######## smem_query_arbiter ########
smem_query_arbiter/pins.png
Scale: 3 px per um. Pins as bars across the die edge, other pins in grey.
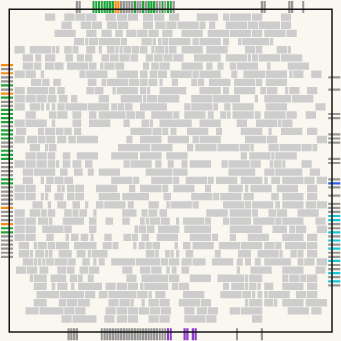

[config.mk]
export PLATFORM = sky130hd
export DESIGN_NAME = smem_query_arbiter
export DESIGN_NICKNAME = d
export VERILOG_FILES = /design/src/rtl/smem_query_arbiter.sv
export SDC_FILE = /design/constraint.sdc
export NUM_CORES = 1
export LEC_CHECK = 0
export CORE_UTILIZATION = 47
export DETAILED_ROUTE_END_ITERATION = 10
export PLACE_DENSITY = 0.8
export SYNTH_ARGS = -nofsm -noshare
export SYNTH_HDL_FRONTEND = slang
export SYNTH_SLANG_ARGS = --single-unit
[constraint.sdc]
create_clock -name clk -period 4.3 [get_ports clk]
set_clock_uncertainty 0.2 [all_clocks]
set_input_delay 0.43 -clock clk [delete_from_list [all_inputs] [get_ports clk]]
set_output_delay 0.43 -clock clk [all_outputs]
set_load 0.02 [all_outputs]
[src/rtl/smem_query_arbiter.sv]
// Round-robin arbiter that shares the single read-RAM query port among NUM_REQ requesters.
// A tag pipe follows each query through the fixed RAM latency and returns the base to its issuer.
module smem_query_arbiter #(
  parameter int NUM_REQ = 4,
  parameter int RAM_LAT = 3,
  parameter int ID_W    = 2
) (
  input  logic                 clk,
  input  logic                 reset_n,
  input  logic                 hold,
  input  logic [NUM_REQ-1:0]   req_valid,
  output logic [NUM_REQ-1:0]   req_ready,
  input  logic [6*NUM_REQ-1:0] req_status,
  input  logic [7*NUM_REQ-1:0] req_position,
  input  logic [8*NUM_REQ-1:0] req_read_num,
  output logic [5:0]           ram_status_query,
  output logic [6:0]           ram_query_pos,
  output logic [7:0]           ram_query_rnum,
  input  logic [7:0]           ram_read_query,
  output logic [NUM_REQ-1:0]   rsp_valid,
  output logic [7:0]           rsp_data,
  output logic [6:0]           rsp_position,
  output logic [7:0]           rsp_read_num,
  output logic [3:0]           inflight
);

  localparam logic [5:0] BUBBLE  = 6'b110000;
  localparam logic [5:0] F_BREAK = 6'h02;
  localparam logic [5:0] BCK_END = 6'h06;

  typedef struct packed {
    logic            valid;
    logic            nofetch;
    logic [ID_W-1:0] id;
    logic [6:0]      pos;
    logic [7:0]      rnum;
  } tag_t;

  logic [ID_W-1:0]    rr_ptr_q, rr_ptr_d;
  logic [5:0]         ram_status_q, ram_status_d;
  logic [6:0]         ram_pos_q, ram_pos_d;
  logic [7:0]         ram_rnum_q, ram_rnum_d;
  logic [NUM_REQ-1:0] rsp_valid_q, rsp_valid_d;
  logic [7:0]         rsp_data_q, rsp_data_d;
  logic [6:0]         rsp_pos_q, rsp_pos_d;
  logic [7:0]         rsp_rnum_q, rsp_rnum_d;
  logic [3:0]         inflight_q, inflight_d;
  tag_t               tag_q [RAM_LAT+1];
  tag_t               tag_in;
  tag_t               tag_out;

  logic [NUM_REQ-1:0] grant;
  logic [ID_W-1:0]    grant_id;
  logic               found;
  logic               hs;
  int                 idx;
  int                 gsel;
  logic [5:0]         sel_status;
  logic [6:0]         sel_pos;
  logic [7:0]         sel_rnum;
  logic               sel_nofetch;

  // Rotating priority: search starts just past the last granted requester.
  // NOTE: every combinational output gets a default first so no path can infer a latch.
  always_comb begin
    grant    = '0;
    grant_id = '0;
    found    = 1'b0;
    idx      = 0;
    if (!hold) begin
      for (int k = 1; k <= NUM_REQ; k++) begin
        idx = (int'(rr_ptr_q) + k) % NUM_REQ;
        if (!found && req_valid[idx]) begin
          found      = 1'b1;
          grant[idx] = 1'b1;
          grant_id   = ID_W'(idx);
        end
      end
    end
  end

  assign req_ready = grant;
  assign hs        = found;
  assign tag_out   = tag_q[RAM_LAT];

  always_comb begin
    gsel        = int'(grant_id);
    sel_status  = req_status[6*gsel +: 6];
    sel_pos     = req_position[7*gsel +: 7];
    sel_rnum    = req_read_num[8*gsel +: 8];
    sel_nofetch = (sel_status == F_BREAK) || (sel_status == BCK_END) || (sel_status == BUBBLE);

    tag_in.valid   = hs;
    tag_in.nofetch = sel_nofetch;
    tag_in.id      = grant_id;
    tag_in.pos     = sel_pos;
    tag_in.rnum    = sel_rnum;

    rr_ptr_d     = hs ? grant_id : rr_ptr_q;
    ram_status_d = (hs && !sel_nofetch) ? sel_status : BUBBLE;
    ram_pos_d    = hs ? sel_pos : ram_pos_q;
    ram_rnum_d   = hs ? sel_rnum : ram_rnum_q;

    rsp_valid_d = '0;
    rsp_data_d  = 8'hFF;
    rsp_pos_d   = rsp_pos_q;
    rsp_rnum_d  = rsp_rnum_q;
    if (tag_out.valid) begin
      rsp_valid_d[tag_out.id] = 1'b1;
      rsp_data_d              = tag_out.nofetch ? 8'hFF : ram_read_query;
      rsp_pos_d               = tag_out.pos;
      rsp_rnum_d              = tag_out.rnum;
    end

    inflight_d = inflight_q + {3'b000, hs} - {3'b000, tag_out.valid};
  end

  // NOTE: state registers use non-blocking assignments so every flop samples pre-edge values.
  always_ff @(posedge clk) begin
    if (!reset_n) begin
      rr_ptr_q     <= ID_W'(NUM_REQ - 1);
      ram_status_q <= BUBBLE;
      ram_pos_q    <= '0;
      ram_rnum_q   <= '0;
      rsp_valid_q  <= '0;
      rsp_data_q   <= 8'hFF;
      rsp_pos_q    <= '0;
      rsp_rnum_q   <= '0;
      inflight_q   <= '0;
      // NOTE: the tag pipe is reset, unlike a data RAM, so queries in flight at reset are dropped.
      for (int i = 0; i <= RAM_LAT; i++) tag_q[i] <= '0;
    end else begin
      rr_ptr_q     <= rr_ptr_d;
      ram_status_q <= ram_status_d;
      ram_pos_q    <= ram_pos_d;
      ram_rnum_q   <= ram_rnum_d;
      rsp_valid_q  <= rsp_valid_d;
      rsp_data_q   <= rsp_data_d;
      rsp_pos_q    <= rsp_pos_d;
      rsp_rnum_q   <= rsp_rnum_d;
      inflight_q   <= inflight_d;
      tag_q[0]     <= tag_in;
      for (int i = 1; i <= RAM_LAT; i++) tag_q[i] <= tag_q[i-1];
    end
  end

  assign ram_status_query = ram_status_q;
  assign ram_query_pos    = ram_pos_q;
  assign ram_query_rnum   = ram_rnum_q;
  assign rsp_valid        = rsp_valid_q;
  assign rsp_data         = rsp_data_q;
  assign rsp_position     = rsp_pos_q;
  assign rsp_read_num     = rsp_rnum_q;
  assign inflight         = inflight_q;

endmodule
######## key_expansion_ctrl_flat ########
===== src/rtl/key_expansion_ctrl_if.sv =====
// Register-file and S-box bus between the key-expansion sequencer and the
// 64 x 32-bit key-schedule file plus its four combinational S-boxes.
// master: the sequencer; slave: the register file / S-box side.
interface key_expansion_ctrl_if;
   logic [5:0]  RF_Addr_Wr;
   logic [31:0] RF_Data;
   logic [5:0]  RF_Addr_A;
   logic [5:0]  RF_Addr_B;
   logic [31:0] RF_Out_A;
   logic [31:0] RF_Out_B;
   logic [31:0] Sbox_In;
   logic [31:0] Sbox_Out;

   modport master (
      output RF_Addr_Wr, RF_Data, RF_Addr_A, RF_Addr_B, Sbox_In,
      input  RF_Out_A, RF_Out_B, Sbox_Out
   );

   modport slave (
      input  RF_Addr_Wr, RF_Data, RF_Addr_A, RF_Addr_B, Sbox_In,
      output RF_Out_A, RF_Out_B, Sbox_Out
   );
endinterface


===== src/rtl/key_expansion_ctrl.sv =====
// AES key-expansion sequencer. Loads a 128/192/256-bit key into the key
// register file, then generates w[Nk..Nw-1] one word per cycle, reading
// w[i-1] on port A and w[i-Nk] on port B and writing w[i] back.
// Optional macro KEY_EXPANSION_PIPE_EN splits each EXPAND word into a READ
// cycle (operands and XOR registered) and a WRITE cycle, cutting the
// read -> S-box -> write combinational path.
module key_expansion_ctrl #(
   parameter logic [5:0] PARK_ADDR = 6'd63,
   parameter logic [7:0] RCON_INIT = 8'h01
) (
   input  logic                       Clk,
   input  logic                       Rst,
   input  logic                       Start,
   input  logic [1:0]                 Key_Size,
   input  logic [255:0]               Key_In,
   key_expansion_ctrl_if.master       rf,
   output logic                       Busy,
   output logic                       Done,
   output logic                       Ready,
   output logic [3:0]                 Num_Rounds
);

   localparam logic [1:0] ST_IDLE   = 2'd0;
   localparam logic [1:0] ST_LOAD   = 2'd1;
   localparam logic [1:0] ST_EXPAND = 2'd2;

   logic [1:0]   state;
   logic [5:0]   idx;
   logic [2:0]   jdx;
   logic [3:0]   nk;
   logic [5:0]   nw;
   logic [7:0]   rcon;
   logic [255:0] key_q;

   logic [3:0]   dec_nk;
   logic [3:0]   dec_nr;
   logic [5:0]   dec_nw;
   logic         accept;
   logic [3:0]   nk_m1;
   logic         word_adv;
   logic         rcon_adv;
   logic [31:0]  sbox_in;
   logic [31:0]  temp;
   logic [31:0]  wr_word;
   logic [5:0]   wr_addr;
   logic [31:0]  wr_data;
   logic [5:0]   addr_a;
   logic [5:0]   addr_b;

   function automatic logic [31:0] rot_word(input logic [31:0] w);
      return {w[23:0], w[31:24]};
   endfunction

   function automatic logic [7:0] xtime(input logic [7:0] r);
      return {r[6:0], 1'b0} ^ (r[7] ? 8'h1b : 8'h00);
   endfunction

   // Word n of the left-aligned key: word 0 sits in bits [255:224].
   function automatic logic [31:0] key_word(input logic [255:0] k, input logic [2:0] n);
      logic [255:0] s;
      s = k << {n, 5'b0};
      return s[255:224];
   endfunction

   // Key-size decode: Nk/Nr/Nw for 128/192/256-bit keys.
   always_comb begin
      dec_nk = 4'd4;
      dec_nr = 4'd10;
      dec_nw = 6'd44;
      case (Key_Size)
         2'b01: begin dec_nk = 4'd6; dec_nr = 4'd12; dec_nw = 6'd52; end
         2'b10: begin dec_nk = 4'd8; dec_nr = 4'd14; dec_nw = 6'd60; end
         default: ;
      endcase
   end

   assign accept = (state == ST_IDLE) && Start && (Key_Size != 2'b11);
   assign nk_m1  = nk - 4'd1;
   assign Busy   = (state == ST_LOAD) || (state == ST_EXPAND);

`ifdef KEY_EXPANSION_PIPE_EN
   logic        vld_p0;
   logic [31:0] xor_p0;

   // READ/WRITE phase toggle inside EXPAND; vld_p0 marks the WRITE cycle.
   always_ff @(posedge Clk or negedge Rst) begin
      if (!Rst)                    vld_p0 <= 1'b0;
      else if (state == ST_EXPAND) vld_p0 <= ~vld_p0;
      else                         vld_p0 <= 1'b0;
   end

   // READ -> WRITE stage boundary: hold the XOR of w[i-Nk] and temp.
   always_ff @(posedge Clk) begin
      if ((state == ST_EXPAND) && !vld_p0) xor_p0 <= rf.RF_Out_B ^ temp;
   end

   assign word_adv = vld_p0;
   assign rcon_adv = !vld_p0 && (jdx == 3'd0);
   assign wr_word  = xor_p0;
`else
   assign word_adv = 1'b1;
   assign rcon_adv = (jdx == 3'd0);
   assign wr_word  = rf.RF_Out_B ^ temp;
`endif

   // Latch the cipher key on acceptance; later Key_In changes are ignored.
   always_ff @(posedge Clk) begin
      if (accept) key_q <= Key_In;
   end

   // Sequencer state, word counters, round constant and status flags.
   always_ff @(posedge Clk or negedge Rst) begin
      if (!Rst) begin
         state      <= ST_IDLE;
         idx        <= 6'd0;
         jdx        <= 3'd0;
         nk         <= 4'd4;
         nw         <= 6'd44;
         rcon       <= RCON_INIT;
         Done       <= 1'b0;
         Ready      <= 1'b0;
         Num_Rounds <= 4'd0;
      end else begin
         Done <= 1'b0;
         case (state)
            ST_IDLE: begin
               if (accept) begin
                  nk         <= dec_nk;
                  nw         <= dec_nw;
                  Num_Rounds <= dec_nr;
                  Ready      <= 1'b0;
                  idx        <= 6'd0;
                  state      <= ST_LOAD;
               end
            end
            ST_LOAD: begin
               if (idx == {2'b00, nk_m1}) begin
                  state <= ST_EXPAND;
                  idx   <= {2'b00, nk};
                  jdx   <= 3'd0;
                  rcon  <= RCON_INIT;
               end else begin
                  idx <= idx + 6'd1;
               end
            end
            ST_EXPAND: begin
               if (rcon_adv) rcon <= xtime(rcon);
               if (word_adv) begin
                  if (idx == nw - 6'd1) begin
                     state <= ST_IDLE;
                     Done  <= 1'b1;
                     Ready <= 1'b1;
                  end else begin
                     idx <= idx + 6'd1;
                     jdx <= (jdx == nk_m1[2:0]) ? 3'd0 : jdx + 3'd1;
                  end
               end
            end
            default: state <= ST_IDLE;
         endcase
      end
   end

   // SubWord input: rotated w[i-1] at the start of each key-length group.
   always_comb begin
      sbox_in = 32'd0;
      if (state == ST_EXPAND) begin
         sbox_in = (jdx == 3'd0) ? rot_word(rf.RF_Out_A) : rf.RF_Out_A;
      end
   end

   // Read addresses, temp selection and the register-file write port.
   always_comb begin
      wr_addr = PARK_ADDR;
      wr_data = 32'd0;
      addr_a  = 6'd0;
      addr_b  = 6'd0;
      temp    = 32'd0;
      case (state)
         ST_LOAD: begin
            wr_addr = idx;
            wr_data = key_word(key_q, idx[2:0]);
         end
         ST_EXPAND: begin
            addr_a = idx - 6'd1;
            addr_b = idx - {2'b00, nk};
            if (jdx == 3'd0)                       temp = rf.Sbox_Out ^ {rcon, 24'h0};
            else if ((nk == 4'd8) && (jdx == 3'd4)) temp = rf.Sbox_Out;
            else                                   temp = rf.RF_Out_A;
            if (word_adv) begin
               wr_addr = idx;
               wr_data = wr_word;
            end
         end
         default: ;
      endcase
   end

   assign rf.RF_Addr_Wr = wr_addr;
   assign rf.RF_Data    = wr_data;
   assign rf.RF_Addr_A  = addr_a;
   assign rf.RF_Addr_B  = addr_b;
   assign rf.Sbox_In    = sbox_in;

endmodule


===== src/flat_wrapper.sv =====
// flat-port wrapper written by rule: the top's interface ports become plain ports
module key_expansion_ctrl_flat 
#(
   parameter logic [5:0] PARK_ADDR = 6'd63,
   parameter logic [7:0] RCON_INIT = 8'h01
)
  (Clk, Rst, Start, Key_Size, Key_In, Busy, Done, Ready, Num_Rounds, rf_RF_Addr_Wr, rf_RF_Data, rf_RF_Addr_A, rf_RF_Addr_B, rf_Sbox_In, rf_RF_Out_A, rf_RF_Out_B, rf_Sbox_Out);
  key_expansion_ctrl_if rf_i ();
  input  logic Clk;
  input  logic Rst;
  input  logic Start;
  input  logic [1:0] Key_Size;
  input  logic [255:0] Key_In;
  output logic Busy;
  output logic Done;
  output logic Ready;
  output logic [3:0] Num_Rounds;
  output wire logic [$bits(rf_i.RF_Addr_Wr)-1:0] rf_RF_Addr_Wr;
  output wire logic [$bits(rf_i.RF_Data)-1:0] rf_RF_Data;
  output wire logic [$bits(rf_i.RF_Addr_A)-1:0] rf_RF_Addr_A;
  output wire logic [$bits(rf_i.RF_Addr_B)-1:0] rf_RF_Addr_B;
  output wire logic [$bits(rf_i.Sbox_In)-1:0] rf_Sbox_In;
  input wire logic [$bits(rf_i.RF_Out_A)-1:0] rf_RF_Out_A;
  input wire logic [$bits(rf_i.RF_Out_B)-1:0] rf_RF_Out_B;
  input wire logic [$bits(rf_i.Sbox_Out)-1:0] rf_Sbox_Out;
  assign rf_RF_Addr_Wr = rf_i.RF_Addr_Wr;
  assign rf_RF_Data = rf_i.RF_Data;
  assign rf_RF_Addr_A = rf_i.RF_Addr_A;
  assign rf_RF_Addr_B = rf_i.RF_Addr_B;
  assign rf_Sbox_In = rf_i.Sbox_In;
  assign rf_i.RF_Out_A = rf_RF_Out_A;
  assign rf_i.RF_Out_B = rf_RF_Out_B;
  assign rf_i.Sbox_Out = rf_Sbox_Out;
  key_expansion_ctrl #(.PARK_ADDR(PARK_ADDR), .RCON_INIT(RCON_INIT)) u_core (.Clk(Clk), .Rst(Rst), .Start(Start), .Key_Size(Key_Size), .Key_In(Key_In), .rf(rf_i), .Busy(Busy), .Done(Done), .Ready(Ready), .Num_Rounds(Num_Rounds));
endmodule

===== config.mk =====
export PLATFORM = sky130hd
export DESIGN_NAME = key_expansion_ctrl_flat
export DESIGN_NICKNAME = d
export VERILOG_FILES = /design/src/rtl/key_expansion_ctrl_if.sv /design/src/rtl/key_expansion_ctrl.sv /design/src/flat_wrapper.sv
export SDC_FILE = /design/constraint.sdc
export NUM_CORES = 1
export LEC_CHECK = 0
export CAP_MARGIN = 30
export CORE_ASPECT_RATIO = 2
export CORE_MARGIN = 8
export CORE_UTILIZATION = 42
export DETAILED_ROUTE_END_ITERATION = 8
export GPL_TIMING_DRIVEN = 0
export PLACE_DENSITY = 0.78
export SYNTH_ARGS = -nofsm -noshare
export SYNTH_HDL_FRONTEND = slang
export SYNTH_SLANG_ARGS = --single-unit

===== constraint.sdc =====
create_clock -name Clk -period 8.25 [get_ports Clk]
set_clock_uncertainty 0.2 [all_clocks]
set_input_delay 2.0625 -clock Clk [delete_from_list [all_inputs] [get_ports Clk]]
set_output_delay 2.0625 -clock Clk [all_outputs]
set_load 0.01 [all_outputs]

######## instr_fetch_flat ########
==> src/rtl/mips_pkg.sv <==
// Shared MIPS pipeline types: fetch FSM state, IF/ID bundle, bubble encoding.
// Latency: n/a (types and constants only).
// Backpressure: n/a.
package mips_pkg;

    // Encoding written into IF/ID when the slot carries no instruction.
    localparam logic [31:0] NOP_INSTR_DEFAULT = 32'h0000_0000;

    typedef enum logic [1:0] {
        BOOT  = 2'd0,
        RUN   = 2'd1,
        HALT  = 2'd2,
        FAULT = 2'd3
    } fetch_state_t;

    // IF/ID pipeline bundle, also consumed by the decode stage.
    typedef struct packed {
        logic [31:0] instr;
        logic [31:0] pc;
        logic [31:0] pc4;
        logic        valid;
    } ifid_t;

endpackage

==> src/rtl/instr_fetch_if.sv <==
// Fetch-stage bus: instruction memory port, pipeline control, IF/ID and status.
// Latency: n/a (wiring only).
// Backpressure: stall from the hazard unit holds the fetch stage.
//   master: the fetch stage (drives imem_addr, ifid_*, status)
//   slave : the surrounding pipeline / memory (drives imem_data and controls)
interface instr_fetch_if;
    logic [31:0] imem_addr;
    logic [31:0] imem_data;
    logic        stall;
    logic        redirect;
    logic [31:0] redirect_target;
    logic        halt_req;
    logic        resume;
    logic [31:0] ifid_instr;
    logic [31:0] ifid_pc;
    logic [31:0] ifid_pc4;
    logic        ifid_valid;
    logic        halted;
    logic        fetch_fault;
    logic        misalign_err;
    logic [31:0] fetch_count;

    modport master (
        output imem_addr, ifid_instr, ifid_pc, ifid_pc4, ifid_valid,
               halted, fetch_fault, misalign_err, fetch_count,
        input  imem_data, stall, redirect, redirect_target, halt_req, resume
    );

    modport slave (
        input  imem_addr, ifid_instr, ifid_pc, ifid_pc4, ifid_valid,
               halted, fetch_fault, misalign_err, fetch_count,
        output imem_data, stall, redirect, redirect_target, halt_req, resume
    );
endinterface

==> src/rtl/instr_fetch_ifid_reg.sv <==
// IF/ID pipeline register with load / bubble / hold controls.
// Latency: 1 cycle from din to q when load is set.
// Backpressure: neither load nor bubble means hold (stall).
//   ports: clk, rst_n, load, bubble, din (ifid_t), q (ifid_t)
module ifid_reg
    import mips_pkg::*;
#(
    parameter logic [31:0] NOP_INSTR = NOP_INSTR_DEFAULT
) (
    input  logic  clk,
    input  logic  rst_n,
    input  logic  load,
    input  logic  bubble,
    input  ifid_t din,
    output ifid_t q
);

    always_ff @(posedge clk or negedge rst_n) begin
        if (!rst_n) begin
            q <= '{instr: NOP_INSTR, pc: 32'h0, pc4: 32'h0, valid: 1'b0};
        end else if (bubble) begin
            // pc fields are meaningless in a bubble; leave them untouched.
            q.instr <= NOP_INSTR;
            q.valid <= 1'b0;
        end else if (load) begin
            q <= din;
        end
    end

endmodule

==> src/rtl/instr_fetch.sv <==
// MIPS instruction fetch: PC, next-PC selection, fetch FSM, IF/ID capture.
// Latency: instruction reaches ifid_* one cycle after its address is presented.
// Backpressure: stall holds pc, IF/ID and fetch_count; redirect overrides stall.
//   ports: clk, rst_n, bus (instr_fetch_if.master: imem, controls, IF/ID, status)
module instr_fetch
    import mips_pkg::*;
#(
    parameter logic [31:0] RESET_PC  = 32'h0000_0000,
    parameter int unsigned MEM_WORDS = 128,
    parameter logic [31:0] NOP_INSTR = NOP_INSTR_DEFAULT
) (
    input  logic           clk,
    input  logic           rst_n,
    instr_fetch_if.master  bus
);

    localparam logic [31:0] MEM_LIMIT = 32'(MEM_WORDS);

    fetch_state_t state_q, state_d;
    logic [31:0]  pc_q, pc_d;
    logic [31:0]  fetch_count_q;
    logic         misalign_q;

    logic         ifid_load;
    logic         ifid_bubble;
    logic         count_inc;
    logic         misalign_set;
    logic         pc_oob;
    logic [31:0]  redirect_pc;
    ifid_t        ifid_din;
    ifid_t        ifid_q;

    // Word index of the current pc; compared unsigned against the memory size.
    assign pc_oob      = ({2'b00, pc_q[31:2]} >= MEM_LIMIT);
    assign redirect_pc = {bus.redirect_target[31:2], 2'b00};

    always_comb begin
        state_d      = state_q;
        pc_d         = pc_q;
        ifid_load    = 1'b0;
        ifid_bubble  = 1'b0;
        count_inc    = 1'b0;
        misalign_set = 1'b0;

        case (state_q)
            BOOT: begin
                // One settling cycle; IF/ID still carries the reset bubble.
                state_d = RUN;
            end
            RUN: begin
                if (bus.redirect) begin
                    pc_d         = redirect_pc;
                    ifid_bubble  = 1'b1;
                    misalign_set = |bus.redirect_target[1:0];
                end else if (pc_oob) begin
                    ifid_bubble = 1'b1;
                    state_d     = FAULT;
                end else if (bus.halt_req) begin
                    ifid_bubble = 1'b1;
                    state_d     = HALT;
                end else if (!bus.stall) begin
                    ifid_load = 1'b1;
                    pc_d      = pc_q + 32'd4;
                    count_inc = 1'b1;
                end
            end
            HALT: begin
                ifid_bubble = 1'b1;
                // redirect and resume are independent: both may act together.
                if (bus.redirect) begin
                    pc_d         = redirect_pc;
                    misalign_set = |bus.redirect_target[1:0];
                end
                if (bus.resume) begin
                    state_d = RUN;
                end
            end
            FAULT: begin
                ifid_bubble = 1'b1;
                if (bus.redirect) begin
                    pc_d         = redirect_pc;
                    misalign_set = |bus.redirect_target[1:0];
                    state_d      = RUN;
                end
            end
            default: begin
                state_d = BOOT;
            end
        endcase
    end

    always_ff @(posedge clk or negedge rst_n) begin
        if (!rst_n) begin
            state_q       <= BOOT;
            pc_q          <= RESET_PC;
            fetch_count_q <= 32'h0;
            misalign_q    <= 1'b0;
        end else begin
            state_q <= state_d;
            pc_q    <= pc_d;
            if (count_inc) begin
                fetch_count_q <= fetch_count_q + 32'd1;
            end
            if (misalign_set) begin
                misalign_q <= 1'b1;
            end
        end
    end

    assign ifid_din = '{instr: bus.imem_data, pc: pc_q, pc4: pc_q + 32'd4, valid: 1'b1};

    ifid_reg #(
        .NOP_INSTR (NOP_INSTR)
    ) u_ifid_reg (
        .clk    (clk),
        .rst_n  (rst_n),
        .load   (ifid_load),
        .bubble (ifid_bubble),
        .din    (ifid_din),
        .q      (ifid_q)
    );

    assign bus.imem_addr    = {2'b00, pc_q[31:2]};
    assign bus.ifid_instr   = ifid_q.instr;
    assign bus.ifid_pc      = ifid_q.pc;
    assign bus.ifid_pc4     = ifid_q.pc4;
    assign bus.ifid_valid   = ifid_q.valid;
    assign bus.halted       = (state_q == HALT);
    assign bus.fetch_fault  = (state_q == FAULT);
    assign bus.misalign_err = misalign_q;
    assign bus.fetch_count  = fetch_count_q;

endmodule

==> src/flat_wrapper.sv <==
// flat-port wrapper written by rule: the top's interface ports become plain ports
module instr_fetch_flat import mips_pkg::*;
#(
    parameter logic [31:0] RESET_PC  = 32'h0000_0000,
    parameter int unsigned MEM_WORDS = 128,
    parameter logic [31:0] NOP_INSTR = NOP_INSTR_DEFAULT
)
  (clk, rst_n, bus_imem_addr, bus_ifid_instr, bus_ifid_pc, bus_ifid_pc4, bus_ifid_valid, bus_halted, bus_fetch_fault, bus_misalign_err, bus_fetch_count, bus_imem_data, bus_stall, bus_redirect, bus_redirect_target, bus_halt_req, bus_resume);
  instr_fetch_if bus_i ();
  input  logic clk;
  input  logic rst_n;
  output wire logic [$bits(bus_i.imem_addr)-1:0] bus_imem_addr;
  output wire logic [$bits(bus_i.ifid_instr)-1:0] bus_ifid_instr;
  output wire logic [$bits(bus_i.ifid_pc)-1:0] bus_ifid_pc;
  output wire logic [$bits(bus_i.ifid_pc4)-1:0] bus_ifid_pc4;
  output wire logic [$bits(bus_i.ifid_valid)-1:0] bus_ifid_valid;
  output wire logic [$bits(bus_i.halted)-1:0] bus_halted;
  output wire logic [$bits(bus_i.fetch_fault)-1:0] bus_fetch_fault;
  output wire logic [$bits(bus_i.misalign_err)-1:0] bus_misalign_err;
  output wire logic [$bits(bus_i.fetch_count)-1:0] bus_fetch_count;
  input wire logic [$bits(bus_i.imem_data)-1:0] bus_imem_data;
  input wire logic [$bits(bus_i.stall)-1:0] bus_stall;
  input wire logic [$bits(bus_i.redirect)-1:0] bus_redirect;
  input wire logic [$bits(bus_i.redirect_target)-1:0] bus_redirect_target;
  input wire logic [$bits(bus_i.halt_req)-1:0] bus_halt_req;
  input wire logic [$bits(bus_i.resume)-1:0] bus_resume;
  assign bus_imem_addr = bus_i.imem_addr;
  assign bus_ifid_instr = bus_i.ifid_instr;
  assign bus_ifid_pc = bus_i.ifid_pc;
  assign bus_ifid_pc4 = bus_i.ifid_pc4;
  assign bus_ifid_valid = bus_i.ifid_valid;
  assign bus_halted = bus_i.halted;
  assign bus_fetch_fault = bus_i.fetch_fault;
  assign bus_misalign_err = bus_i.misalign_err;
  assign bus_fetch_count = bus_i.fetch_count;
  assign bus_i.imem_data = bus_imem_data;
  assign bus_i.stall = bus_stall;
  assign bus_i.redirect = bus_redirect;
  assign bus_i.redirect_target = bus_redirect_target;
  assign bus_i.halt_req = bus_halt_req;
  assign bus_i.resume = bus_resume;
  instr_fetch #(.RESET_PC(RESET_PC), .MEM_WORDS(MEM_WORDS), .NOP_INSTR(NOP_INSTR)) u_core (.clk(clk), .rst_n(rst_n), .bus(bus_i));
endmodule
==> config.mk <==
export PLATFORM = sky130hd
export DESIGN_NAME = instr_fetch_flat
export DESIGN_NICKNAME = d
export VERILOG_FILES = /design/src/rtl/mips_pkg.sv /design/src/rtl/instr_fetch_if.sv /design/src/rtl/instr_fetch_ifid_reg.sv /design/src/rtl/instr_fetch.sv /design/src/flat_wrapper.sv
export SDC_FILE = /design/constraint.sdc
export NUM_CORES = 1
export LEC_CHECK = 0
export CORE_AREA = 5 5 124 138
export CTS_CLUSTER_DIAMETER = 40
export DETAILED_ROUTE_END_ITERATION = 10
export DIE_AREA = 0 0 129 143
export PLACE_DENSITY = 0.75
export SYNTH_ARGS = -nofsm -noshare
export SYNTH_HDL_FRONTEND = slang
export SYNTH_SLANG_ARGS = --single-unit
==> constraint.sdc <==
create_clock -name clk -period 5.15 [get_ports clk]
set_input_delay 1.03 -clock clk [delete_from_list [all_inputs] [get_ports clk]]
set_output_delay 1.03 -clock clk [all_outputs]
set_load 0.005 [all_outputs]
######## nand4_if ########
$ cat config.mk
export PLATFORM = sky130hd
export DESIGN_NAME = nand4_if
export DESIGN_NICKNAME = d
export VERILOG_FILES = /design/src/rtl/nand4_pkg.sv /design/src/rtl/nand_reduce.sv /design/src/rtl/nand4_if.sv
export SDC_FILE = /design/constraint.sdc
export NUM_CORES = 1
export LEC_CHECK = 0
export CAP_MARGIN = 0
export CORE_AREA = 2 2 39 41
export DETAILED_ROUTE_END_ITERATION = 6
export DIE_AREA = 0 0 41 43
export PLACE_DENSITY_LB_ADDON = 0.3
export SLEW_MARGIN = 10
export SYNTH_ARGS = -nofsm -noshare
export SYNTH_HDL_FRONTEND = slang
export SYNTH_SLANG_ARGS = --single-unit
$ cat constraint.sdc
create_clock -name clk -period 4.35 [get_ports clk]
set_clock_uncertainty 0.2 [all_clocks]
set_input_delay 0.6525 -clock clk [delete_from_list [all_inputs] [get_ports clk]]
set_output_delay 0.6525 -clock clk [all_outputs]
set_load 0.02 [all_outputs]
$ cat src/rtl/nand4_pkg.sv
// Shared constants and helpers for the registered NAND block.
package nand4_pkg;

  // Default operand width and zero-event counter width.
  localparam int WIDTH_DEF = 4;
  localparam int CNT_W_DEF = 8;

  // Largest value representable in a w-bit counter (2^w - 1), computed in
  // 33 bits so that w = 32 does not overflow before the subtraction.
  function automatic logic [31:0] sat_max(input int w);
    logic [32:0] top_bit;
    top_bit = 33'd1 << w;
    return 32'(top_bit - 33'd1);
  endfunction

endpackage

$ cat src/rtl/nand_reduce.sv
// Combinational reduction NAND of a WIDTH-bit operand.
module nand_reduce #(
  parameter int WIDTH = 4
) (
  input  logic [WIDTH-1:0] in,
  output logic             out
);

  // Reduction NAND keeps standard X/Z propagation: unknown bits are not masked.
  assign out = ~&in;

endmodule

$ cat src/rtl/nand4_if.sv
// NAND of a WIDTH-bit operand with a registered copy, a change pulse and a
// saturating count of cycles in which the NAND output is low.
module nand4_if
  import nand4_pkg::*;
#(
  parameter int WIDTH = WIDTH_DEF,
  parameter int CNT_W = CNT_W_DEF
) (
  input  logic             clk,
  input  logic             rst,
  input  logic [WIDTH-1:0] a,
  output logic             y,
  output logic             y_q,
  output logic             chg,
  output logic [CNT_W-1:0] zero_cnt
);

  localparam logic [CNT_W-1:0] CNT_MAX = CNT_W'(sat_max(CNT_W));

  logic             y_q_reg;
  logic             chg_reg;
  logic [CNT_W-1:0] zero_cnt_reg;

  // The combinational path never sees clk or rst.
  nand_reduce #(
    .WIDTH(WIDTH)
  ) u_nand_reduce (
    .in (a),
    .out(y)
  );

  // All state: registered y, change pulse (new y differs from held y),
  // and the zero counter, which holds once it reaches its maximum.
  // Reset takes priority over an increment at the same edge.
  always_ff @(posedge clk) begin
    if (rst) begin
      y_q_reg      <= 1'b1;
      chg_reg      <= 1'b0;
      zero_cnt_reg <= '0;
    end else begin
      y_q_reg <= y;
      chg_reg <= y ^ y_q_reg;
      if (!y && (zero_cnt_reg != CNT_MAX)) begin
        zero_cnt_reg <= zero_cnt_reg + 1'b1;
      end
    end
  end

  assign y_q      = y_q_reg;
  assign chg      = chg_reg;
  assign zero_cnt = zero_cnt_reg;

endmodule

key_expansion_ctrl_flat/metal_stack.png
Scale: 1.5 px per um.
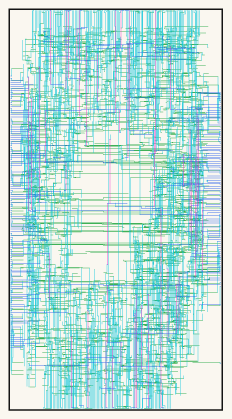
met1: in green, wire length 15700 um. met4: in magenta, wire length 2380 um. met3: in blue, wire length 3410 um. met2: in cyan, wire length 25.7 mm.
detailed-route via count: 9353
final WL: 47200 um
WL/cell: 26.7 um
GRT Overall Usage: 24.4%

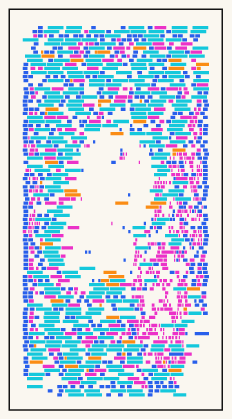
key_expansion_ctrl_flat/cell_classes.png
Scale: 1.5 px per um.
other buffers and delay cells: in blue, cells 500. clock drivers and dummy loads: in orange, cells 48. flip-flops: in cyan, cells 284. all other logic: in magenta, cells 502.
fin area: 0.0191 mm2
Core Area: 0.0309 mm2

==> flow_metrics.env, key_expansion_ctrl_flat <==
# implementation run metrics
export IMPL_seq_cell_share_pct=44.0
export IMPL_nFillCells=2378
export IMPL_synthCells=840
export IMPL_biggestCellCategory="sequential cells"
export IMPL_cp_num_buf_inv=3
export IMPL_ctsHoldBuffers=0
export IMPL_grt_use_met1_pct=24.3
export IMPL_common_cells="256 x edfxtp_1, 92 x nand2_1, 64 x mux4_2"
export IMPL_hold_depth=1
export IMPL_timing_fmax_ghz=0.156
export IMPL_largest_reg_flops=256
export IMPL_cap_violations=0
export IMPL_fin_util_pct=61.8
export IMPL_finalSetupViolCount=0
export IMPL_status="finished clean"
export IMPL_die_h_um=266
export IMPL_cp_required_ns=5.99
export IMPL_ff_type="edfxtp_1"
export IMPL_die_w_um=141
export IMPL_comb_share_pct=23.1
export IMPL_p_int_uw=3480
export IMPL_synth_seq_share_pct=63.9
export IMPL_lay_top_count="clkdlybuf4s50_1"
export IMPL_die_area_mm2=0.0375
export IMPL_power_frac_comb_pct=37.8
export IMPL_drt_met1_wl_um=15700
export IMPL_hold_start="u_core.Num_Rounds[3]$_DFFE_PN0P_"
export IMPL_initCoreUtil_pct=42.6
export IMPL_path_max_fanout=10
export IMPL_yosysWarnings=0
export IMPL_aoi_share_pct=6.71
export IMPL_r2r_start="u_core.idx[1]$_DFFE_PN0P_"
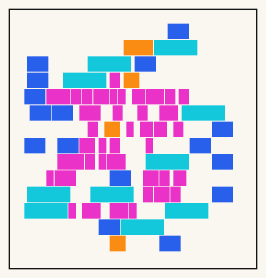
nand4_if/cell_classes.png
Scale: 6 px per um.
clock drivers and dummy loads: in orange, cells 4. other buffers and delay cells: in blue, cells 16. all other logic: in magenta, cells 40. flip-flops: in cyan, cells 10.
post-layout util: 47.9%
Core Area: 0.00138 mm2

==> flow_metrics.env, nand4_if <==
# implementation run metrics
export IMPL_routabilityCongestion=0.765
export IMPL_finalSetupViolCount=0
export IMPL_crit_cells=4
export IMPL_clkPwrFrac_pct=44.9
export IMPL_die_w_um=41
export IMPL_r2r_start="zero_cnt[0]$_SDFFE_PP0P_"
export IMPL_postSynth_asyncResetShare_pct=0
export IMPL_topRoutingLayerUsed="met4"
export IMPL_critPathMostFrequentCell="clkdlybuf4s50_1"
export IMPL_critPathCapture="y"
export IMPL_slowest_delay_ns=0.61
export IMPL_rsz0062_at_grt="false"
export IMPL_dp_hpwl_um=668
export IMPL_buffers=16
export IMPL_drive_gt1_share_pct=11.4
export IMPL_syn_area_um2=450
export IMPL_post_synth_cell_area_avg_um2=8.83
export IMPL_status="finished clean"
export IMPL_dpl_cell_area_um2=627
export IMPL_cp_required_ns=3.50
export IMPL_busiest_layer="met2"
export IMPL_final_comb_area_um2=243
export IMPL_power_frac_seq_pct=49.0
export IMPL_use_met3_pct=3.14
export IMPL_critPathKind="primary input to output port"
export IMPL_syn_nets=58
export IMPL_dr_pass1_iters=4
export IMPL_hp_class="register to register"
export IMPL_lay_top_cells="16 x clkdlybuf4s50_1, 10 x dfxtp_1, 6 x nor2_1, 5 x a21oi_1, 4 x nand3_1"
export IMPL_ys_sh_simple_pct=33.6
export IMPL_path_cells="clkdlybuf4s50_1, and4_4, inv_2, clkdlybuf4s50_1"
export IMPL_yosys_area_um2=450
export IMPL_synth_seq_share_pct=44.4
export IMPL_grt_usage_pct=13.8
export IMPL_dp_cells=82
export IMPL_xor_area_share_pct=3.89
export IMPL_ys_seq_elements=10
export IMPL_top_area_share_pct=44.4
export IMPL_nMultiInputCombCells=39
export IMPL_crit_family="buffers and inverters"
export IMPL_antenna_found_initial=0
export IMPL_ff2ff_path_depth=5
export IMPL_worst_pin_slew_ns=0.385
export IMPL_clk_path_buf_depth=2
export IMPL_pg_comb_uw=11.7
export IMPL_die_h_um=43
export IMPL_yosysWarnings=0
export IMPL_cp_startpoint="a[2]"
export IMPL_finalMaxSlewViolations=0
export IMPL_pg_seq_uw=92.9
export IMPL_clock_tree_root_cell="clkbuf_4"
export IMPL_setup_ws_ns=1.54
export IMPL_pre_cts_slack_ns=1.54
export IMPL_largestPowerGroup="sequential cells"
export IMPL_synthDistinctLibCells=26
export IMPL_ant_nets=0
export IMPL_yosys_area_share_adder_pct=2.78
export IMPL_power_leakage_uw=0.000233
export IMPL_hold_start="zero_cnt[5]$_SDFFE_PP0P_"
export IMPL_clkSinkCount=10
export IMPL_p_total_uw=190
export IMPL_grt_pass1_vias=393
export IMPL_common_cells="10 x dfxtp_1, 6 x nor2_1, 5 x a21oi_1"
export IMPL_cp_num_buf_inv=3
export IMPL_clk_latency_ns=0.27
export IMPL_n_tap_cell=16
export IMPL_cts_buffers=3
export IMPL_design_area_um2=663
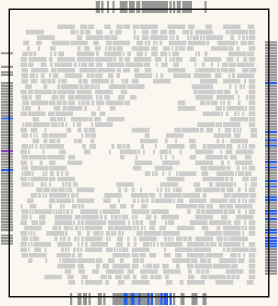
instr_fetch_flat/pins.png
Scale: 2 px per um. Pins as bars across the die edge, other pins in grey.
`bus_ifid_pc`: in blue, pins 32, direction output, edge 19 east, 11 south, 2 west. `bus_fetch_fault`: in purple, pins 1, direction output, edge west.
Die Wd: 129 um
Port Buffers: 227
die height: 143 um

==> flow_metrics.env, instr_fetch_flat <==
# implementation run metrics
export IMPL_post_synth_cell_area_avg_um2=10.2
export IMPL_design_area_mm2=0.00970
export IMPL_pg_comb_uw=236
export IMPL_nFillCells=1320
export IMPL_n_clock_buffer=17
export IMPL_lay_top_count="clkdlybuf4s50_1"
export IMPL_cts_repair_resized=0
export IMPL_ys_sh_simple_pct=24.5
export IMPL_antenna_found_initial=0
export IMPL_fin_worst_skew_ns=0.00998
export IMPL_grt_max_degree=93
export IMPL_worst_pin_slew_ns=1.05
export IMPL_synth_edff_count=0
export IMPL_buffers=233
export IMPL_grt_pass1_wl_um=29700
export IMPL_yosys_stat_cells=676
export IMPL_dr_wl_met3_um=1410
export IMPL_postSynth_asyncResetShare_pct=100
export IMPL_grt_use_met1_pct=26.7
export IMPL_synth_seq_share_pct=57.5
export IMPL_power_frac_seq_pct=45.0
export IMPL_nMultiInputCombCells=451
export IMPL_dr_pass1_iters=4
export IMPL_synthDistinctLibCells=48
export IMPL_clkSinkCount=158
export IMPL_vias=5386
export IMPL_drtIter0Drc=299
export IMPL_final_seq_area_mm2=0.00395
export IMPL_setup_ws_ns=2.11
export IMPL_largest_area_cell="dfrtp_1"
export IMPL_p_total_uw=2930
export IMPL_synth_area_top_cells="dfrtp_1 58%, nand2_1 8.6%, and2_1 4.5%, buf_4 4.0%, xnor2_1 3.6%"
export IMPL_ant_nets=0
export IMPL_final_comb_area_mm2=0.00251
export IMPL_ys_sh_mux_pct=0.146
export IMPL_n_tap_cell=200
export IMPL_syn_area_mm2=0.00687
export IMPL_p_clk_uw=1380
export IMPL_drcViolationCount=0
export IMPL_status="finished clean"
export IMPL_yosys_area_share_adder_pct=0.546
export IMPL_yosys_area_mm2=0.00687
export IMPL_cp_num_buf_inv=1
export IMPL_timing_fmax_ghz=0.329
export IMPL_drt_met1_wl_um=7930
export IMPL_grt_pass1_vias=5539
export IMPL_top_cell="dfrtp_1"
export IMPL_r2r_setup_slack_ns=2.20
export IMPL_switching_share_pct=23.9
export IMPL_rows=48
export IMPL_crit_family="simple AND/OR/NAND/NOR gates"
export IMPL_crit_cells=5
export IMPL_path_clk_slew_ns=0.06
export IMPL_cp_required_ns=5.44
export IMPL_top_logic_kind="simple AND/OR/NAND/NOR gates"
export IMPL_cts_setup_buffers=0
export IMPL_overflow=0
export IMPL_biggestCellCategory="sequential cells"
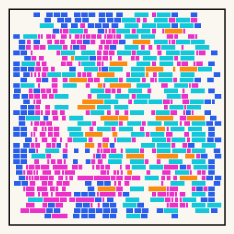
smem_query_arbiter/cell_classes.png
Scale: 2 px per um.
all other logic: in magenta, cells 338. flip-flops: in cyan, cells 130. clock drivers and dummy loads: in orange, cells 30. other buffers and delay cells: in blue, cells 164.
FP Rows: 38
post-layout util: 68.7%
fin area: 0.00741 mm2

## Picture notes: smem_query_arbiter/pins.png
`ram_status_query`: in purple, pins 6, direction output, edge south. `ram_read_query`: in cyan, pins 8, direction input, edge east. `reset_n`: in blue, pins 1, direction input, edge east. `ram_query_pos`: in orange, pins 7, direction output, edge 5 west, 2 north. `req_read_num`: in green, pins 32, direction input, edge 16 west, 16 north.
All pins by edge: 48 west, 37 north, 36 south, 34 east.
die height: 107 um
Port Buffers: 154
Die Wd: 107 um

==> flow_metrics.env, smem_query_arbiter <==
# implementation run metrics
export IMPL_status="finished with violations"
export IMPL_violations="DRC"
export IMPL_synth_seq_share_pct=50.1
export IMPL_clk_latency_ns=0.51
export IMPL_grt_use_met2_pct=35.5
export IMPL_end_kind="output port"
export IMPL_yosys_stat_cells=506
export IMPL_dr_wl_met3_um=828
export IMPL_hold_depth=1
export IMPL_vias=4200
export IMPL_drcViolationCount=1
export IMPL_lay_top_cells="153 x clkdlybuf4s50_1, 129 x dfxtp_1, 74 x and2_1, 34 x nor2_1, 34 x nand2_1"
export IMPL_cp_required_ns=3.67
export IMPL_area_delta_synth_final_pct=42.8
export IMPL_post_synth_cell_area_avg_um2=10.3
export IMPL_hold_viol_final=0
export IMPL_yosys_area_share_adder_pct=3.28
export IMPL_lay_top_count="clkdlybuf4s50_1"
export IMPL_worst_path_max_delay_cell="mux4_2"
export IMPL_synthCells=506
export IMPL_drt_met1_wl_um=5380
export IMPL_power_leakage_uw=0.00289
export IMPL_min_period_ns=4.04
export IMPL_switching_share_pct=27.4
export IMPL_switching_power_uw=1010
export IMPL_htreeDepth=4
export IMPL_grt_pass1_vias=4183
export IMPL_dpl_cell_area_mm2=0.00682
export IMPL_power_frac_comb_pct=24.1
export IMPL_top_cell="dfxtp_1"
export IMPL_r2r_setup_slack_ns=0.37
export IMPL_synth_area_top_cells="dfxtp_1 50%, and2_1 8.9%, a311oi_1 5.2%, mux2i_1 3.5%, mux4_2 3.0%"
export IMPL_top_register="tag_q"

## Gallery

Cell area per tile.
image #1
Scale: 8 px per um. The die is cut into 8 by 9 equal tiles; black is low, pale yellow is high, 0 to 100% covered.
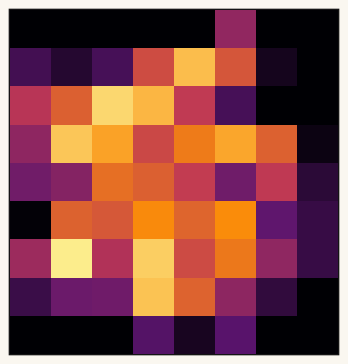
image #2
Scale: 2 px per um. The die is cut into 14 by 27 equal tiles; black is low, pale yellow is high, 0 to 100% covered.
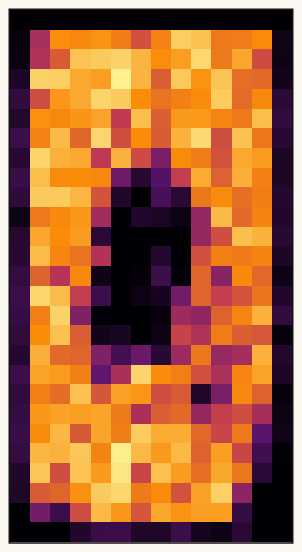
image #3
Scale: 2 px per um. The die is cut into 13 by 14 equal tiles; black is low, pale yellow is high, 0 to 100% covered.
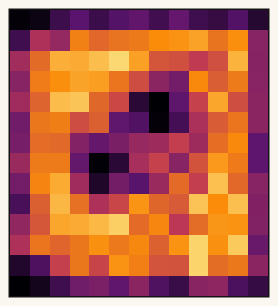
image #4
Scale: 3 px per um. The die is cut into 11 by 11 equal tiles; black is low, pale yellow is high, 0 to 100% covered.
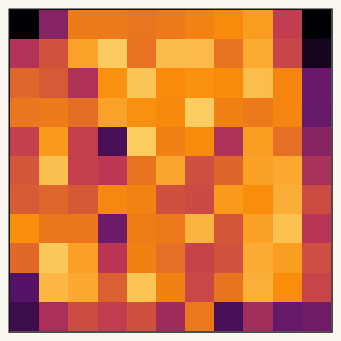
key_expansion_ctrl_flat is image #2.
smem_query_arbiter is image #4.
instr_fetch_flat is image #3.
nand4_if is image #1.

Key to image #2:
12% of the tiles are nearly empty. The emptiest ninth of the die: centre. 29% of the tiles are over 75% full. The mean over all tiles is 49%. The fullest tile reaches 97%.


######## ex_result_stage ########
ex_result_stage/cell_classes.png
Scale: 1.5 px per um.
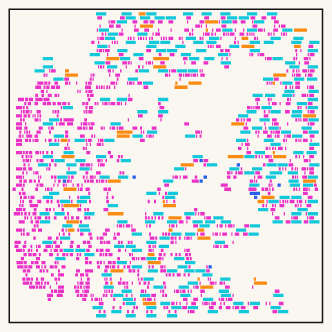

## src/rtl/ex_result_stage.sv

```systemverilog
// Execute result stage: resolves branch/jump redirects, selects write-back data and buffers the result.
// Two-entry skid buffer (M + S) keeps ready_o a function of registers only.
module ex_result_stage #(
  parameter int RESET_PC_ALIGN = 1
) (
  input  logic        clk_i,
  input  logic        rst_ni,
  input  logic        valid_i,
  output logic        ready_o,
  input  logic [31:0] alu_result_i,
  input  logic        alu_flag_i,
  input  logic [31:0] pc_i,
  input  logic [31:0] imm_i,
  input  logic [31:0] rs2_data_i,
  input  logic [4:0]  rd_addr_i,
  input  logic        branch_i,
  input  logic        jal_i,
  input  logic        jalr_i,
  input  logic        gpr_we_i,
  input  logic        mem_req_i,
  input  logic        mem_we_i,
  input  logic [2:0]  mem_size_i,
  input  logic [1:0]  wb_sel_i,
  input  logic        flush_i,
  output logic        valid_o,
  input  logic        ready_i,
  output logic [31:0] wb_data_o,
  output logic [31:0] mem_addr_o,
  output logic [31:0] mem_wd_o,
  output logic [4:0]  rd_addr_o,
  output logic        gpr_we_o,
  output logic        mem_req_o,
  output logic        mem_we_o,
  output logic        wb_from_mem_o,
  output logic [2:0]  mem_size_o,
  output logic        redirect_o,
  output logic [31:0] redirect_pc_o,
  output logic        misaligned_o
);

  typedef struct packed {
    logic [31:0] wb_data;
    logic [31:0] mem_addr;
    logic [31:0] mem_wd;
    logic [4:0]  rd_addr;
    logic        gpr_we;
    logic        mem_req;
    logic        mem_we;
    logic        wb_from_mem;
    logic [2:0]  mem_size;
  } entry_t;

  logic        r_rst_q;
  logic        r_m_vld;
  logic        r_s_vld;
  entry_t      r_m;
  entry_t      r_s;
  logic        r_redirect;
  logic        r_misaligned;
  logic [31:0] r_redirect_pc;

  logic        w_accept;
  logic        w_taken;
  logic [31:0] w_target;
  logic        w_misaligned;
  logic        w_redirect;
  entry_t      w_in;

  assign ready_o      = r_rst_q & ~r_s_vld;
  assign w_accept     = valid_i & ready_o & ~flush_i;
  assign w_taken      = jal_i | jalr_i | (branch_i & alu_flag_i);
  assign w_target     = jalr_i ? {alu_result_i[31:1], 1'b0} : (pc_i + imm_i);
  assign w_misaligned = (RESET_PC_ALIGN != 0) && w_target[1];
  assign w_redirect   = w_accept & w_taken;

  always_comb begin
    w_in             = '0;
    w_in.wb_data     = (wb_sel_i == 2'd2) ? (pc_i + 32'd4) : alu_result_i;
    w_in.mem_addr    = alu_result_i;
    w_in.mem_wd      = rs2_data_i;
    w_in.rd_addr     = rd_addr_i;
    w_in.gpr_we      = gpr_we_i;
    w_in.mem_req     = mem_req_i;
    w_in.mem_we      = mem_we_i;
    w_in.wb_from_mem = (wb_sel_i == 2'd1);
    w_in.mem_size    = mem_size_i;
  end

  always_ff @(posedge clk_i) begin
    if (!rst_ni) begin
      r_rst_q       <= 1'b0;
      r_m_vld       <= 1'b0;
      r_s_vld       <= 1'b0;
      r_m           <= '0;
      r_s           <= '0;
      r_redirect    <= 1'b0;
      r_misaligned  <= 1'b0;
      r_redirect_pc <= '0;
    end else begin
      r_rst_q      <= 1'b1;
      // redirect follows acceptance, so output backpressure never delays it
      r_redirect   <= w_redirect & ~w_misaligned;
      r_misaligned <= w_redirect & w_misaligned;
      if (w_redirect && !w_misaligned) begin
        r_redirect_pc <= w_target;
      end

      if (flush_i) begin
        r_m_vld <= 1'b0;
        r_s_vld <= 1'b0;
      end else if (r_s_vld) begin
        if (ready_i) begin
          r_m     <= r_s;
          r_s_vld <= 1'b0;
        end
      end else if (r_m_vld) begin
        if (ready_i) begin
          r_m_vld <= w_accept;
          if (w_accept) begin
            r_m <= w_in;
          end
        end else if (w_accept) begin
          r_s     <= w_in;
          r_s_vld <= 1'b1;
        end
      end else if (w_accept) begin
        r_m     <= w_in;
        r_m_vld <= 1'b1;
      end
    end
  end

  assign valid_o       = r_m_vld;
  assign wb_data_o     = r_m.wb_data;
  assign mem_addr_o    = r_m.mem_addr;
  assign mem_wd_o      = r_m.mem_wd;
  assign rd_addr_o     = r_m.rd_addr;
  assign gpr_we_o      = r_m_vld & r_m.gpr_we;
  assign mem_req_o     = r_m_vld & r_m.mem_req;
  assign mem_we_o      = r_m_vld & r_m.mem_we;
  assign wb_from_mem_o = r_m.wb_from_mem;
  assign mem_size_o    = r_m.mem_size;
  assign redirect_o    = r_redirect;
  assign redirect_pc_o = r_redirect_pc;
  assign misaligned_o  = r_misaligned;

endmodule
```

## config.mk

```make
export PLATFORM = sky130hd
export DESIGN_NAME = ex_result_stage
export DESIGN_NICKNAME = d
export VERILOG_FILES = /design/src/rtl/ex_result_stage.sv
export SDC_FILE = /design/constraint.sdc
export NUM_CORES = 1
export LEC_CHECK = 0
export CELL_PAD_IN_SITES_DETAIL_PLACEMENT = 0
export CELL_PAD_IN_SITES_GLOBAL_PLACEMENT = 1
export CORE_UTILIZATION = 32
export DETAILED_ROUTE_END_ITERATION = 12
export DONT_BUFFER_PORTS = 1
export PLACE_DENSITY = 0.67
export SETUP_SLACK_MARGIN = 0.02
export SLEW_MARGIN = 15
export SYNTH_ARGS = -nofsm -noshare
export SYNTH_HDL_FRONTEND = slang
export SYNTH_SLANG_ARGS = --single-unit
```

## constraint.sdc

```tcl
create_clock -name clk_i -period 6.3 [get_ports clk_i]
set_clock_uncertainty 0.1 [all_clocks]
set_input_delay 0.945 -clock clk_i [delete_from_list [all_inputs] [get_ports clk_i]]
set_output_delay 0.945 -clock clk_i [all_outputs]
set_load 0.05 [all_outputs]
```

######## usb3_if_rx ########
## src/rtl/usb3_if_pkg.sv

```systemverilog
`default_nettype none
// ============================================================================
// usb3_if_pkg : shared types and constants for the FT60x receive interface
// Revision    : 1.0
// ============================================================================
package usb3_if_pkg;

  localparam int DATA_W     = 32;
  localparam int SKID_DEPTH = 2;
  localparam int CNT_W      = $clog2(SKID_DEPTH + 1);

  typedef enum logic [1:0] {
    IDLE = 2'd0,
    TURN = 2'd1,
    READ = 2'd2
  } rx_state_e;

endpackage
`default_nettype wire

```

## src/rtl/usb3_rx_skid.sv

```systemverilog
`default_nettype none
// ============================================================================
// usb3_rx_skid : 2-entry in-order skid buffer between bridge bus and FIFO
// Revision     : 1.0
// ============================================================================
module usb3_rx_skid
  import usb3_if_pkg::*;
(
  input  logic              clk,
  input  logic              rst_n,
  input  logic              push,
  input  logic              pop,
  input  logic [DATA_W-1:0] din,
  output logic [DATA_W-1:0] head,
  output logic [CNT_W-1:0]  cnt,
  output logic [CNT_W-1:0]  cnt_n
);

  logic [DATA_W-1:0] head_q, head_d;
  logic [DATA_W-1:0] tail_q, tail_d;
  logic [CNT_W-1:0]  cnt_q, cnt_d;
  logic              do_pop, do_push;

  always_comb begin
    do_pop  = pop && (cnt_q != '0);
    do_push = push && ((cnt_q != CNT_W'(SKID_DEPTH)) || do_pop);
    cnt_d   = cnt_q;
    head_d  = head_q;
    tail_d  = tail_q;

    if (do_push && !do_pop) begin
      cnt_d = cnt_q + CNT_W'(1);
    end else if (!do_push && do_pop) begin
      cnt_d = cnt_q - CNT_W'(1);
    end

    // The head only moves when a second entry exists behind it; otherwise it
    // keeps its last value so the FIFO data bus stays quiet while empty.
    if (do_pop && (cnt_q == CNT_W'(2))) begin
      head_d = tail_q;
    end

    if (do_push) begin
      if ((cnt_q == '0) || (do_pop && (cnt_q == CNT_W'(1)))) begin
        head_d = din;
      end else begin
        tail_d = din;
      end
    end
  end

  always_ff @(posedge clk or negedge rst_n) begin
    if (!rst_n) begin
      head_q <= '0;
      tail_q <= '0;
      cnt_q  <= '0;
    end else begin
      head_q <= head_d;
      tail_q <= tail_d;
      cnt_q  <= cnt_d;
    end
  end

  assign head  = head_q;
  assign cnt   = cnt_q;
  assign cnt_n = cnt_d;

endmodule
`default_nettype wire

```

## src/rtl/usb3_if_rx.sv

```systemverilog
`default_nettype none
// ============================================================================
// usb3_if_rx : FT60x 245 sync-FIFO receive side into the dc32 FIFO
// Revision   : 1.0
// ============================================================================
module usb3_if_rx
  import usb3_if_pkg::*;
(
  input  logic              ftdi_clk,
  input  logic              reset_n,
  input  logic              FR_RXF,
  output logic              FT_OE,
  output logic              FT_RD,
  input  logic [DATA_W-1:0] usb3_data_in,
  output logic              write_to_dc32_fifo,
  output logic [DATA_W-1:0] dc32_fifo_data_in,
  input  logic              dc32_fifo_is_full
);

  rx_state_e         state_q, state_d;
  logic              ft_oe_q, ft_oe_d;
  logic              ft_rd_q, ft_rd_d;
  logic              push, pop;
  logic [CNT_W-1:0]  cnt, cnt_n;
  logic [DATA_W-1:0] head;

  // A word is on the bus whenever the bridge has data and our read strobe is active.
  assign push = !ft_rd_q && !FR_RXF;
  assign pop  = (cnt != '0) && !dc32_fifo_is_full;

  usb3_rx_skid u_skid (
    .clk   (ftdi_clk),
    .rst_n (reset_n),
    .push  (push),
    .pop   (pop),
    .din   (usb3_data_in),
    .head  (head),
    .cnt   (cnt),
    .cnt_n (cnt_n)
  );

  always_comb begin
    state_d = state_q;
    unique case (state_q)
      IDLE: begin
        if (!FR_RXF && (cnt_n == '0)) state_d = TURN;
      end
      TURN: begin
        if (FR_RXF)                         state_d = IDLE;
        else if (cnt_n <= CNT_W'(1))        state_d = READ;
      end
      READ: begin
        if (FR_RXF || (cnt_n == CNT_W'(SKID_DEPTH))) state_d = IDLE;
      end
      default: state_d = IDLE;
    endcase
    ft_oe_d = (state_d == IDLE);
    ft_rd_d = (state_d != READ);
  end

  always_ff @(posedge ftdi_clk or negedge reset_n) begin
    if (!reset_n) begin
      state_q <= IDLE;
      ft_oe_q <= 1'b1;
      ft_rd_q <= 1'b1;
    end else begin
      state_q <= state_d;
      ft_oe_q <= ft_oe_d;
      ft_rd_q <= ft_rd_d;
    end
  end

  assign FT_OE              = ft_oe_q;
  assign FT_RD              = ft_rd_q;
  assign write_to_dc32_fifo = pop;
  assign dc32_fifo_data_in  = head;

endmodule
`default_nettype wire

```

## config.mk

```make
export PLATFORM = sky130hd
export DESIGN_NAME = usb3_if_rx
export DESIGN_NICKNAME = d
export VERILOG_FILES = /design/src/rtl/usb3_if_pkg.sv /design/src/rtl/usb3_rx_skid.sv /design/src/rtl/usb3_if_rx.sv
export SDC_FILE = /design/constraint.sdc
export NUM_CORES = 1
export LEC_CHECK = 0
export CAP_MARGIN = 10
export CORE_ASPECT_RATIO = 0.6
export CORE_MARGIN = 8
export CORE_UTILIZATION = 49
export CTS_CLUSTER_DIAMETER = 100
export CTS_CLUSTER_SIZE = 16
export DETAILED_ROUTE_END_ITERATION = 12
export GPL_ROUTABILITY_DRIVEN = 0
export PLACE_DENSITY = 0.8
export SYNTH_ARGS = -nofsm -noshare
export SYNTH_HDL_FRONTEND = slang
export SYNTH_SLANG_ARGS = --single-unit
```

## constraint.sdc

```tcl
create_clock -name ftdi_clk -period 2.2 [get_ports ftdi_clk]
set_clock_uncertainty 0.05 [all_clocks]
set_input_delay 0.44 -clock ftdi_clk [delete_from_list [all_inputs] [get_ports ftdi_clk]]
set_output_delay 0.44 -clock ftdi_clk [all_outputs]
set_load 0.02 [all_outputs]
```

######## tmds_encoder_mc ########
--- src/rtl/tmds_encoder_mc.sv ---
// Multi-lane TMDS encoder: video (8b/10b DC-balanced), control, TERC4 data island and guard bands.
// Optional per-lane disparity monitor outputs are enabled with `define TMDS_DISP_MON_EN.
module tmds_encoder_mc #(
    parameter int unsigned NUM_CH = 3,
    parameter int unsigned IN_REG = 1,
    parameter int unsigned ACC_W  = 6
) (
    input  logic                    i_clk,
    input  logic                    i_rst,
    input  logic                    i_ce,
    input  logic [2:0]              i_mode,
    input  logic [NUM_CH*8-1:0]     i_data,
    input  logic [NUM_CH*2-1:0]     i_ctrl,
    input  logic [NUM_CH*4-1:0]     i_aux,
    output logic [NUM_CH*10-1:0]    o_encoded
`ifdef TMDS_DISP_MON_EN
    ,
    output logic [NUM_CH*ACC_W-1:0] o_disparity,
    output logic                    o_dc_err
`endif
);

    localparam logic [2:0] MODE_CTRL   = 3'd0;
    localparam logic [2:0] MODE_VIDEO  = 3'd1;
    localparam logic [2:0] MODE_VGUARD = 3'd2;
    localparam logic [2:0] MODE_DATA   = 3'd3;
    localparam logic [2:0] MODE_DGUARD = 3'd4;

    localparam logic [9:0] CODE_CTRL00 = 10'b1101010100;
    localparam logic [9:0] GUARD_A     = 10'b1011001100;
    localparam logic [9:0] GUARD_B     = 10'b0100110011;

    function automatic logic [3:0] ones8(input logic [7:0] d);
        logic [3:0] c;
        c = '0;
        for (int i = 0; i < 8; i++) c = c + 4'(d[i]);
        return c;
    endfunction

    function automatic logic [9:0] ctrl_code(input logic [1:0] c);
        logic [9:0] w;
        case (c)
            2'b00:   w = 10'b1101010100;
            2'b01:   w = 10'b0010101011;
            2'b10:   w = 10'b0101010100;
            default: w = 10'b1010101011;
        endcase
        return w;
    endfunction

    function automatic logic [9:0] terc4(input logic [3:0] n);
        logic [9:0] w;
        case (n)
            4'h0:    w = 10'b1010011100;
            4'h1:    w = 10'b1001100011;
            4'h2:    w = 10'b1011100100;
            4'h3:    w = 10'b1011100010;
            4'h4:    w = 10'b0101110001;
            4'h5:    w = 10'b0100011110;
            4'h6:    w = 10'b0110001110;
            4'h7:    w = 10'b0100111100;
            4'h8:    w = 10'b1011001100;
            4'h9:    w = 10'b0100111001;
            4'hA:    w = 10'b0110011100;
            4'hB:    w = 10'b1011000110;
            4'hC:    w = 10'b1010001110;
            4'hD:    w = 10'b1001110001;
            4'hE:    w = 10'b0101100011;
            default: w = 10'b1011000011;
        endcase
        return w;
    endfunction

    // Transition minimisation: q_m[8]=1 selects the XOR chain, 0 the XNOR chain.
    function automatic logic [8:0] tm_min(input logic [7:0] d);
        logic [3:0] n1;
        logic       use_xnor;
        logic [8:0] q;
        n1       = ones8(d);
        use_xnor = (n1 > 4'd4) || ((n1 == 4'd4) && !d[0]);
        q        = '0;
        q[0]     = d[0];
        for (int i = 1; i < 8; i++) q[i] = q[i-1] ^ d[i] ^ use_xnor;
        q[8]     = ~use_xnor;
        return q;
    endfunction

    logic [NUM_CH*9-1:0] qm_c;

    always_comb begin
        qm_c = '0;
        for (int ch = 0; ch < NUM_CH; ch++) qm_c[ch*9 +: 9] = tm_min(i_data[ch*8 +: 8]);
    end

    logic [2:0]          s1_mode;
    logic [NUM_CH*9-1:0] s1_qm;
    logic [NUM_CH*2-1:0] s1_ctrl;
    logic [NUM_CH*4-1:0] s1_aux;

    generate
        if (IN_REG != 0) begin : g_in_reg
            always_ff @(posedge i_clk) begin
                if (i_rst) begin
                    s1_mode <= MODE_CTRL;
                    s1_qm   <= '0;
                    s1_ctrl <= '0;
                    s1_aux  <= '0;
                end else if (i_ce) begin
                    s1_mode <= i_mode;
                    s1_qm   <= qm_c;
                    s1_ctrl <= i_ctrl;
                    s1_aux  <= i_aux;
                end
            end
        end else begin : g_no_reg
            assign s1_mode = i_mode;
            assign s1_qm   = qm_c;
            assign s1_ctrl = i_ctrl;
            assign s1_aux  = i_aux;
        end
    endgenerate

    logic signed [ACC_W-1:0] cnt_q  [NUM_CH];
    logic signed [ACC_W-1:0] cnt_nx [NUM_CH];
    logic [9:0]              enc_c  [NUM_CH];

    // Output stage: mode select and DC-balance update of the running disparity.
    always_comb begin : p_encode
        logic [8:0]              qm;
        logic [3:0]              n1;
        logic signed [ACC_W-1:0] cnt;
        logic signed [ACC_W-1:0] disp;
        logic signed [ACC_W-1:0] two_q8;
        logic signed [ACC_W-1:0] two_nq8;
        qm      = '0;
        n1      = '0;
        cnt     = '0;
        disp    = '0;
        two_q8  = '0;
        two_nq8 = '0;
        for (int ch = 0; ch < NUM_CH; ch++) begin
            qm          = s1_qm[ch*9 +: 9];
            n1          = ones8(qm[7:0]);
            cnt         = cnt_q[ch];
            disp        = ACC_W'({n1, 1'b0}) - ACC_W'(8);
            two_q8      = qm[8] ? ACC_W'(2) : '0;
            two_nq8     = qm[8] ? '0 : ACC_W'(2);
            enc_c[ch]   = ctrl_code(s1_ctrl[ch*2 +: 2]);
            cnt_nx[ch]  = '0;
            case (s1_mode)
                MODE_VIDEO: begin
                    if ((cnt == '0) || (disp == '0)) begin
                        enc_c[ch]  = {~qm[8], qm[8], qm[8] ? qm[7:0] : ~qm[7:0]};
                        cnt_nx[ch] = qm[8] ? (cnt + disp) : (cnt - disp);
                    end else if (cnt[ACC_W-1] == disp[ACC_W-1]) begin
                        enc_c[ch]  = {1'b1, qm[8], ~qm[7:0]};
                        cnt_nx[ch] = cnt + two_q8 - disp;
                    end else begin
                        enc_c[ch]  = {1'b0, qm[8], qm[7:0]};
                        cnt_nx[ch] = cnt + disp - two_nq8;
                    end
                end
                MODE_VGUARD: enc_c[ch] = (ch == 1) ? GUARD_B : GUARD_A;
                MODE_DATA:   enc_c[ch] = terc4(s1_aux[ch*4 +: 4]);
                MODE_DGUARD: enc_c[ch] = (ch == 0) ? terc4({2'b11, s1_ctrl[1:0]}) : GUARD_B;
                default:     ;
            endcase
        end
    end

    always_ff @(posedge i_clk) begin
        if (i_rst) begin
            o_encoded <= {NUM_CH{CODE_CTRL00}};
            for (int ch = 0; ch < NUM_CH; ch++) cnt_q[ch] <= '0;
        end else if (i_ce) begin
            for (int ch = 0; ch < NUM_CH; ch++) begin
                o_encoded[ch*10 +: 10] <= enc_c[ch];
                cnt_q[ch]              <= cnt_nx[ch];
            end
        end
    end

`ifdef TMDS_DISP_MON_EN
    logic dc_err_c;

    always_comb begin
        dc_err_c = 1'b0;
        for (int ch = 0; ch < NUM_CH; ch++) begin
            if ((int'(cnt_nx[ch]) > 10) || (int'(cnt_nx[ch]) < -10)) dc_err_c = 1'b1;
        end
    end

    // Sticky imbalance flag; only reset clears it.
    always_ff @(posedge i_clk) begin
        if (i_rst) begin
            o_disparity <= '0;
            o_dc_err    <= 1'b0;
        end else if (i_ce) begin
            for (int ch = 0; ch < NUM_CH; ch++) o_disparity[ch*ACC_W +: ACC_W] <= cnt_nx[ch];
            o_dc_err <= o_dc_err | dc_err_c;
        end
    end
`endif

endmodule

--- config.mk ---
export PLATFORM = sky130hd
export DESIGN_NAME = tmds_encoder_mc
export DESIGN_NICKNAME = d
export VERILOG_FILES = /design/src/rtl/tmds_encoder_mc.sv
export SDC_FILE = /design/constraint.sdc
export NUM_CORES = 1
export LEC_CHECK = 0
export ABC_AREA = 1
export CAP_MARGIN = 30
export CORE_AREA = 3 3 141 143
export DETAILED_ROUTE_END_ITERATION = 8
export DIE_AREA = 0 0 144 146
export PLACE_DENSITY = 0.72
export REMOVE_ABC_BUFFERS = 1
export SYNTH_ARGS = -nofsm -noshare
export SYNTH_HDL_FRONTEND = slang
export SYNTH_SLANG_ARGS = --single-unit
--- constraint.sdc ---
create_clock -name i_clk -period 6.34 [get_ports i_clk]
set_input_delay 0.634 -clock i_clk [delete_from_list [all_inputs] [get_ports i_clk]]
set_output_delay 0.634 -clock i_clk [all_outputs]
set_load 0.01 [all_outputs]
ex_result_stage/metal_stack.png
Scale: 1.5 px per um.
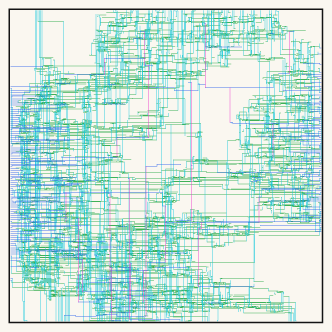
met3: in blue, wire length 3980 um. met1: in green, wire length 18500 um. met4: in magenta, wire length 839 um. met2: in cyan, wire length 18000 um.
WL/cell: 20.5 um
GRT Overall Usage: 18.5%

About ex_result_stage/cell_classes.png:
all other logic: in magenta, cells 1156. flip-flops: in cyan, cells 253. other buffers and delay cells: in blue, cells 10. clock drivers and dummy loads: in orange, cells 53.
FP Rows: 75
fin area: 0.0141 mm2

==> flow_metrics.env, ex_result_stage <==
# implementation run metrics
export IMPL_grt_pass1_vias=10100
export IMPL_ir_drop_v=0.000219
export IMPL_clock_tree_root_cell="clkbuf_16"
export IMPL_cts_repair_resized=0
export IMPL_power_frac_seq_pct=45.4
export IMPL_top_register="r_s"
export IMPL_grt_max_degree=193
export IMPL_cap_violations=0
export IMPL_critPathKind="register to register"
export IMPL_r2r_start="r_s_vld$_SDFF_PP0_"
export IMPL_final_comb_area_mm2=0.00725
export IMPL_cp_start_kind="register"
export IMPL_clk_path_buf_depth=3
export IMPL_setup_ws_ns=2.30
export IMPL_io_buffers=0
export IMPL_top_cell="nand2_1"
export IMPL_syn_area_mm2=0.0136
export IMPL_hold_viol_final=0
export IMPL_max_slew_margin_rel_pct=28.6
export IMPL_yosysWarnings=0
export IMPL_dpl_cell_area_mm2=0.0131
export IMPL_hp_class="register to register"
export IMPL_vias_per_cell=5.35
export IMPL_grt_pass1_wl_um=62700
export IMPL_cts_setup_buffers=0
export IMPL_pre_cts_slack_ns=2.25
export IMPL_hold_start="r_s[13]$_SDFFE_PN0P_"
export IMPL_xor_area_share_pct=3.62
export IMPL_cp_num_buf_inv=1
export IMPL_status="finished clean"
export IMPL_r2r_end="redirect_pc_o[27]$_SDFFE_PN0P_"
export IMPL_final_cells=2011
export IMPL_aoi_share_pct=22.5
export IMPL_fp_coreArea_mm2=0.0419
export IMPL_die_area_mm2=0.0432
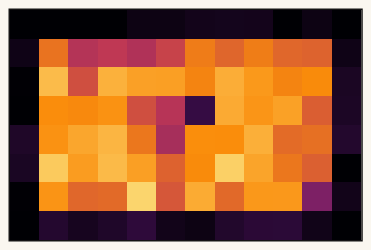
usb3_if_rx/density.png
Scale: 3 px per um. The die is cut into 12 by 8 equal tiles; black is low, pale yellow is high, 0 to 100% covered.
The emptiest ninth of the die: north-west. The mean over all tiles is 45%. The fullest tile reaches 91%. 13% of the tiles are nearly empty.
Core Area: 0.00603 mm2
Starting Density: 49.9%

==> flow_metrics.env, usb3_if_rx <==
# implementation run metrics
export IMPL_power_frac_comb_pct=42.1
export IMPL_min_period_ns=2.09
export IMPL_cp_required_ns=2.42
export IMPL_critPathKind="register to register"
export IMPL_io_buffers=70
export IMPL_postSynth_asyncResetShare_pct=100
export IMPL_status="finished clean"
export IMPL_clock_tree_root_cell="clkbuf_8"
export IMPL_end_kind="register"
export IMPL_biggestCellCategory="sequential cells"
export IMPL_cp_num_buf_inv=1
export IMPL_ir_drop_v=0.000664
export IMPL_synth_area_top_cells="dfrtp_1 57%, mux2_2 12%, mux2i_1 11%, a21oi_1 5.7%, nor2_1 4.1%"
export IMPL_die_w_um=117
export IMPL_synthDistinctLibCells=28
export IMPL_path_clk_slew_ns=0.07
export IMPL_seq_cell_count=70
export IMPL_largest_area_cell="dfrtp_1"
export IMPL_num_antenna_cells=0
export IMPL_yosys_stat_cells=244
export IMPL_drtIter0Drc=64
export IMPL_slowest_delay_ns=0.36
export IMPL_rsz0062_at_grt="false"
export IMPL_worst_pin_slew_ns=0.373
export IMPL_ys_sh_simple_pct=6.74
export IMPL_crit_cells=7
export IMPL_synth_seq_share_pct=58.4
export IMPL_nNetsFinal=366
export IMPL_inverters=4
export IMPL_grt_use_met2_pct=24.2
export IMPL_dp_hpwl_um=4650
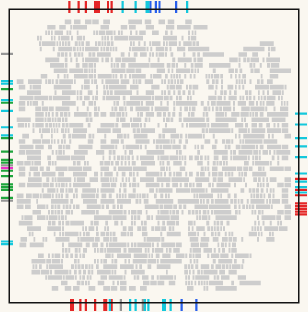
tmds_encoder_mc/pins.png
Scale: 2 px per um. Pins as bars across the die edge, other pins in grey.
`o_encoded`: in cyan, pins 30, direction output, edge 9 east, 8 west, 8 south, 5 north. `i_aux`: in green, pins 12, direction input, edge west. `i_ce`: in magenta, pins 1, direction input, edge west. `i_data`: in red, pins 24, direction input, edge 8 east, 8 north, 8 south. `i_ctrl`: in blue, pins 6, direction input, edge 4 north, 2 south.
Port Buffers: 77
die height: 146 um
Die Wd: 144 um

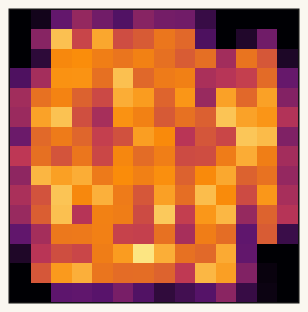
tmds_encoder_mc/density.png
Scale: 2 px per um. The die is cut into 14 by 15 equal tiles; black is low, pale yellow is high, 0 to 100% covered.
The mean over all tiles is 53%. The fullest tile reaches 94%. 7.6% of the tiles are nearly empty.
Starting Density: 54.0%
post-layout util: 61.6%
Core Area: 0.0187 mm2

==> flow_metrics.env, tmds_encoder_mc <==
# implementation run metrics
export IMPL_grt_pass1_wl_um=41100
export IMPL_path_max_fanout=4
export IMPL_clk_latency_ns=0.42
export IMPL_ctsHoldBuffers=0
export IMPL_warnings=81
export IMPL_timing_fmax_ghz=0.199
export IMPL_hold_worst_slack_ns=0.448
export IMPL_final_cells=1674
export IMPL_synthCells=1370
export IMPL_critPathKind="register to register"
export IMPL_rsz0062_at_grt="false"
export IMPL_max_slew_margin_rel_pct=47.8
export IMPL_post_synth_cell_area_avg_um2=7.37
export IMPL_r2r_end="cnt_q[0][17]$_SDFFCE_PN0P_"
export IMPL_synth_edff_count=18
export IMPL_dp_hpwl_um=18100
export IMPL_pg_comb_uw=1860
export IMPL_crit_cells=21
export IMPL_arrival_ns=5.18
export IMPL_status="finished clean"
export IMPL_dpl_cell_area_mm2=0.0110
export IMPL_lay_top_cells="256 x nand2_1, 223 x inv_1, 125 x nor2_1, 122 x o21ai_0, 108 x dfxtp_1"
export IMPL_nNetsFinal=1621
export IMPL_busiest_layer="met2"
export IMPL_dp_cells=1642
export IMPL_switching_share_pct=42.1
export IMPL_p_per_area_mw_per_mm2=325
export IMPL_num_antenna_cells=0
export IMPL_drtIter0Drc=740
export IMPL_clock_tree_root_cell="clkbuf_16"
export IMPL_yosys_stat_cells=1370
export IMPL_area_delta_synth_final_pct=14.1
export IMPL_num_io_pins=78
export IMPL_cp_startpoint="s1_qm[18]$_SDFFE_PP0P_"
export IMPL_p_int_uw=2170
export IMPL_power_frac_seq_pct=25.9
export IMPL_finalSetupViolCount=0
export IMPL_clk_path_buf_depth=2
export IMPL_crit_family="adder cells"
export IMPL_drcViolationCount=0
export IMPL_finalCritPeriodShare_pct=79.2

######## hazard_ctrl ########
hazard_ctrl/cell_classes.png
Scale: 3 px per um.
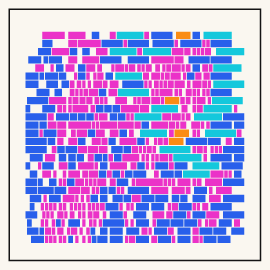

File: src/rtl/hazard_ctrl.sv
// hazard_ctrl: hazard detection, forwarding selection and halt sequencing for
// the 5-stage MIPS pipeline. Stall/flush/forward outputs are combinational;
// the RUN/DRAIN/HALT state, drain counter and stall counter are registered.
module hazard_ctrl #(
    parameter int DRAIN_CYCLES = 4,
    parameter int CNT_W        = 16
) (
    input  logic             CLK,
    input  logic             RST_N,
    input  logic [31:0]      instrD,
    input  logic [4:0]       rsD,
    input  logic [4:0]       rtD,
    input  logic             BranchD,
    input  logic             JumpD,
    input  logic             JrD,
    input  logic             PCSrcD,
    input  logic [4:0]       rsE,
    input  logic [4:0]       rtE,
    input  logic [4:0]       WriteRegE,
    input  logic             RegWriteE,
    input  logic             MemtoRegE,
    input  logic [4:0]       WriteRegM,
    input  logic             RegWriteM,
    input  logic             MemtoRegM,
    input  logic [4:0]       WriteRegW,
    input  logic             RegWriteW,
    output logic             StallF,
    output logic             StallD,
    output logic             FlushD,
    output logic             FlushE,
    output logic [1:0]       ForwardAE,
    output logic [1:0]       ForwardBE,
    output logic [1:0]       ForwardAD,
    output logic [1:0]       ForwardBD,
    output logic             done,
    output logic [CNT_W-1:0] stall_cnt
);

    // Drain counter only needs to hold DRAIN_CYCLES-1; keep at least one bit.
    localparam int              DCW        = (DRAIN_CYCLES > 1) ? $clog2(DRAIN_CYCLES) : 1;
    localparam logic [DCW-1:0]  DRAIN_LOAD = DCW'(DRAIN_CYCLES - 1);

    typedef enum logic [1:0] {
        S_RUN   = 2'd0,
        S_DRAIN = 2'd1,
        S_HALT  = 2'd2
    } state_t;

    state_t           r_state;
    state_t           w_state_nxt;
    logic [DCW-1:0]   r_drain_cnt;
    logic [DCW-1:0]   w_drain_nxt;
    logic [CNT_W-1:0] r_stall_cnt;

    logic w_haltD;
    logic w_lwstall;
    logic w_brstall;
    logic w_hazard;
    logic w_e_rs, w_e_rt, w_m_rs, w_m_rt;

    // A destination register matches a source only when it is not $zero.
    function automatic logic reg_match(input logic [4:0] wr, input logic [4:0] rd);
        return (wr != 5'd0) && (wr == rd);
    endfunction

    // MEM result is newer than WB, so it wins when both would match.
    function automatic logic [1:0] fwd_sel(
        input logic       rw_m,
        input logic [4:0] wr_m,
        input logic       rw_w,
        input logic [4:0] wr_w,
        input logic [4:0] src
    );
        logic [1:0] sel;
        sel = 2'b00;
        if (rw_m && reg_match(wr_m, src)) begin
            sel = 2'b10;
        end else if (rw_w && reg_match(wr_w, src)) begin
            sel = 2'b01;
        end
        return sel;
    endfunction

    assign w_haltD = (instrD == 32'hffff_ffff);

    assign w_e_rs = reg_match(WriteRegE, rsD);
    assign w_e_rt = reg_match(WriteRegE, rtD);
    assign w_m_rs = reg_match(WriteRegM, rsD);
    assign w_m_rt = reg_match(WriteRegM, rtD);

    // Load-use and branch-operand hazards; the halt word's rs/rt fields are ignored.
    always_comb begin
        w_lwstall = 1'b0;
        w_brstall = 1'b0;
        if (!w_haltD) begin
            w_lwstall = RegWriteE & MemtoRegE & (w_e_rs | w_e_rt);
            w_brstall = (BranchD & ((RegWriteE & (w_e_rs | w_e_rt)) |
                                    (MemtoRegM & (w_m_rs | w_m_rt)))) |
                        (JrD     & ((RegWriteE & w_e_rs) | (MemtoRegM & w_m_rs)));
        end
        w_hazard = w_lwstall | w_brstall | w_haltD;
    end

    assign ForwardAE = fwd_sel(RegWriteM, WriteRegM, RegWriteW, WriteRegW, rsE);
    assign ForwardBE = fwd_sel(RegWriteM, WriteRegM, RegWriteW, WriteRegW, rtE);
    assign ForwardAD = fwd_sel(RegWriteM, WriteRegM, RegWriteW, WriteRegW, rsD);
    assign ForwardBD = fwd_sel(RegWriteM, WriteRegM, RegWriteW, WriteRegW, rtD);

    // State register and drain counter.
    always_ff @(posedge CLK or negedge RST_N) begin
        if (!RST_N) begin
            r_state     <= S_RUN;
            r_drain_cnt <= '0;
        end else begin
            r_state     <= w_state_nxt;
            r_drain_cnt <= w_drain_nxt;
        end
    end

    // Next-state logic plus stall/flush/done outputs for each state.
    always_comb begin
        w_state_nxt = r_state;
        w_drain_nxt = r_drain_cnt;
        StallF      = 1'b0;
        StallD      = 1'b0;
        FlushE      = 1'b0;
        FlushD      = 1'b0;
        done        = 1'b0;
        case (r_state)
            S_RUN: begin
                StallF = w_hazard;
                StallD = w_hazard;
                FlushE = w_hazard;
                // A redirect during a stall is dropped; the branch resolves again next cycle.
                FlushD = (PCSrcD | JumpD) & ~w_hazard;
                if (w_haltD) begin
                    w_state_nxt = S_DRAIN;
                    w_drain_nxt = DRAIN_LOAD;
                end
            end
            S_DRAIN: begin
                StallF = 1'b1;
                StallD = 1'b1;
                FlushE = 1'b1;
                if (r_drain_cnt == '0) begin
                    w_state_nxt = S_HALT;
                end else begin
                    w_drain_nxt = r_drain_cnt - DCW'(1);
                end
            end
            S_HALT: begin
                StallF = 1'b1;
                StallD = 1'b1;
                FlushE = 1'b1;
                done   = 1'b1;
            end
            default: begin
                w_state_nxt = S_RUN;
            end
        endcase
    end

    // Count RUN-state stall cycles, saturating at all ones.
    always_ff @(posedge CLK or negedge RST_N) begin
        if (!RST_N) begin
            r_stall_cnt <= '0;
        end else if ((r_state == S_RUN) && w_hazard && (r_stall_cnt != '1)) begin
            r_stall_cnt <= r_stall_cnt + CNT_W'(1);
        end
    end

    assign stall_cnt = r_stall_cnt;

endmodule

File: config.mk
export PLATFORM = sky130hd
export DESIGN_NAME = hazard_ctrl
export DESIGN_NICKNAME = d
export VERILOG_FILES = /design/src/rtl/hazard_ctrl.sv
export SDC_FILE = /design/constraint.sdc
export NUM_CORES = 1
export LEC_CHECK = 0
export ABC_AREA = 1
export CAP_MARGIN = 20
export CORE_MARGIN = 5
export CORE_UTILIZATION = 42
export DETAILED_ROUTE_END_ITERATION = 7
export GPL_ROUTABILITY_DRIVEN = 1
export PLACE_DENSITY = 0.82
export SKIP_CTS_REPAIR_TIMING = 1
export SLEW_MARGIN = 20
export SYNTH_ARGS = -nofsm -noshare
export SYNTH_HDL_FRONTEND = slang
export SYNTH_SLANG_ARGS = --single-unit
File: constraint.sdc
create_clock -name CLK -period 1.92 [get_ports CLK]
set_input_delay 0.384 -clock CLK [delete_from_list [all_inputs] [get_ports CLK]]
set_output_delay 0.384 -clock CLK [all_outputs]
set_load 0.1 [all_outputs]
######## mdr_mar_mem_if ########
### src/rtl/mem_if_pkg.sv
// Shared types and defaults for the MDR/MAR memory interface.
package mem_if_pkg;

    localparam int ADDR_W_DEF      = 9;
    localparam int TIMEOUT_CYC_DEF = 16;

    typedef enum logic [1:0] {
        ST_IDLE   = 2'd0,
        ST_ACCESS = 2'd1,
        ST_DONE   = 2'd2
    } state_t;

endpackage

### src/rtl/mem_timeout_ctr.sv
// Cycle counter for the access phase; expired is high in the LIMIT-th enabled cycle.
// Latency: combinational flag off a registered count; no backpressure, holds at the limit.
module mem_timeout_ctr #(
    parameter int LIMIT = 16
) (
    input  logic clk,
    input  logic clr,
    input  logic clear,
    input  logic en,
    output logic expired
);

    localparam int CW = $clog2(LIMIT + 1);

    logic [CW-1:0] cnt_q;

    always_ff @(posedge clk) begin
        if (clr || clear) begin
            cnt_q <= '0;
        end else if (en && !expired) begin
            cnt_q <= cnt_q + CW'(1);
        end
    end

    assign expired = en && (cnt_q == CW'(LIMIT - 1));

endmodule

### src/rtl/mdr_mar_mem_if.sv
// MAR/MDR registers and a single-outstanding memory request handshake with timeout.
// Latency: request the cycle after start, done the cycle after ack; starts while busy are dropped.
module mdr_mar_mem_if
    import mem_if_pkg::*;
#(
    parameter int ADDR_W      = ADDR_W_DEF,
    parameter int TIMEOUT_CYC = TIMEOUT_CYC_DEF
) (
    input  logic              clk,
    input  logic              clr,
    input  logic [31:0]       bus_in,
    input  logic              MARin,
    input  logic              MDRin,
    input  logic              mem_rd,
    input  logic              mem_wr,
    output logic [31:0]       mdr_out,
    output logic [ADDR_W-1:0] mem_addr,
    output logic [31:0]       mem_wdata,
    output logic              mem_req,
    output logic              mem_we,
    input  logic [31:0]       mem_rdata,
    input  logic              mem_ack,
    output logic              busy,
    output logic              done,
    output logic              err
);

    state_t              state_q, state_d;
    logic [ADDR_W-1:0]   mar_q;
    logic [ADDR_W-1:0]   addr_q;
    logic [31:0]         mdr_q;
    logic                we_q;
    logic                err_q;
    logic                tmo_expired;

    logic is_idle, is_access, start, illegal, acked;

    assign is_idle   = (state_q == ST_IDLE);
    assign is_access = (state_q == ST_ACCESS);
    assign start     = is_idle && (mem_rd ^ mem_wr);
    assign illegal   = is_idle && mem_rd && mem_wr;
    assign acked     = is_access && mem_ack;

    mem_timeout_ctr #(
        .LIMIT (TIMEOUT_CYC)
    ) u_tmo (
        .clk     (clk),
        .clr     (clr),
        .clear   (!is_access),
        .en      (is_access),
        .expired (tmo_expired)
    );

    always_ff @(posedge clk) begin
        if (clr) begin
            state_q <= ST_IDLE;
        end else begin
            state_q <= state_d;
        end
    end

    always_comb begin
        state_d = state_q;
        case (state_q)
            ST_IDLE:   if (start) state_d = ST_ACCESS;
            ST_ACCESS: begin
                if (mem_ack)          state_d = ST_DONE;
                else if (tmo_expired) state_d = ST_IDLE;
            end
            ST_DONE:   state_d = ST_IDLE;
            default:   state_d = ST_IDLE;
        endcase
    end

    // addr_q snapshots the pre-edge MAR so a same-edge MARin cannot retarget the access.
    always_ff @(posedge clk) begin
        if (clr) begin
            mar_q  <= '0;
            mdr_q  <= '0;
            addr_q <= '0;
            we_q   <= 1'b0;
            err_q  <= 1'b0;
        end else begin
            if (is_idle && MARin) begin
                mar_q <= bus_in[ADDR_W-1:0];
            end
            if (acked && !we_q) begin
                mdr_q <= mem_rdata;
            end else if (is_idle && MDRin) begin
                mdr_q <= bus_in;
            end
            if (start) begin
                addr_q <= mar_q;
                we_q   <= mem_wr;
            end
            err_q <= illegal || (is_access && !mem_ack && tmo_expired);
        end
    end

    always_comb begin
        mem_req   = is_access;
        mem_we    = is_access && we_q;
        busy      = !is_idle;
        done      = (state_q == ST_DONE);
        err       = err_q;
        mdr_out   = mdr_q;
        mem_wdata = mdr_q;
        mem_addr  = is_idle ? mar_q : addr_q;
    end

endmodule

### config.mk
export PLATFORM = sky130hd
export DESIGN_NAME = mdr_mar_mem_if
export DESIGN_NICKNAME = d
export VERILOG_FILES = /design/src/rtl/mem_if_pkg.sv /design/src/rtl/mem_timeout_ctr.sv /design/src/rtl/mdr_mar_mem_if.sv
export SDC_FILE = /design/constraint.sdc
export NUM_CORES = 1
export LEC_CHECK = 0
export CAP_MARGIN = 25
export CORE_MARGIN = 1
export CORE_UTILIZATION = 41
export CTS_BUF_LIST = sky130_fd_sc_hd__clkbuf_8
export DETAILED_ROUTE_END_ITERATION = 6
export PLACE_DENSITY = 0.93
export SKIP_LAST_GASP = 1
export SYNTH_ARGS = -nofsm -noshare
export SYNTH_HDL_FRONTEND = slang
export SYNTH_SLANG_ARGS = --single-unit
### constraint.sdc
create_clock -name clk -period 2.6 [get_ports clk]
set_input_delay 0.52 -clock clk [delete_from_list [all_inputs] [get_ports clk]]
set_output_delay 0.52 -clock clk [all_outputs]
set_load 0.005 [all_outputs]
hazard_ctrl/density.png
Scale: 4 px per um. The die is cut into 8 by 8 equal tiles; black is low, pale yellow is high, 0 to 100% covered.
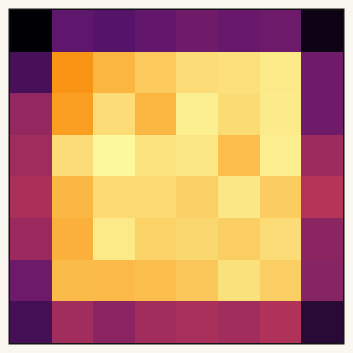
The densest ninth of the die: centre. The fullest tile reaches 99%. 56% of the tiles are over 75% full. The mean over all tiles is 65%. The emptiest ninth of the die: north-west.
Starting Density: 43.6%
Core Area: 0.00517 mm2

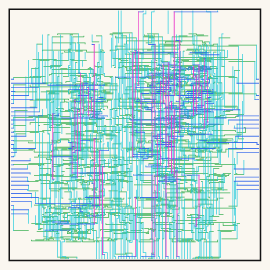
hazard_ctrl/metal_stack.png
Scale: 3 px per um.
met4: in magenta, wire length 820 um. met1: in green, wire length 3850 um. met3: in blue, wire length 1020 um. met2: in cyan, wire length 5740 um.
GRT Overall Usage: 24.7%
detailed-route via count: 3482

Notes on hazard_ctrl/cell_classes.png above:
flip-flops: in cyan, cells 20. other buffers and delay cells: in blue, cells 167. all other logic: in magenta, cells 324. clock drivers and dummy loads: in orange, cells 4.
fin area: 0.00457 mm2
sequential share of cell area: 11.6%
FP Rows: 26
post-layout util: 88.4%

==> flow_metrics.env, hazard_ctrl <==
# implementation run metrics
export IMPL_ys_sh_mux_pct=0
export IMPL_finalSetupViolCount=25
export IMPL_fin_worst_skew_ns=0.00698
export IMPL_path_clk_slew_ns=0.09
export IMPL_ff2ff_path_depth=9
export IMPL_pg_comb_uw=533
export IMPL_violations="setup timing"
export IMPL_dr_pass1_iters=8
export IMPL_vias_per_cell=5.94
export IMPL_routed_wl_um=11400
export IMPL_p_int_uw=877
export IMPL_status="finished with violations"
export IMPL_pre_cts_slack_ns=-0.671
export IMPL_p_clk_uw=345
export IMPL_routabilityCongestion=0.961
export IMPL_hold_viol_final=0
export IMPL_worst_path_max_delay_cell="clkdlybuf4s50_1"
export IMPL_common_cells="103 x nand2_1, 45 x inv_1, 30 x nand4_1"
export IMPL_setup_ws_ns=-0.200
export IMPL_critPathKind="primary input to output port"
export IMPL_clk_path_buf_depth=2
export IMPL_hold_worst_slack_ns=0.456
export IMPL_largest_area_cell="dfrtp_1"
export IMPL_nNetsFinal=600
export IMPL_grt_use_met1_pct=26.4
export IMPL_p_total_uw=1300
export IMPL_num_antenna_cells=1
export IMPL_min_period_ns=2.12
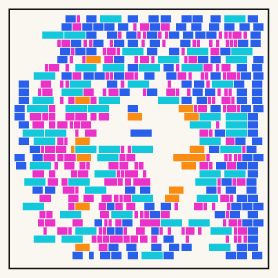
mdr_mar_mem_if/cell_classes.png
Scale: 3 px per um.
flip-flops: in cyan, cells 59. other buffers and delay cells: in blue, cells 154. clock drivers and dummy loads: in orange, cells 15. all other logic: in magenta, cells 225.
fin area: 0.00442 mm2
post-layout util: 65.0%
Core Area: 0.00679 mm2

==> flow_metrics.env, mdr_mar_mem_if <==
# implementation run metrics
export IMPL_drcViolationCount=0
export IMPL_htreeDepth=3
export IMPL_pg_seq_uw=1040
export IMPL_r2r_end="u_tmo.cnt_q[3]$_SDFFE_PP0P_"
export IMPL_cts_tree="yes"
export IMPL_p_int_uw=1910
export IMPL_area_delta_synth_final_pct=53.0
export IMPL_cp_num_buf_inv=2
export IMPL_clock_tree_root_cell="clkbuf_8"
export IMPL_dp_cells=534
export IMPL_ant_nets=0
export IMPL_ctsHoldBuffers=0
export IMPL_dp_hpwl_um=5870
export IMPL_die_w_um=85.9
export IMPL_lay_top_count="clkdlybuf4s50_1"
export IMPL_cap_violations=0
export IMPL_yosys_stat_cells=343
export IMPL_antenna_found_initial=0
export IMPL_common_cells="64 x nand2_1, 59 x dfxtp_1, 50 x nor2_1"
export IMPL_routed_wl_um=8110
export IMPL_yosysWarnings=0
export IMPL_slowest_delay_ns=0.45
export IMPL_top_cell="nand2_1"
export IMPL_p_clk_uw=880
export IMPL_path_cells="nor2_1, buf_4, mux2_2, clkdlybuf4s50_1"
export IMPL_nNetsFinal=522
export IMPL_drt_met1_wl_um=3440
export IMPL_xor_area_share_pct=0.910
export IMPL_status="finished clean"
export IMPL_largestPowerGroup="sequential cells"
export IMPL_nMultiInputCombCells=221
export IMPL_ff2ff_path_depth=6
export IMPL_cts_setup_buffers=0
export IMPL_syn_area_mm2=0.00289
export IMPL_p_per_area_mw_per_mm2=576
export IMPL_rsz0062_at_grt="false"
export IMPL_finalMaxSlewViolations=0

==> layout pictures side by side <==
Clock wiring as the flow saved it.
panel A
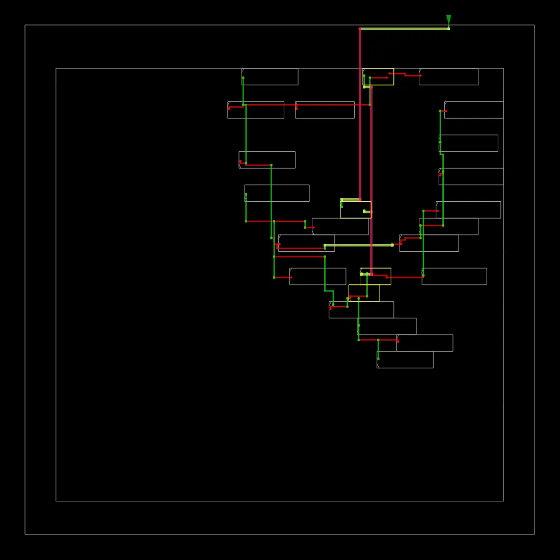
panel B
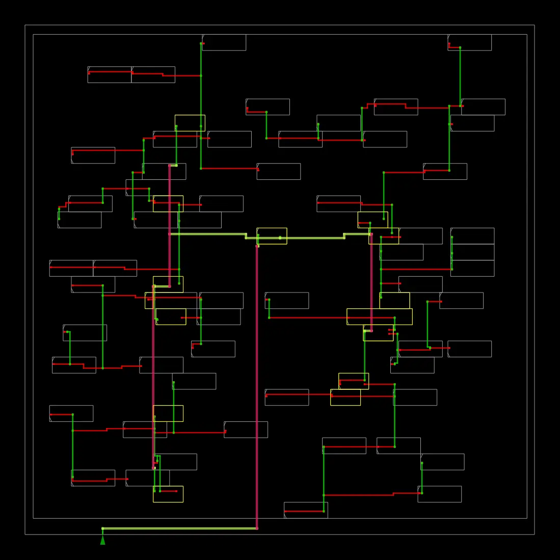
- mdr_mar_mem_if = panel B
- hazard_ctrl = panel A


######## escalonador_chamadas ########
escalonador_chamadas/pins.png
Scale: 8 px per um. Pins as bars across the die edge, other pins in grey.
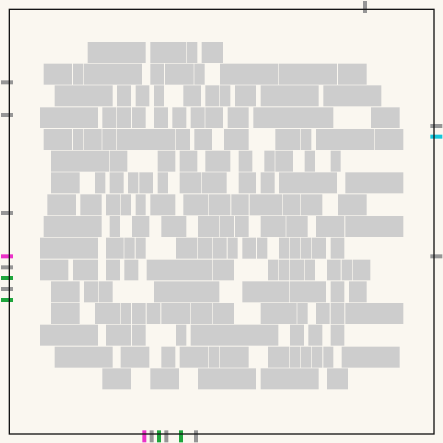

File: src/rtl/escalonador_chamadas.sv
// ---------------------------------------------------------------------------
// escalonador_chamadas
//
// Call scheduler for a four-floor elevator. It latches floor calls, picks a
// travel direction, asks the floor controller for one floor step at a time,
// opens the door at served floors and flags a fault when a requested step
// never completes.
//
// State table
//   state   | meaning
//   --------+---------------------------------------------------------------
//   OCIOSO  | idle, deciding: serve the current floor in place or start a step
//   PEDIR   | one-cycle step request (o_mover=1), origin floor latched
//   AGUARDA | waiting for the floor controller to report a new floor
//   PORTA   | door open, door counter running down on i_tick
//   ERRO    | step timed out; held until reset
//
// Parameters
//   TEMPO_PORTA : ticks the door stays open per stop (1..15)
//   LIMITE_MOV  : ticks allowed for a requested step before fault (1..15)
//
// Ports
//   i_clock_in      sole clock, rising edge
//   i_reset         synchronous, active-high reset
//   i_tick          one-cycle pacing enable for the door and timeout counters
//   i_chamada[3:0]  level-sensitive floor call buttons, bit i = floor i
//   i_andar_atual   current floor from the floor controller (0..3)
//   o_mover         one-cycle request for exactly one floor step
//   o_sentido       step direction, 1 = up, 0 = down; held between steps
//   o_porta_aberta  door open
//   o_pendentes     latched, unserviced calls
//   o_ocupado       high whenever the scheduler is not idle
//   o_erro          movement-timeout fault
//
// All outputs are registered; they are computed from the next state so they
// line up with the state register.
// ---------------------------------------------------------------------------
module escalonador_chamadas #(
    parameter int TEMPO_PORTA = 3,
    parameter int LIMITE_MOV  = 8
) (
    input  logic       i_clock_in,
    input  logic       i_reset,
    input  logic       i_tick,
    input  logic [3:0] i_chamada,
    input  logic [1:0] i_andar_atual,
    output logic       o_mover,
    output logic       o_sentido,
    output logic       o_porta_aberta,
    output logic [3:0] o_pendentes,
    output logic       o_ocupado,
    output logic       o_erro
);

    typedef enum logic [2:0] {
        OCIOSO  = 3'd0,
        PEDIR   = 3'd1,
        AGUARDA = 3'd2,
        PORTA   = 3'd3,
        ERRO    = 3'd4
    } estado_t;

    localparam logic [3:0] C_TEMPO  = 4'(TEMPO_PORTA);
    localparam logic [3:0] C_LIMITE = 4'(LIMITE_MOV);

    estado_t    r_estado;
    logic [3:0] r_cont_porta;
    logic [3:0] r_cont_mov;
    logic [1:0] r_origem;
    logic       r_sentido;
    logic [3:0] r_pendentes;
    logic       r_mover;
    logic       r_porta;
    logic       r_ocupado;
    logic       r_erro;

    estado_t    w_estado_prox;
    logic [3:0] w_cont_porta_prox;
    logic [3:0] w_cont_mov_prox;
    logic [1:0] w_origem_prox;
    logic       w_sentido_prox;
    logic [3:0] w_pendentes_prox;
    logic [3:0] w_andar_oh;
    logic [3:0] w_mascara;
    logic [3:0] w_cont_mov_inc;
    logic       w_acima;
    logic       w_abaixo;
    logic       w_dir;
    logic       w_servir_aqui;

    // Pending-call geometry relative to the current floor.
    always_comb begin
        w_andar_oh = 4'b0001 << i_andar_atual;
        w_acima    = 1'b0;
        w_abaixo   = 1'b0;
        for (int i = 0; i < 4; i++) begin
            if (r_pendentes[i]) begin
                if (2'(i) > i_andar_atual) w_acima  = 1'b1;
                if (2'(i) < i_andar_atual) w_abaixo = 1'b1;
            end
        end
        // Keep going the current way while something lies ahead, else turn.
        // At floor 3 nothing is above and at floor 0 nothing is below, so the
        // choice can never point off the shaft.
        w_dir = r_sentido ? w_acima : ~w_abaixo;
    end

    // Saturating timeout increment.
    always_comb begin
        w_cont_mov_inc = (r_cont_mov == 4'hF) ? 4'hF : r_cont_mov + 4'd1;
    end

    // Calls at the floor the car is parked at (idle or door open) are served
    // in place and never latched.
    always_comb begin
        w_mascara = ((r_estado == OCIOSO) || (r_estado == PORTA)) ? w_andar_oh : 4'b0000;
        // A call latched for this floor while the car was still here (during
        // the request cycle) is also served in place rather than stepping away.
        w_servir_aqui = i_chamada[i_andar_atual] | r_pendentes[i_andar_atual];
    end

    always_comb begin
        w_estado_prox     = r_estado;
        w_cont_porta_prox = r_cont_porta;
        w_cont_mov_prox   = r_cont_mov;
        w_origem_prox     = r_origem;
        w_sentido_prox    = r_sentido;
        w_pendentes_prox  = r_pendentes | (i_chamada & ~w_mascara);

        case (r_estado)
            OCIOSO: begin
                if (w_servir_aqui) begin
                    w_estado_prox     = PORTA;
                    w_cont_porta_prox = C_TEMPO;
                    w_pendentes_prox  = w_pendentes_prox & ~w_andar_oh;
                end else if (r_pendentes != 4'b0000) begin
                    w_estado_prox   = PEDIR;
                    w_sentido_prox  = w_dir;
                    w_origem_prox   = i_andar_atual;
                    w_cont_mov_prox = 4'd0;
                end
            end

            PEDIR: begin
                w_estado_prox = AGUARDA;
            end

            AGUARDA: begin
                // A floor change beats a timeout reached on the same edge.
                if (i_andar_atual != r_origem) begin
                    if (r_pendentes[i_andar_atual] || i_chamada[i_andar_atual]) begin
                        w_estado_prox     = PORTA;
                        w_cont_porta_prox = C_TEMPO;
                        // Clearing beats a call arriving on the same edge.
                        w_pendentes_prox  = w_pendentes_prox & ~w_andar_oh;
                    end else begin
                        w_estado_prox = OCIOSO;
                    end
                end else if (i_tick) begin
                    w_cont_mov_prox = w_cont_mov_inc;
                    if (w_cont_mov_inc >= C_LIMITE) begin
                        w_estado_prox = ERRO;
                    end
                end
            end

            PORTA: begin
                if (i_chamada[i_andar_atual]) begin
                    w_cont_porta_prox = C_TEMPO;
                end else if (i_tick) begin
                    if (r_cont_porta <= 4'd1) begin
                        w_cont_porta_prox = 4'd0;
                        w_estado_prox     = OCIOSO;
                    end else begin
                        w_cont_porta_prox = r_cont_porta - 4'd1;
                    end
                end
            end

            ERRO: begin
                w_estado_prox = ERRO;
            end

            default: begin
                w_estado_prox = OCIOSO;
            end
        endcase
    end

    always_ff @(posedge i_clock_in) begin
        if (i_reset) begin
            r_estado     <= OCIOSO;
            r_cont_porta <= 4'd0;
            r_cont_mov   <= 4'd0;
            r_origem     <= 2'd0;
            r_sentido    <= 1'b1;
            r_pendentes  <= 4'b0000;
            r_mover      <= 1'b0;
            r_porta      <= 1'b0;
            r_ocupado    <= 1'b0;
            r_erro       <= 1'b0;
        end else begin
            r_estado     <= w_estado_prox;
            r_cont_porta <= w_cont_porta_prox;
            r_cont_mov   <= w_cont_mov_prox;
            r_origem     <= w_origem_prox;
            r_sentido    <= w_sentido_prox;
            r_pendentes  <= w_pendentes_prox;
            r_mover      <= (w_estado_prox == PEDIR);
            r_porta      <= (w_estado_prox == PORTA);
            r_ocupado    <= (w_estado_prox != OCIOSO);
            r_erro       <= (w_estado_prox == ERRO);
        end
    end

    assign o_mover        = r_mover;
    assign o_sentido      = r_sentido;
    assign o_porta_aberta = r_porta;
    assign o_pendentes    = r_pendentes;
    assign o_ocupado      = r_ocupado;
    assign o_erro         = r_erro;

endmodule

File: config.mk
export PLATFORM = sky130hd
export DESIGN_NAME = escalonador_chamadas
export DESIGN_NICKNAME = d
export VERILOG_FILES = /design/src/rtl/escalonador_chamadas.sv
export SDC_FILE = /design/constraint.sdc
export NUM_CORES = 1
export LEC_CHECK = 0
export CAP_MARGIN = 20
export CORE_MARGIN = 3
export CORE_UTILIZATION = 57
export CTS_CLUSTER_SIZE = 16
export DETAILED_ROUTE_END_ITERATION = 6
export PLACE_DENSITY = 0.84
export SKIP_CTS_REPAIR_TIMING = 1
export SLEW_MARGIN = 5
export SYNTH_ARGS = -nofsm -noshare
export SYNTH_HDL_FRONTEND = slang
export SYNTH_SLANG_ARGS = --single-unit
export TNS_END_PERCENT = 100
File: constraint.sdc
create_clock -name i_clock_in -period 4.75 [get_ports i_clock_in]
set_input_delay 1.1875 -clock i_clock_in [delete_from_list [all_inputs] [get_ports i_clock_in]]
set_output_delay 1.1875 -clock i_clock_in [all_outputs]
set_load 0.005 [all_outputs]
######## intr_handler_mc ########
**config.mk**
```make
export PLATFORM = sky130hd
export DESIGN_NAME = intr_handler_mc
export DESIGN_NICKNAME = d
export VERILOG_FILES = /design/src/rtl/intr_handler_pkg.sv /design/src/rtl/rr_arbiter.sv /design/src/rtl/intr_handler_mc.sv
export SDC_FILE = /design/constraint.sdc
export NUM_CORES = 1
export LEC_CHECK = 0
export CAP_MARGIN = 25
export CORE_MARGIN = 1.5
export CORE_UTILIZATION = 52
export DETAILED_ROUTE_END_ITERATION = 8
export PLACE_DENSITY = 0.78
export SLEW_MARGIN = 5
export SYNTH_ARGS = -nofsm -noshare
export SYNTH_HDL_FRONTEND = slang
export SYNTH_SLANG_ARGS = --single-unit
```
**constraint.sdc**
```tcl
create_clock -name clock -period 1.8 [get_ports clock]
set_input_delay 0.36 -clock clock [delete_from_list [all_inputs] [get_ports clock]]
set_output_delay 0.36 -clock clock [all_outputs]
set_load 0.02 [all_outputs]
```
**src/rtl/intr_handler_pkg.sv**
```systemverilog
// Shared types and codes for the multi-channel interrupt handshake controller.
// Holds the FSM state encoding, cc_mux/uscite codes and a hold-state helper.
package intr_handler_pkg;

   typedef enum logic [2:0] {
      INIT   = 3'b000,
      WAIT   = 3'b001,
      ENIN   = 3'b010,
      ENIN_W = 3'b011,
      INTR   = 3'b100,
      INTR_1 = 3'b101,
      INTR_W = 3'b110
   } state_t;

   localparam logic [1:0] CC_IDLE = 2'b01;
   localparam logic [1:0] CC_INTR = 2'b10;
   localparam logic [1:0] CC_EN   = 2'b11;

   localparam logic [1:0] US_ACT  = 2'b00;
   localparam logic [1:0] US_IDLE = 2'b01;
   localparam logic [1:0] US_TMO  = 2'b10;
   localparam logic [1:0] US_INTR = 2'b11;

   // States that may self-loop while the granted request stays high.
   function automatic logic is_hold(state_t s);
      return s inside {ENIN, ENIN_W, INTR, INTR_W};
   endfunction

endpackage

```
**src/rtl/rr_arbiter.sv**
```systemverilog
// Combinational round-robin pick: first set req bit searching upward from ptr+1.
// Ports: req (requests), ptr (last winner) -> winner (index), any (|req).
module rr_arbiter #(
   parameter int NUM_CH = 4,
   localparam int CH_W  = $clog2(NUM_CH)
) (
   input  logic [NUM_CH-1:0] req,
   input  logic [CH_W-1:0]   ptr,
   output logic [CH_W-1:0]   winner,
   output logic              any
);

   logic [CH_W-1:0] hi_win;
   logic [CH_W-1:0] lo_win;
   logic            hi_any;
   logic            lo_any;

   // Descending scan leaves the lowest set index in each candidate;
   // the "hi" candidate only considers indices above ptr, giving the wrap.
   always_comb begin
      hi_win = '0;
      lo_win = '0;
      hi_any = 1'b0;
      lo_any = 1'b0;
      for (int j = NUM_CH - 1; j >= 0; j--) begin
         if (req[j]) begin
            lo_win = CH_W'(j);
            lo_any = 1'b1;
            if (j > int'(ptr)) begin
               hi_win = CH_W'(j);
               hi_any = 1'b1;
            end
         end
      end
   end

   assign winner = hi_any ? hi_win : lo_win;
   assign any    = lo_any;

endmodule

```
**src/rtl/intr_handler_mc.sv**
```systemverilog
// Multi-channel interrupt handshake FSM with round-robin grant and hold timeout.
// Ports: clock, reset (async high), eql[NUM_CH], cont_eql -> cc_mux, uscite,
// enable_count, ackout, grant_id, grant_valid, timeout_err.
// Build option: define STICKY_ERR_EN to make timeout_err hold until reset.
module intr_handler_mc
   import intr_handler_pkg::*;
#(
   parameter int NUM_CH   = 4,
   parameter int WAIT_MAX = 15,
   localparam int CH_W    = $clog2(NUM_CH),
   localparam int CNT_W   = $clog2(WAIT_MAX + 1)
) (
   input  logic              clock,
   input  logic              reset,
   input  logic [NUM_CH-1:0] eql,
   input  logic              cont_eql,
   output logic [1:0]        cc_mux,
   output logic [1:0]        uscite,
   output logic              enable_count,
   output logic              ackout,
   output logic [CH_W-1:0]   grant_id,
   output logic              grant_valid,
   output logic              timeout_err
);

   state_t          state;
   logic [CH_W-1:0] sel;
   logic [CH_W-1:0] rr_ptr;
   logic [CNT_W-1:0] cnt;

   logic [CH_W-1:0] win;
   logic            any_req;
   logic            e;
   logic            hold;
   logic            tmo;

   rr_arbiter #(
      .NUM_CH(NUM_CH)
   ) u_arb (
      .req    (eql),
      .ptr    (rr_ptr),
      .winner (win),
      .any    (any_req)
   );

   assign e    = eql[sel];
   assign hold = is_hold(state) && e;
   assign tmo  = (cnt == CNT_W'(WAIT_MAX - 1));

   always_ff @(posedge clock or posedge reset) begin
      if (reset) begin
         state        <= INIT;
         sel          <= '0;
         rr_ptr       <= CH_W'(NUM_CH - 1);
         cnt          <= '0;
         cc_mux       <= '0;
         uscite       <= '0;
         enable_count <= 1'b0;
         ackout       <= 1'b0;
         grant_id     <= '0;
         grant_valid  <= 1'b0;
         timeout_err  <= 1'b0;
      end else begin
         ackout       <= !cont_eql;
         enable_count <= !cont_eql;
`ifndef STICKY_ERR_EN
         timeout_err  <= 1'b0;
`endif
         // Every non-hold edge changes state, so clearing here covers it.
         cnt <= (hold && !tmo) ? cnt + CNT_W'(1) : '0;

         if (hold && tmo) begin
            state       <= WAIT;
            uscite      <= US_TMO;
            cc_mux      <= CC_IDLE;
            grant_valid <= 1'b0;
            timeout_err <= 1'b1;
         end else begin
            unique case (state)
               INIT: begin
                  state  <= WAIT;
                  cc_mux <= CC_IDLE;
                  uscite <= US_IDLE;
               end
               WAIT: begin
                  if (any_req) begin
                     sel         <= win;
                     rr_ptr      <= win;
                     grant_id    <= win;
                     grant_valid <= 1'b1;
                     state       <= ENIN;
                     uscite      <= US_ACT;
                     cc_mux      <= CC_EN;
                  end else begin
                     state  <= INTR_1;
                     uscite <= US_IDLE;
                     cc_mux <= CC_INTR;
                  end
               end
               INTR_1: begin
                  if (any_req) begin
                     sel         <= win;
                     rr_ptr      <= win;
                     grant_id    <= win;
                     grant_valid <= 1'b1;
                     state       <= INTR;
                     uscite      <= US_ACT;
                     cc_mux      <= CC_EN;
                  end else begin
                     state       <= WAIT;
                     grant_valid <= 1'b0;
                     uscite      <= US_IDLE;
                     cc_mux      <= CC_IDLE;
                  end
               end
               ENIN: begin
                  if (e) begin
                     uscite <= US_ACT;
                     cc_mux <= CC_EN;
                  end else begin
                     state        <= ENIN_W;
                     uscite       <= US_IDLE;
                     cc_mux       <= CC_IDLE;
                     ackout       <= 1'b1;
                     enable_count <= 1'b1;
                  end
               end
               ENIN_W: begin
                  uscite <= US_IDLE;
                  cc_mux <= CC_IDLE;
                  if (!e) begin
                     state       <= WAIT;
                     grant_valid <= 1'b0;
                  end
               end
               INTR: begin
                  if (e) begin
                     uscite <= US_ACT;
                     cc_mux <= CC_EN;
                  end else begin
                     state  <= INTR_W;
                     uscite <= US_INTR;
                     cc_mux <= CC_INTR;
                  end
               end
               INTR_W: begin
                  if (e) begin
                     uscite <= US_INTR;
                     cc_mux <= CC_INTR;
                  end else begin
                     state       <= WAIT;
                     grant_valid <= 1'b0;
                     uscite      <= US_IDLE;
                     cc_mux      <= CC_IDLE;
                  end
               end
               default: begin
                  state <= INIT;
               end
            endcase
         end
      end
   end

endmodule

```
######## max_tracker ########
[config.mk]
export PLATFORM = sky130hd
export DESIGN_NAME = max_tracker
export DESIGN_NICKNAME = d
export VERILOG_FILES = /design/src/rtl/max_tracker_pkg.sv /design/src/rtl/greater_than.sv /design/src/rtl/max_tracker.sv
export SDC_FILE = /design/constraint.sdc
export NUM_CORES = 1
export LEC_CHECK = 0
export CORE_AREA = 10 10 47 49
export CTS_BUF_LIST = sky130_fd_sc_hd__clkbuf_2
export CTS_CLUSTER_DIAMETER = 30
export CTS_CLUSTER_SIZE = 10
export DETAILED_ROUTE_END_ITERATION = 16
export DIE_AREA = 0 0 57 59
export PLACE_DENSITY_LB_ADDON = 0.08
export SYNTH_ARGS = -nofsm -noshare
export SYNTH_HDL_FRONTEND = slang
export SYNTH_SLANG_ARGS = --single-unit
[constraint.sdc]
create_clock -name clk -period 1.8 [get_ports clk]
set_input_delay 0.36 -clock clk [delete_from_list [all_inputs] [get_ports clk]]
set_output_delay 0.36 -clock clk [all_outputs]
set_load 0.03 [all_outputs]
[src/rtl/max_tracker_pkg.sv]
// Shared definitions for max_tracker: state encoding and default geometry.
package max_tracker_pkg;

  localparam int DEFAULT_WIDTH  = 2;
  localparam int DEFAULT_WINDOW = 4;

  typedef enum logic {
    COLLECT = 1'b0,
    HOLD    = 1'b1
  } state_t;

  // Index width: at least one bit even for a single-sample window.
  function automatic int idx_width(input int window);
    return (window > 1) ? $clog2(window) : 1;
  endfunction

endpackage

[src/rtl/greater_than.sv]
// Two-operand unsigned comparator: F is high when A is strictly greater than B.
module greater_than #(
  parameter int WIDTH = 2
) (
  input  logic [WIDTH-1:0] A,
  input  logic [WIDTH-1:0] B,
  output logic             F
);

  assign F = (A > B);

endmodule

[src/rtl/max_tracker.sv]
// Windowed maximum tracker: collects WINDOW accepted samples, then holds the
// largest value and the position of its first occurrence until downstream takes it.
module max_tracker
  import max_tracker_pkg::*;
#(
  parameter  int WIDTH  = DEFAULT_WIDTH,
  parameter  int WINDOW = DEFAULT_WINDOW,
  localparam int IDXW   = idx_width(WINDOW)
) (
  input  logic             clk,
  input  logic             rst,
  input  logic             in_valid,
  output logic             in_ready,
  input  logic [WIDTH-1:0] in_data,
  output logic             out_valid,
  input  logic             out_ready,
  output logic [WIDTH-1:0] out_max,
  output logic [IDXW-1:0]  out_idx,
  output logic             new_max
);

  localparam logic [IDXW-1:0] LAST_IDX = IDXW'(WINDOW - 1);

  state_t           state_q, state_d;
  logic [IDXW-1:0]  count_q, count_d;
  logic [IDXW-1:0]  idx_q, idx_d;
  logic [WIDTH-1:0] max_q, max_d;
  logic             new_max_q, new_max_d;
  logic             accept;
  logic             gt;

  greater_than #(.WIDTH(WIDTH)) u_gt (
    .A(in_data),
    .B(max_q),
    .F(gt)
  );

  assign in_ready  = (state_q == COLLECT);
  assign out_valid = (state_q == HOLD);
  assign accept    = in_valid && in_ready;
  assign out_max   = max_q;
  assign out_idx   = idx_q;
  assign new_max   = new_max_q;

  always_comb begin
    state_d   = state_q;
    count_d   = count_q;
    max_d     = max_q;
    idx_d     = idx_q;
    new_max_d = 1'b0;
    case (state_q)
      COLLECT: begin
        if (accept) begin
          // The first sample of a window seeds the running max unconditionally.
          if ((count_q == '0) || gt) begin
            max_d     = in_data;
            idx_d     = count_q;
            new_max_d = 1'b1;
          end
          if (count_q == LAST_IDX) begin
            count_d = '0;
            state_d = HOLD;
          end else begin
            count_d = count_q + IDXW'(1);
          end
        end
      end
      HOLD: begin
        if (out_ready) begin
          state_d = COLLECT;
        end
      end
      default: state_d = COLLECT;
    endcase
  end

  always_ff @(posedge clk) begin
    if (rst) begin
      state_q   <= COLLECT;
      count_q   <= '0;
      max_q     <= '0;
      idx_q     <= '0;
      new_max_q <= 1'b0;
    end else begin
      state_q   <= state_d;
      count_q   <= count_d;
      max_q     <= max_d;
      idx_q     <= idx_d;
      new_max_q <= new_max_d;
    end
  end

endmodule

max_tracker/metal_stack.png
Scale: 4 px per um.
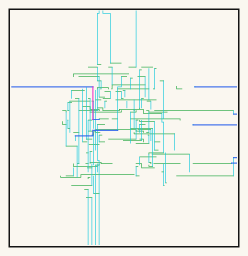
met3: in blue, wire length 57.5 um. met4: in magenta, wire length 8.20 um. met2: in cyan, wire length 447 um. met1: in green, wire length 357 um.
GRT Overall Usage: 6.25%
detailed-route via count: 324
final WL: 869 um
WL/cell: 11.9 um

==> flow_metrics.env, max_tracker <==
# implementation run metrics
export IMPL_pg_seq_uw=199
export IMPL_min_period_ns=1.68
export IMPL_vias_per_cell=4.44
export IMPL_cp_startpoint="in_data[1]"
export IMPL_num_io_pins=13
export IMPL_status="finished clean"
export IMPL_yosys_area_share_adder_pct=11.7
export IMPL_grt_pass1_wl_um=1600
export IMPL_num_antenna_cells=0
export IMPL_synthDistinctLibCells=14
export IMPL_common_cells="8 x dfxtp_1, 8 x nand2b_1, 6 x mux2i_1"
export IMPL_routed_wl_met2_um=446
export IMPL_grt_use_met1_pct=5.76
export IMPL_clock_tree_root_cell="clkbuf_2"
export IMPL_postSynth_asyncResetShare_pct=0
export IMPL_ys_seq_elements=8
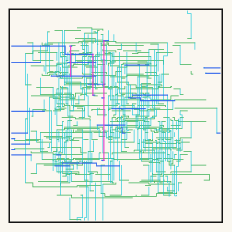
escalonador_chamadas/metal_stack.png
Scale: 4 px per um.
met3: in blue, wire length 148 um. met2: in cyan, wire length 1260 um. met4: in magenta, wire length 47.6 um. met1: in green, wire length 1210 um.
WL/cell: 13.8 um
GRT Overall Usage: 23.0%

About escalonador_chamadas/pins.png:
`i_andar_atual`: in magenta, pins 2, direction input, edge 1 south, 1 west. `o_porta_aberta`: in cyan, pins 1, direction output, edge east. `i_chamada`: in green, pins 4, direction input, edge 2 south, 2 west.
All pins by edge: 8 west, 6 south, 3 east, 1 north.
die height: 52.9 um
Die Wd: 52.9 um
Port Buffers: 17

==> flow_metrics.env, escalonador_chamadas <==
# implementation run metrics
export IMPL_hold_worst_slack_ns=0.491
export IMPL_initCoreUtil_pct=62.0
export IMPL_top_area_share_pct=35.1
export IMPL_aoi_share_pct=29.0
export IMPL_n_tap_cell=27
export IMPL_hold_start="r_origem[0]$_SDFFE_PP0P_"
export IMPL_dp_cells=189
export IMPL_crit_cells=7
export IMPL_topRoutingLayerUsed="met4"
export IMPL_clock_tree_root_cell="clkbuf_4"
export IMPL_overflow=0
export IMPL_ys_seq_elements=22
export IMPL_grt_pass1_vias=1161
export IMPL_top_logic_kind="AND-OR/OR-AND gates"
export IMPL_pre_cts_slack_ns=0.691
export IMPL_grt_max_degree=18
export IMPL_final_comb_area_um2=743
export IMPL_hp_class="register to register"
export IMPL_routed_wl_um=2670
export IMPL_status="finished clean"
export IMPL_r2r_start="r_cont_porta[0]$_SDFFE_PP0P_"
export IMPL_buffers=17
export IMPL_worst_pin_slew_ns=0.640
export IMPL_critPathCapture="o_sentido$_SDFFE_PP1P_"
export IMPL_top_cell="dfxtp_1"
export IMPL_clkPwrFrac_pct=25.5
export IMPL_clk_path_buf_depth=2
export IMPL_r2r_setup_slack_ns=2.45
export IMPL_n_clock_buffer=3
export IMPL_syn_nets=165
export IMPL_clk_latency_ns=0.31
export IMPL_crit_family="AND-OR/OR-AND gates"
export IMPL_arrival_ns=3.98
export IMPL_slowest_delay_ns=0.71
export IMPL_grt_use_met2_pct=38.4
export IMPL_dr_pass1_iters=4
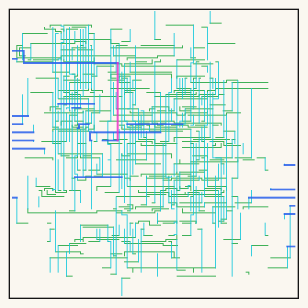
intr_handler_mc/metal_stack.png
Scale: 6 px per um.
met2: in cyan, wire length 1130 um. met4: in magenta, wire length 12.9 um. met3: in blue, wire length 96.5 um. met1: in green, wire length 1000 um.
GRT Overall Usage: 21.5%
WL/cell: 13.4 um

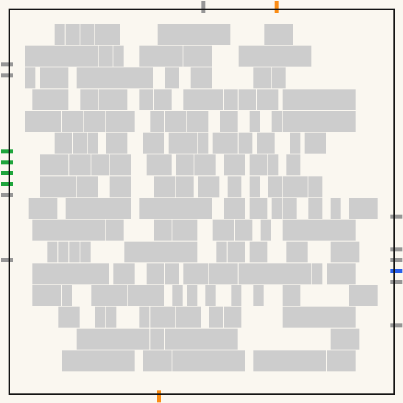
intr_handler_mc/pins.png
Scale: 8 px per um. Pins as bars across the die edge, other pins in grey.
`eql`: in green, pins 4, direction input, edge west. `enable_count`: in blue, pins 1, direction output, edge east. `cc_mux`: in orange, pins 2, direction output, edge 1 north, 1 south.
All pins by edge: 8 west, 6 east, 2 north, 1 south.
die height: 47.9 um
Port Buffers: 16
Die Wd: 47.9 um

==> flow_metrics.env, intr_handler_mc <==
# implementation run metrics
export IMPL_grt_max_degree=22
export IMPL_ff_type="dfrtp_1"
export IMPL_fin_setup_tns_ns=0
export IMPL_cap_violations=0
export IMPL_ir_drop_v=0.000944
export IMPL_arrival_ns=1.97
export IMPL_initCoreUtil_pct=54.6
export IMPL_cp_num_buf_inv=1
export IMPL_largest_registers="cnt: 4 flops, state: 3 flops"
export IMPL_antenna_found_initial=0
export IMPL_clkPwrFrac_pct=12.8
export IMPL_p_total_uw=2010
export IMPL_finalMaxSlewViolations=0
export IMPL_cp_startpoint="eql[1]"
export IMPL_top_register="cnt"
export IMPL_n_clock_buffer=4
export IMPL_synth_area_top_cells="dfrtp_1 38%, dfstp_2 5.0%, nand2_1 4.3%, nor2_1 4.3%, o21ai_0 3.8%"
export IMPL_design_area_mm2=0.00133
export IMPL_critPathCapture="cc_mux[1]$_DFFE_PP0P_"
export IMPL_cts_tree="yes"
export IMPL_grt_use_met1_pct=28.5
export IMPL_status="finished clean"
export IMPL_routed_wl_met2_um=1130
export IMPL_biggestCellCategory="combinational gates"
export IMPL_dp_hpwl_um=1620
export IMPL_clkSinkCount=18
export IMPL_final_seq_area_um2=453
export IMPL_largestPowerGroup="combinational logic"
export IMPL_hold_viol_final=0
export IMPL_syn_area_mm2=0.00105
export IMPL_fp_coreArea_mm2=0.00192
export IMPL_path_cells="clkdlybuf4s50_1, mux4_2, or2_0, a211o_1, o21ai_2"
export IMPL_dpl_cell_area_mm2=0.00128
export IMPL_power_frac_seq_pct=33.6
export IMPL_grt_use_met2_pct=34.1
export IMPL_seq_cell_count=18
export IMPL_warnings=27
export IMPL_largest_reg_flops=4
export IMPL_top_logic_kind="simple AND/OR/NAND/NOR gates"
export IMPL_switching_share_pct=41.7
export IMPL_r2r_start="sel[0]$_DFFE_PP0P_"
export IMPL_vias_per_cell=5.69
export IMPL_inverters=5
export IMPL_busiest_layer="met2"
export IMPL_ys_seq_elements=18
export IMPL_worst_path_max_delay_cell="mux4_2"
export IMPL_top_area_share_pct=38.1
export IMPL_path_clk_slew_ns=0.11
export IMPL_p_int_uw=1170
export IMPL_htreeDepth=1
export IMPL_lay_top_cells="16 x dfrtp_1, 13 x clkdlybuf4s50_1, 12 x nor2_1, 11 x nand2_1, 10 x buf_4"
export IMPL_clock_tree_root_cell="clkbuf_4"
export IMPL_aoi_share_pct=20.0
export IMPL_post_synth_cell_area_avg_um2=8.97
export IMPL_largest_area_cell="dfrtp_1"
export IMPL_postSynth_asyncResetShare_pct=100
export IMPL_rows=16
export IMPL_clk_path_buf_depth=2
export IMPL_ys_sh_mux_pct=3.10
export IMPL_hold_worst_slack_ns=0.360
export IMPL_dr_pass1_iters=4
export IMPL_finalCritPeriodShare_pct=96.0
export IMPL_ctsHoldBuffers=0
export IMPL_clock_cell_area_share_pct=2.73
export IMPL_yosys_area_share_adder_pct=2.38
export IMPL_nMultiInputCombCells=87

==> gallery <==
Cell area per tile.
shot_01.png
Scale: 8 px per um. The die is cut into 11 by 11 equal tiles; black is low, pale yellow is high, 0 to 100% covered.
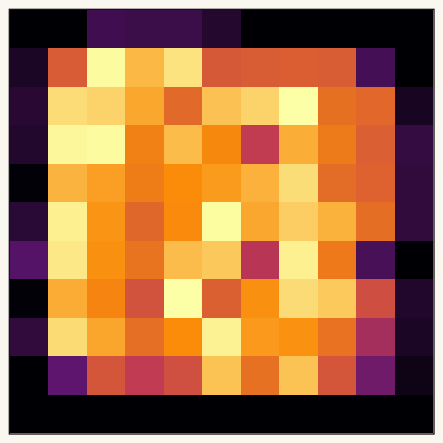
shot_02.png
Scale: 6 px per um. The die is cut into 11 by 12 equal tiles; black is low, pale yellow is high, 0 to 100% covered.
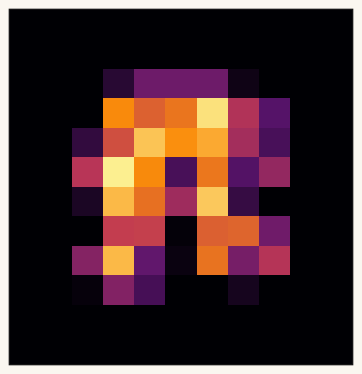
shot_03.png
Scale: 8 px per um. The die is cut into 10 by 10 equal tiles; black is low, pale yellow is high, 0 to 100% covered.
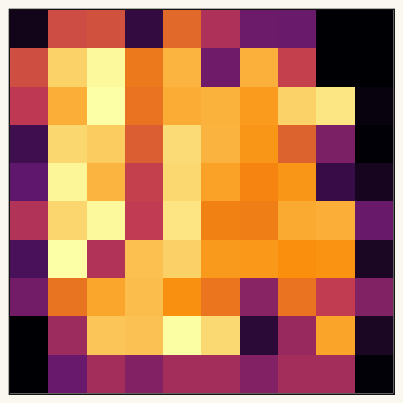
intr_handler_mc: shot_03.png
escalonador_chamadas: shot_01.png
max_tracker: shot_02.png

Key to shot_02.png:
6.1% of the tiles are over 75% full. 65% of the tiles are nearly empty. The densest ninth of the die: centre. The fullest tile reaches 97%.



==> layout pictures side by side <==
Placed cells, one colour a class.
(a)
Scale: 2 px per um.
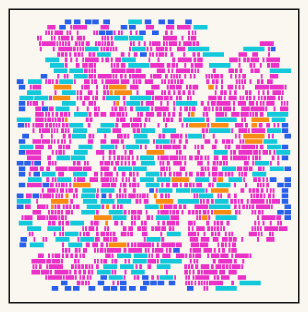
(b)
Scale: 4 px per um.
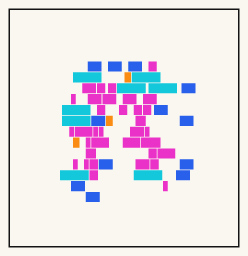
(c)
Scale: 6 px per um.
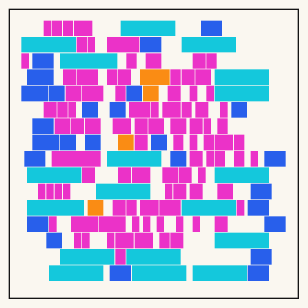
(d)
Scale: 2 px per um.
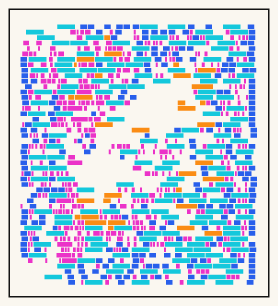
(e)
Scale: 4 px per um.
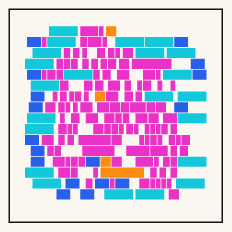
(f)
Scale: 2 px per um.
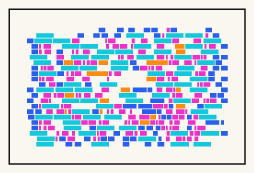
(c): intr_handler_mc
(f): usb3_if_rx
(a): tmds_encoder_mc
(d): instr_fetch_flat
(b): max_tracker
(e): escalonador_chamadas


## Gallery

Pin placement.
Plate I
Scale: 6 px per um. Pins as bars across the die edge, other pins in grey.
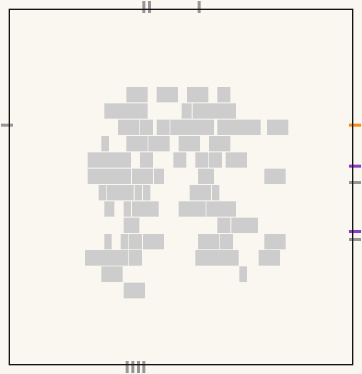
Plate II
Scale: 8 px per um. Pins as bars across the die edge, other pins in grey.
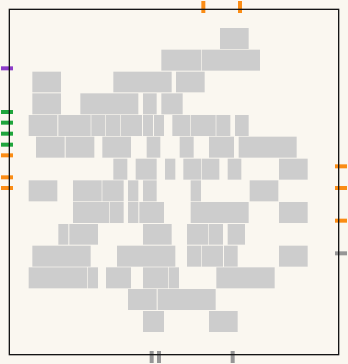
Plate III
Scale: 2 px per um. Pins as bars across the die edge, other pins in grey.
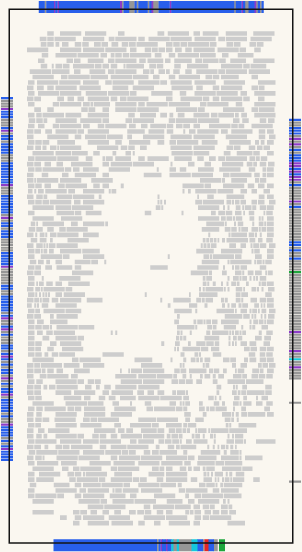
Plate IV
Scale: 4 px per um. Pins as bars across the die edge, other pins in grey.
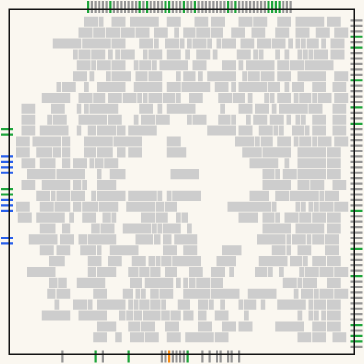
Plate V
Scale: 3 px per um. Pins as bars across the die edge, other pins in grey.
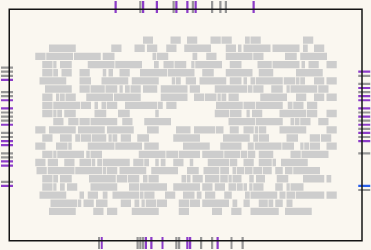
Plate VI
Scale: 2 px per um. Pins as bars across the die edge, other pins in grey.
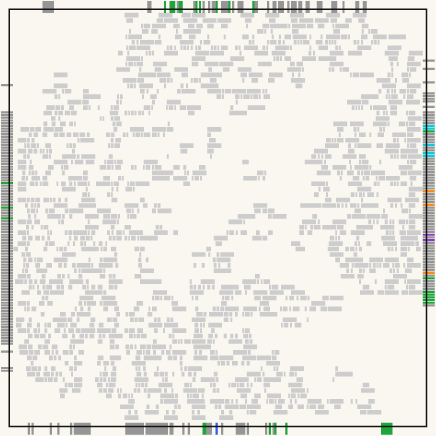
Plate VI comes from ex_result_stage.
Plate I comes from max_tracker.
Plate IV comes from mdr_mar_mem_if.
Plate V comes from usb3_if_rx.
Plate III comes from key_expansion_ctrl_flat.
Plate II comes from nand4_if.
Of these, largest die: Plate VI
Of these, smallest die: Plate II

Key to Plate V:
`reset_n`: in blue, pins 1, direction input, edge east. `dc32_fifo_data_in`: in purple, pins 32, direction output, edge 9 east, 9 west, 7 south, 7 north.

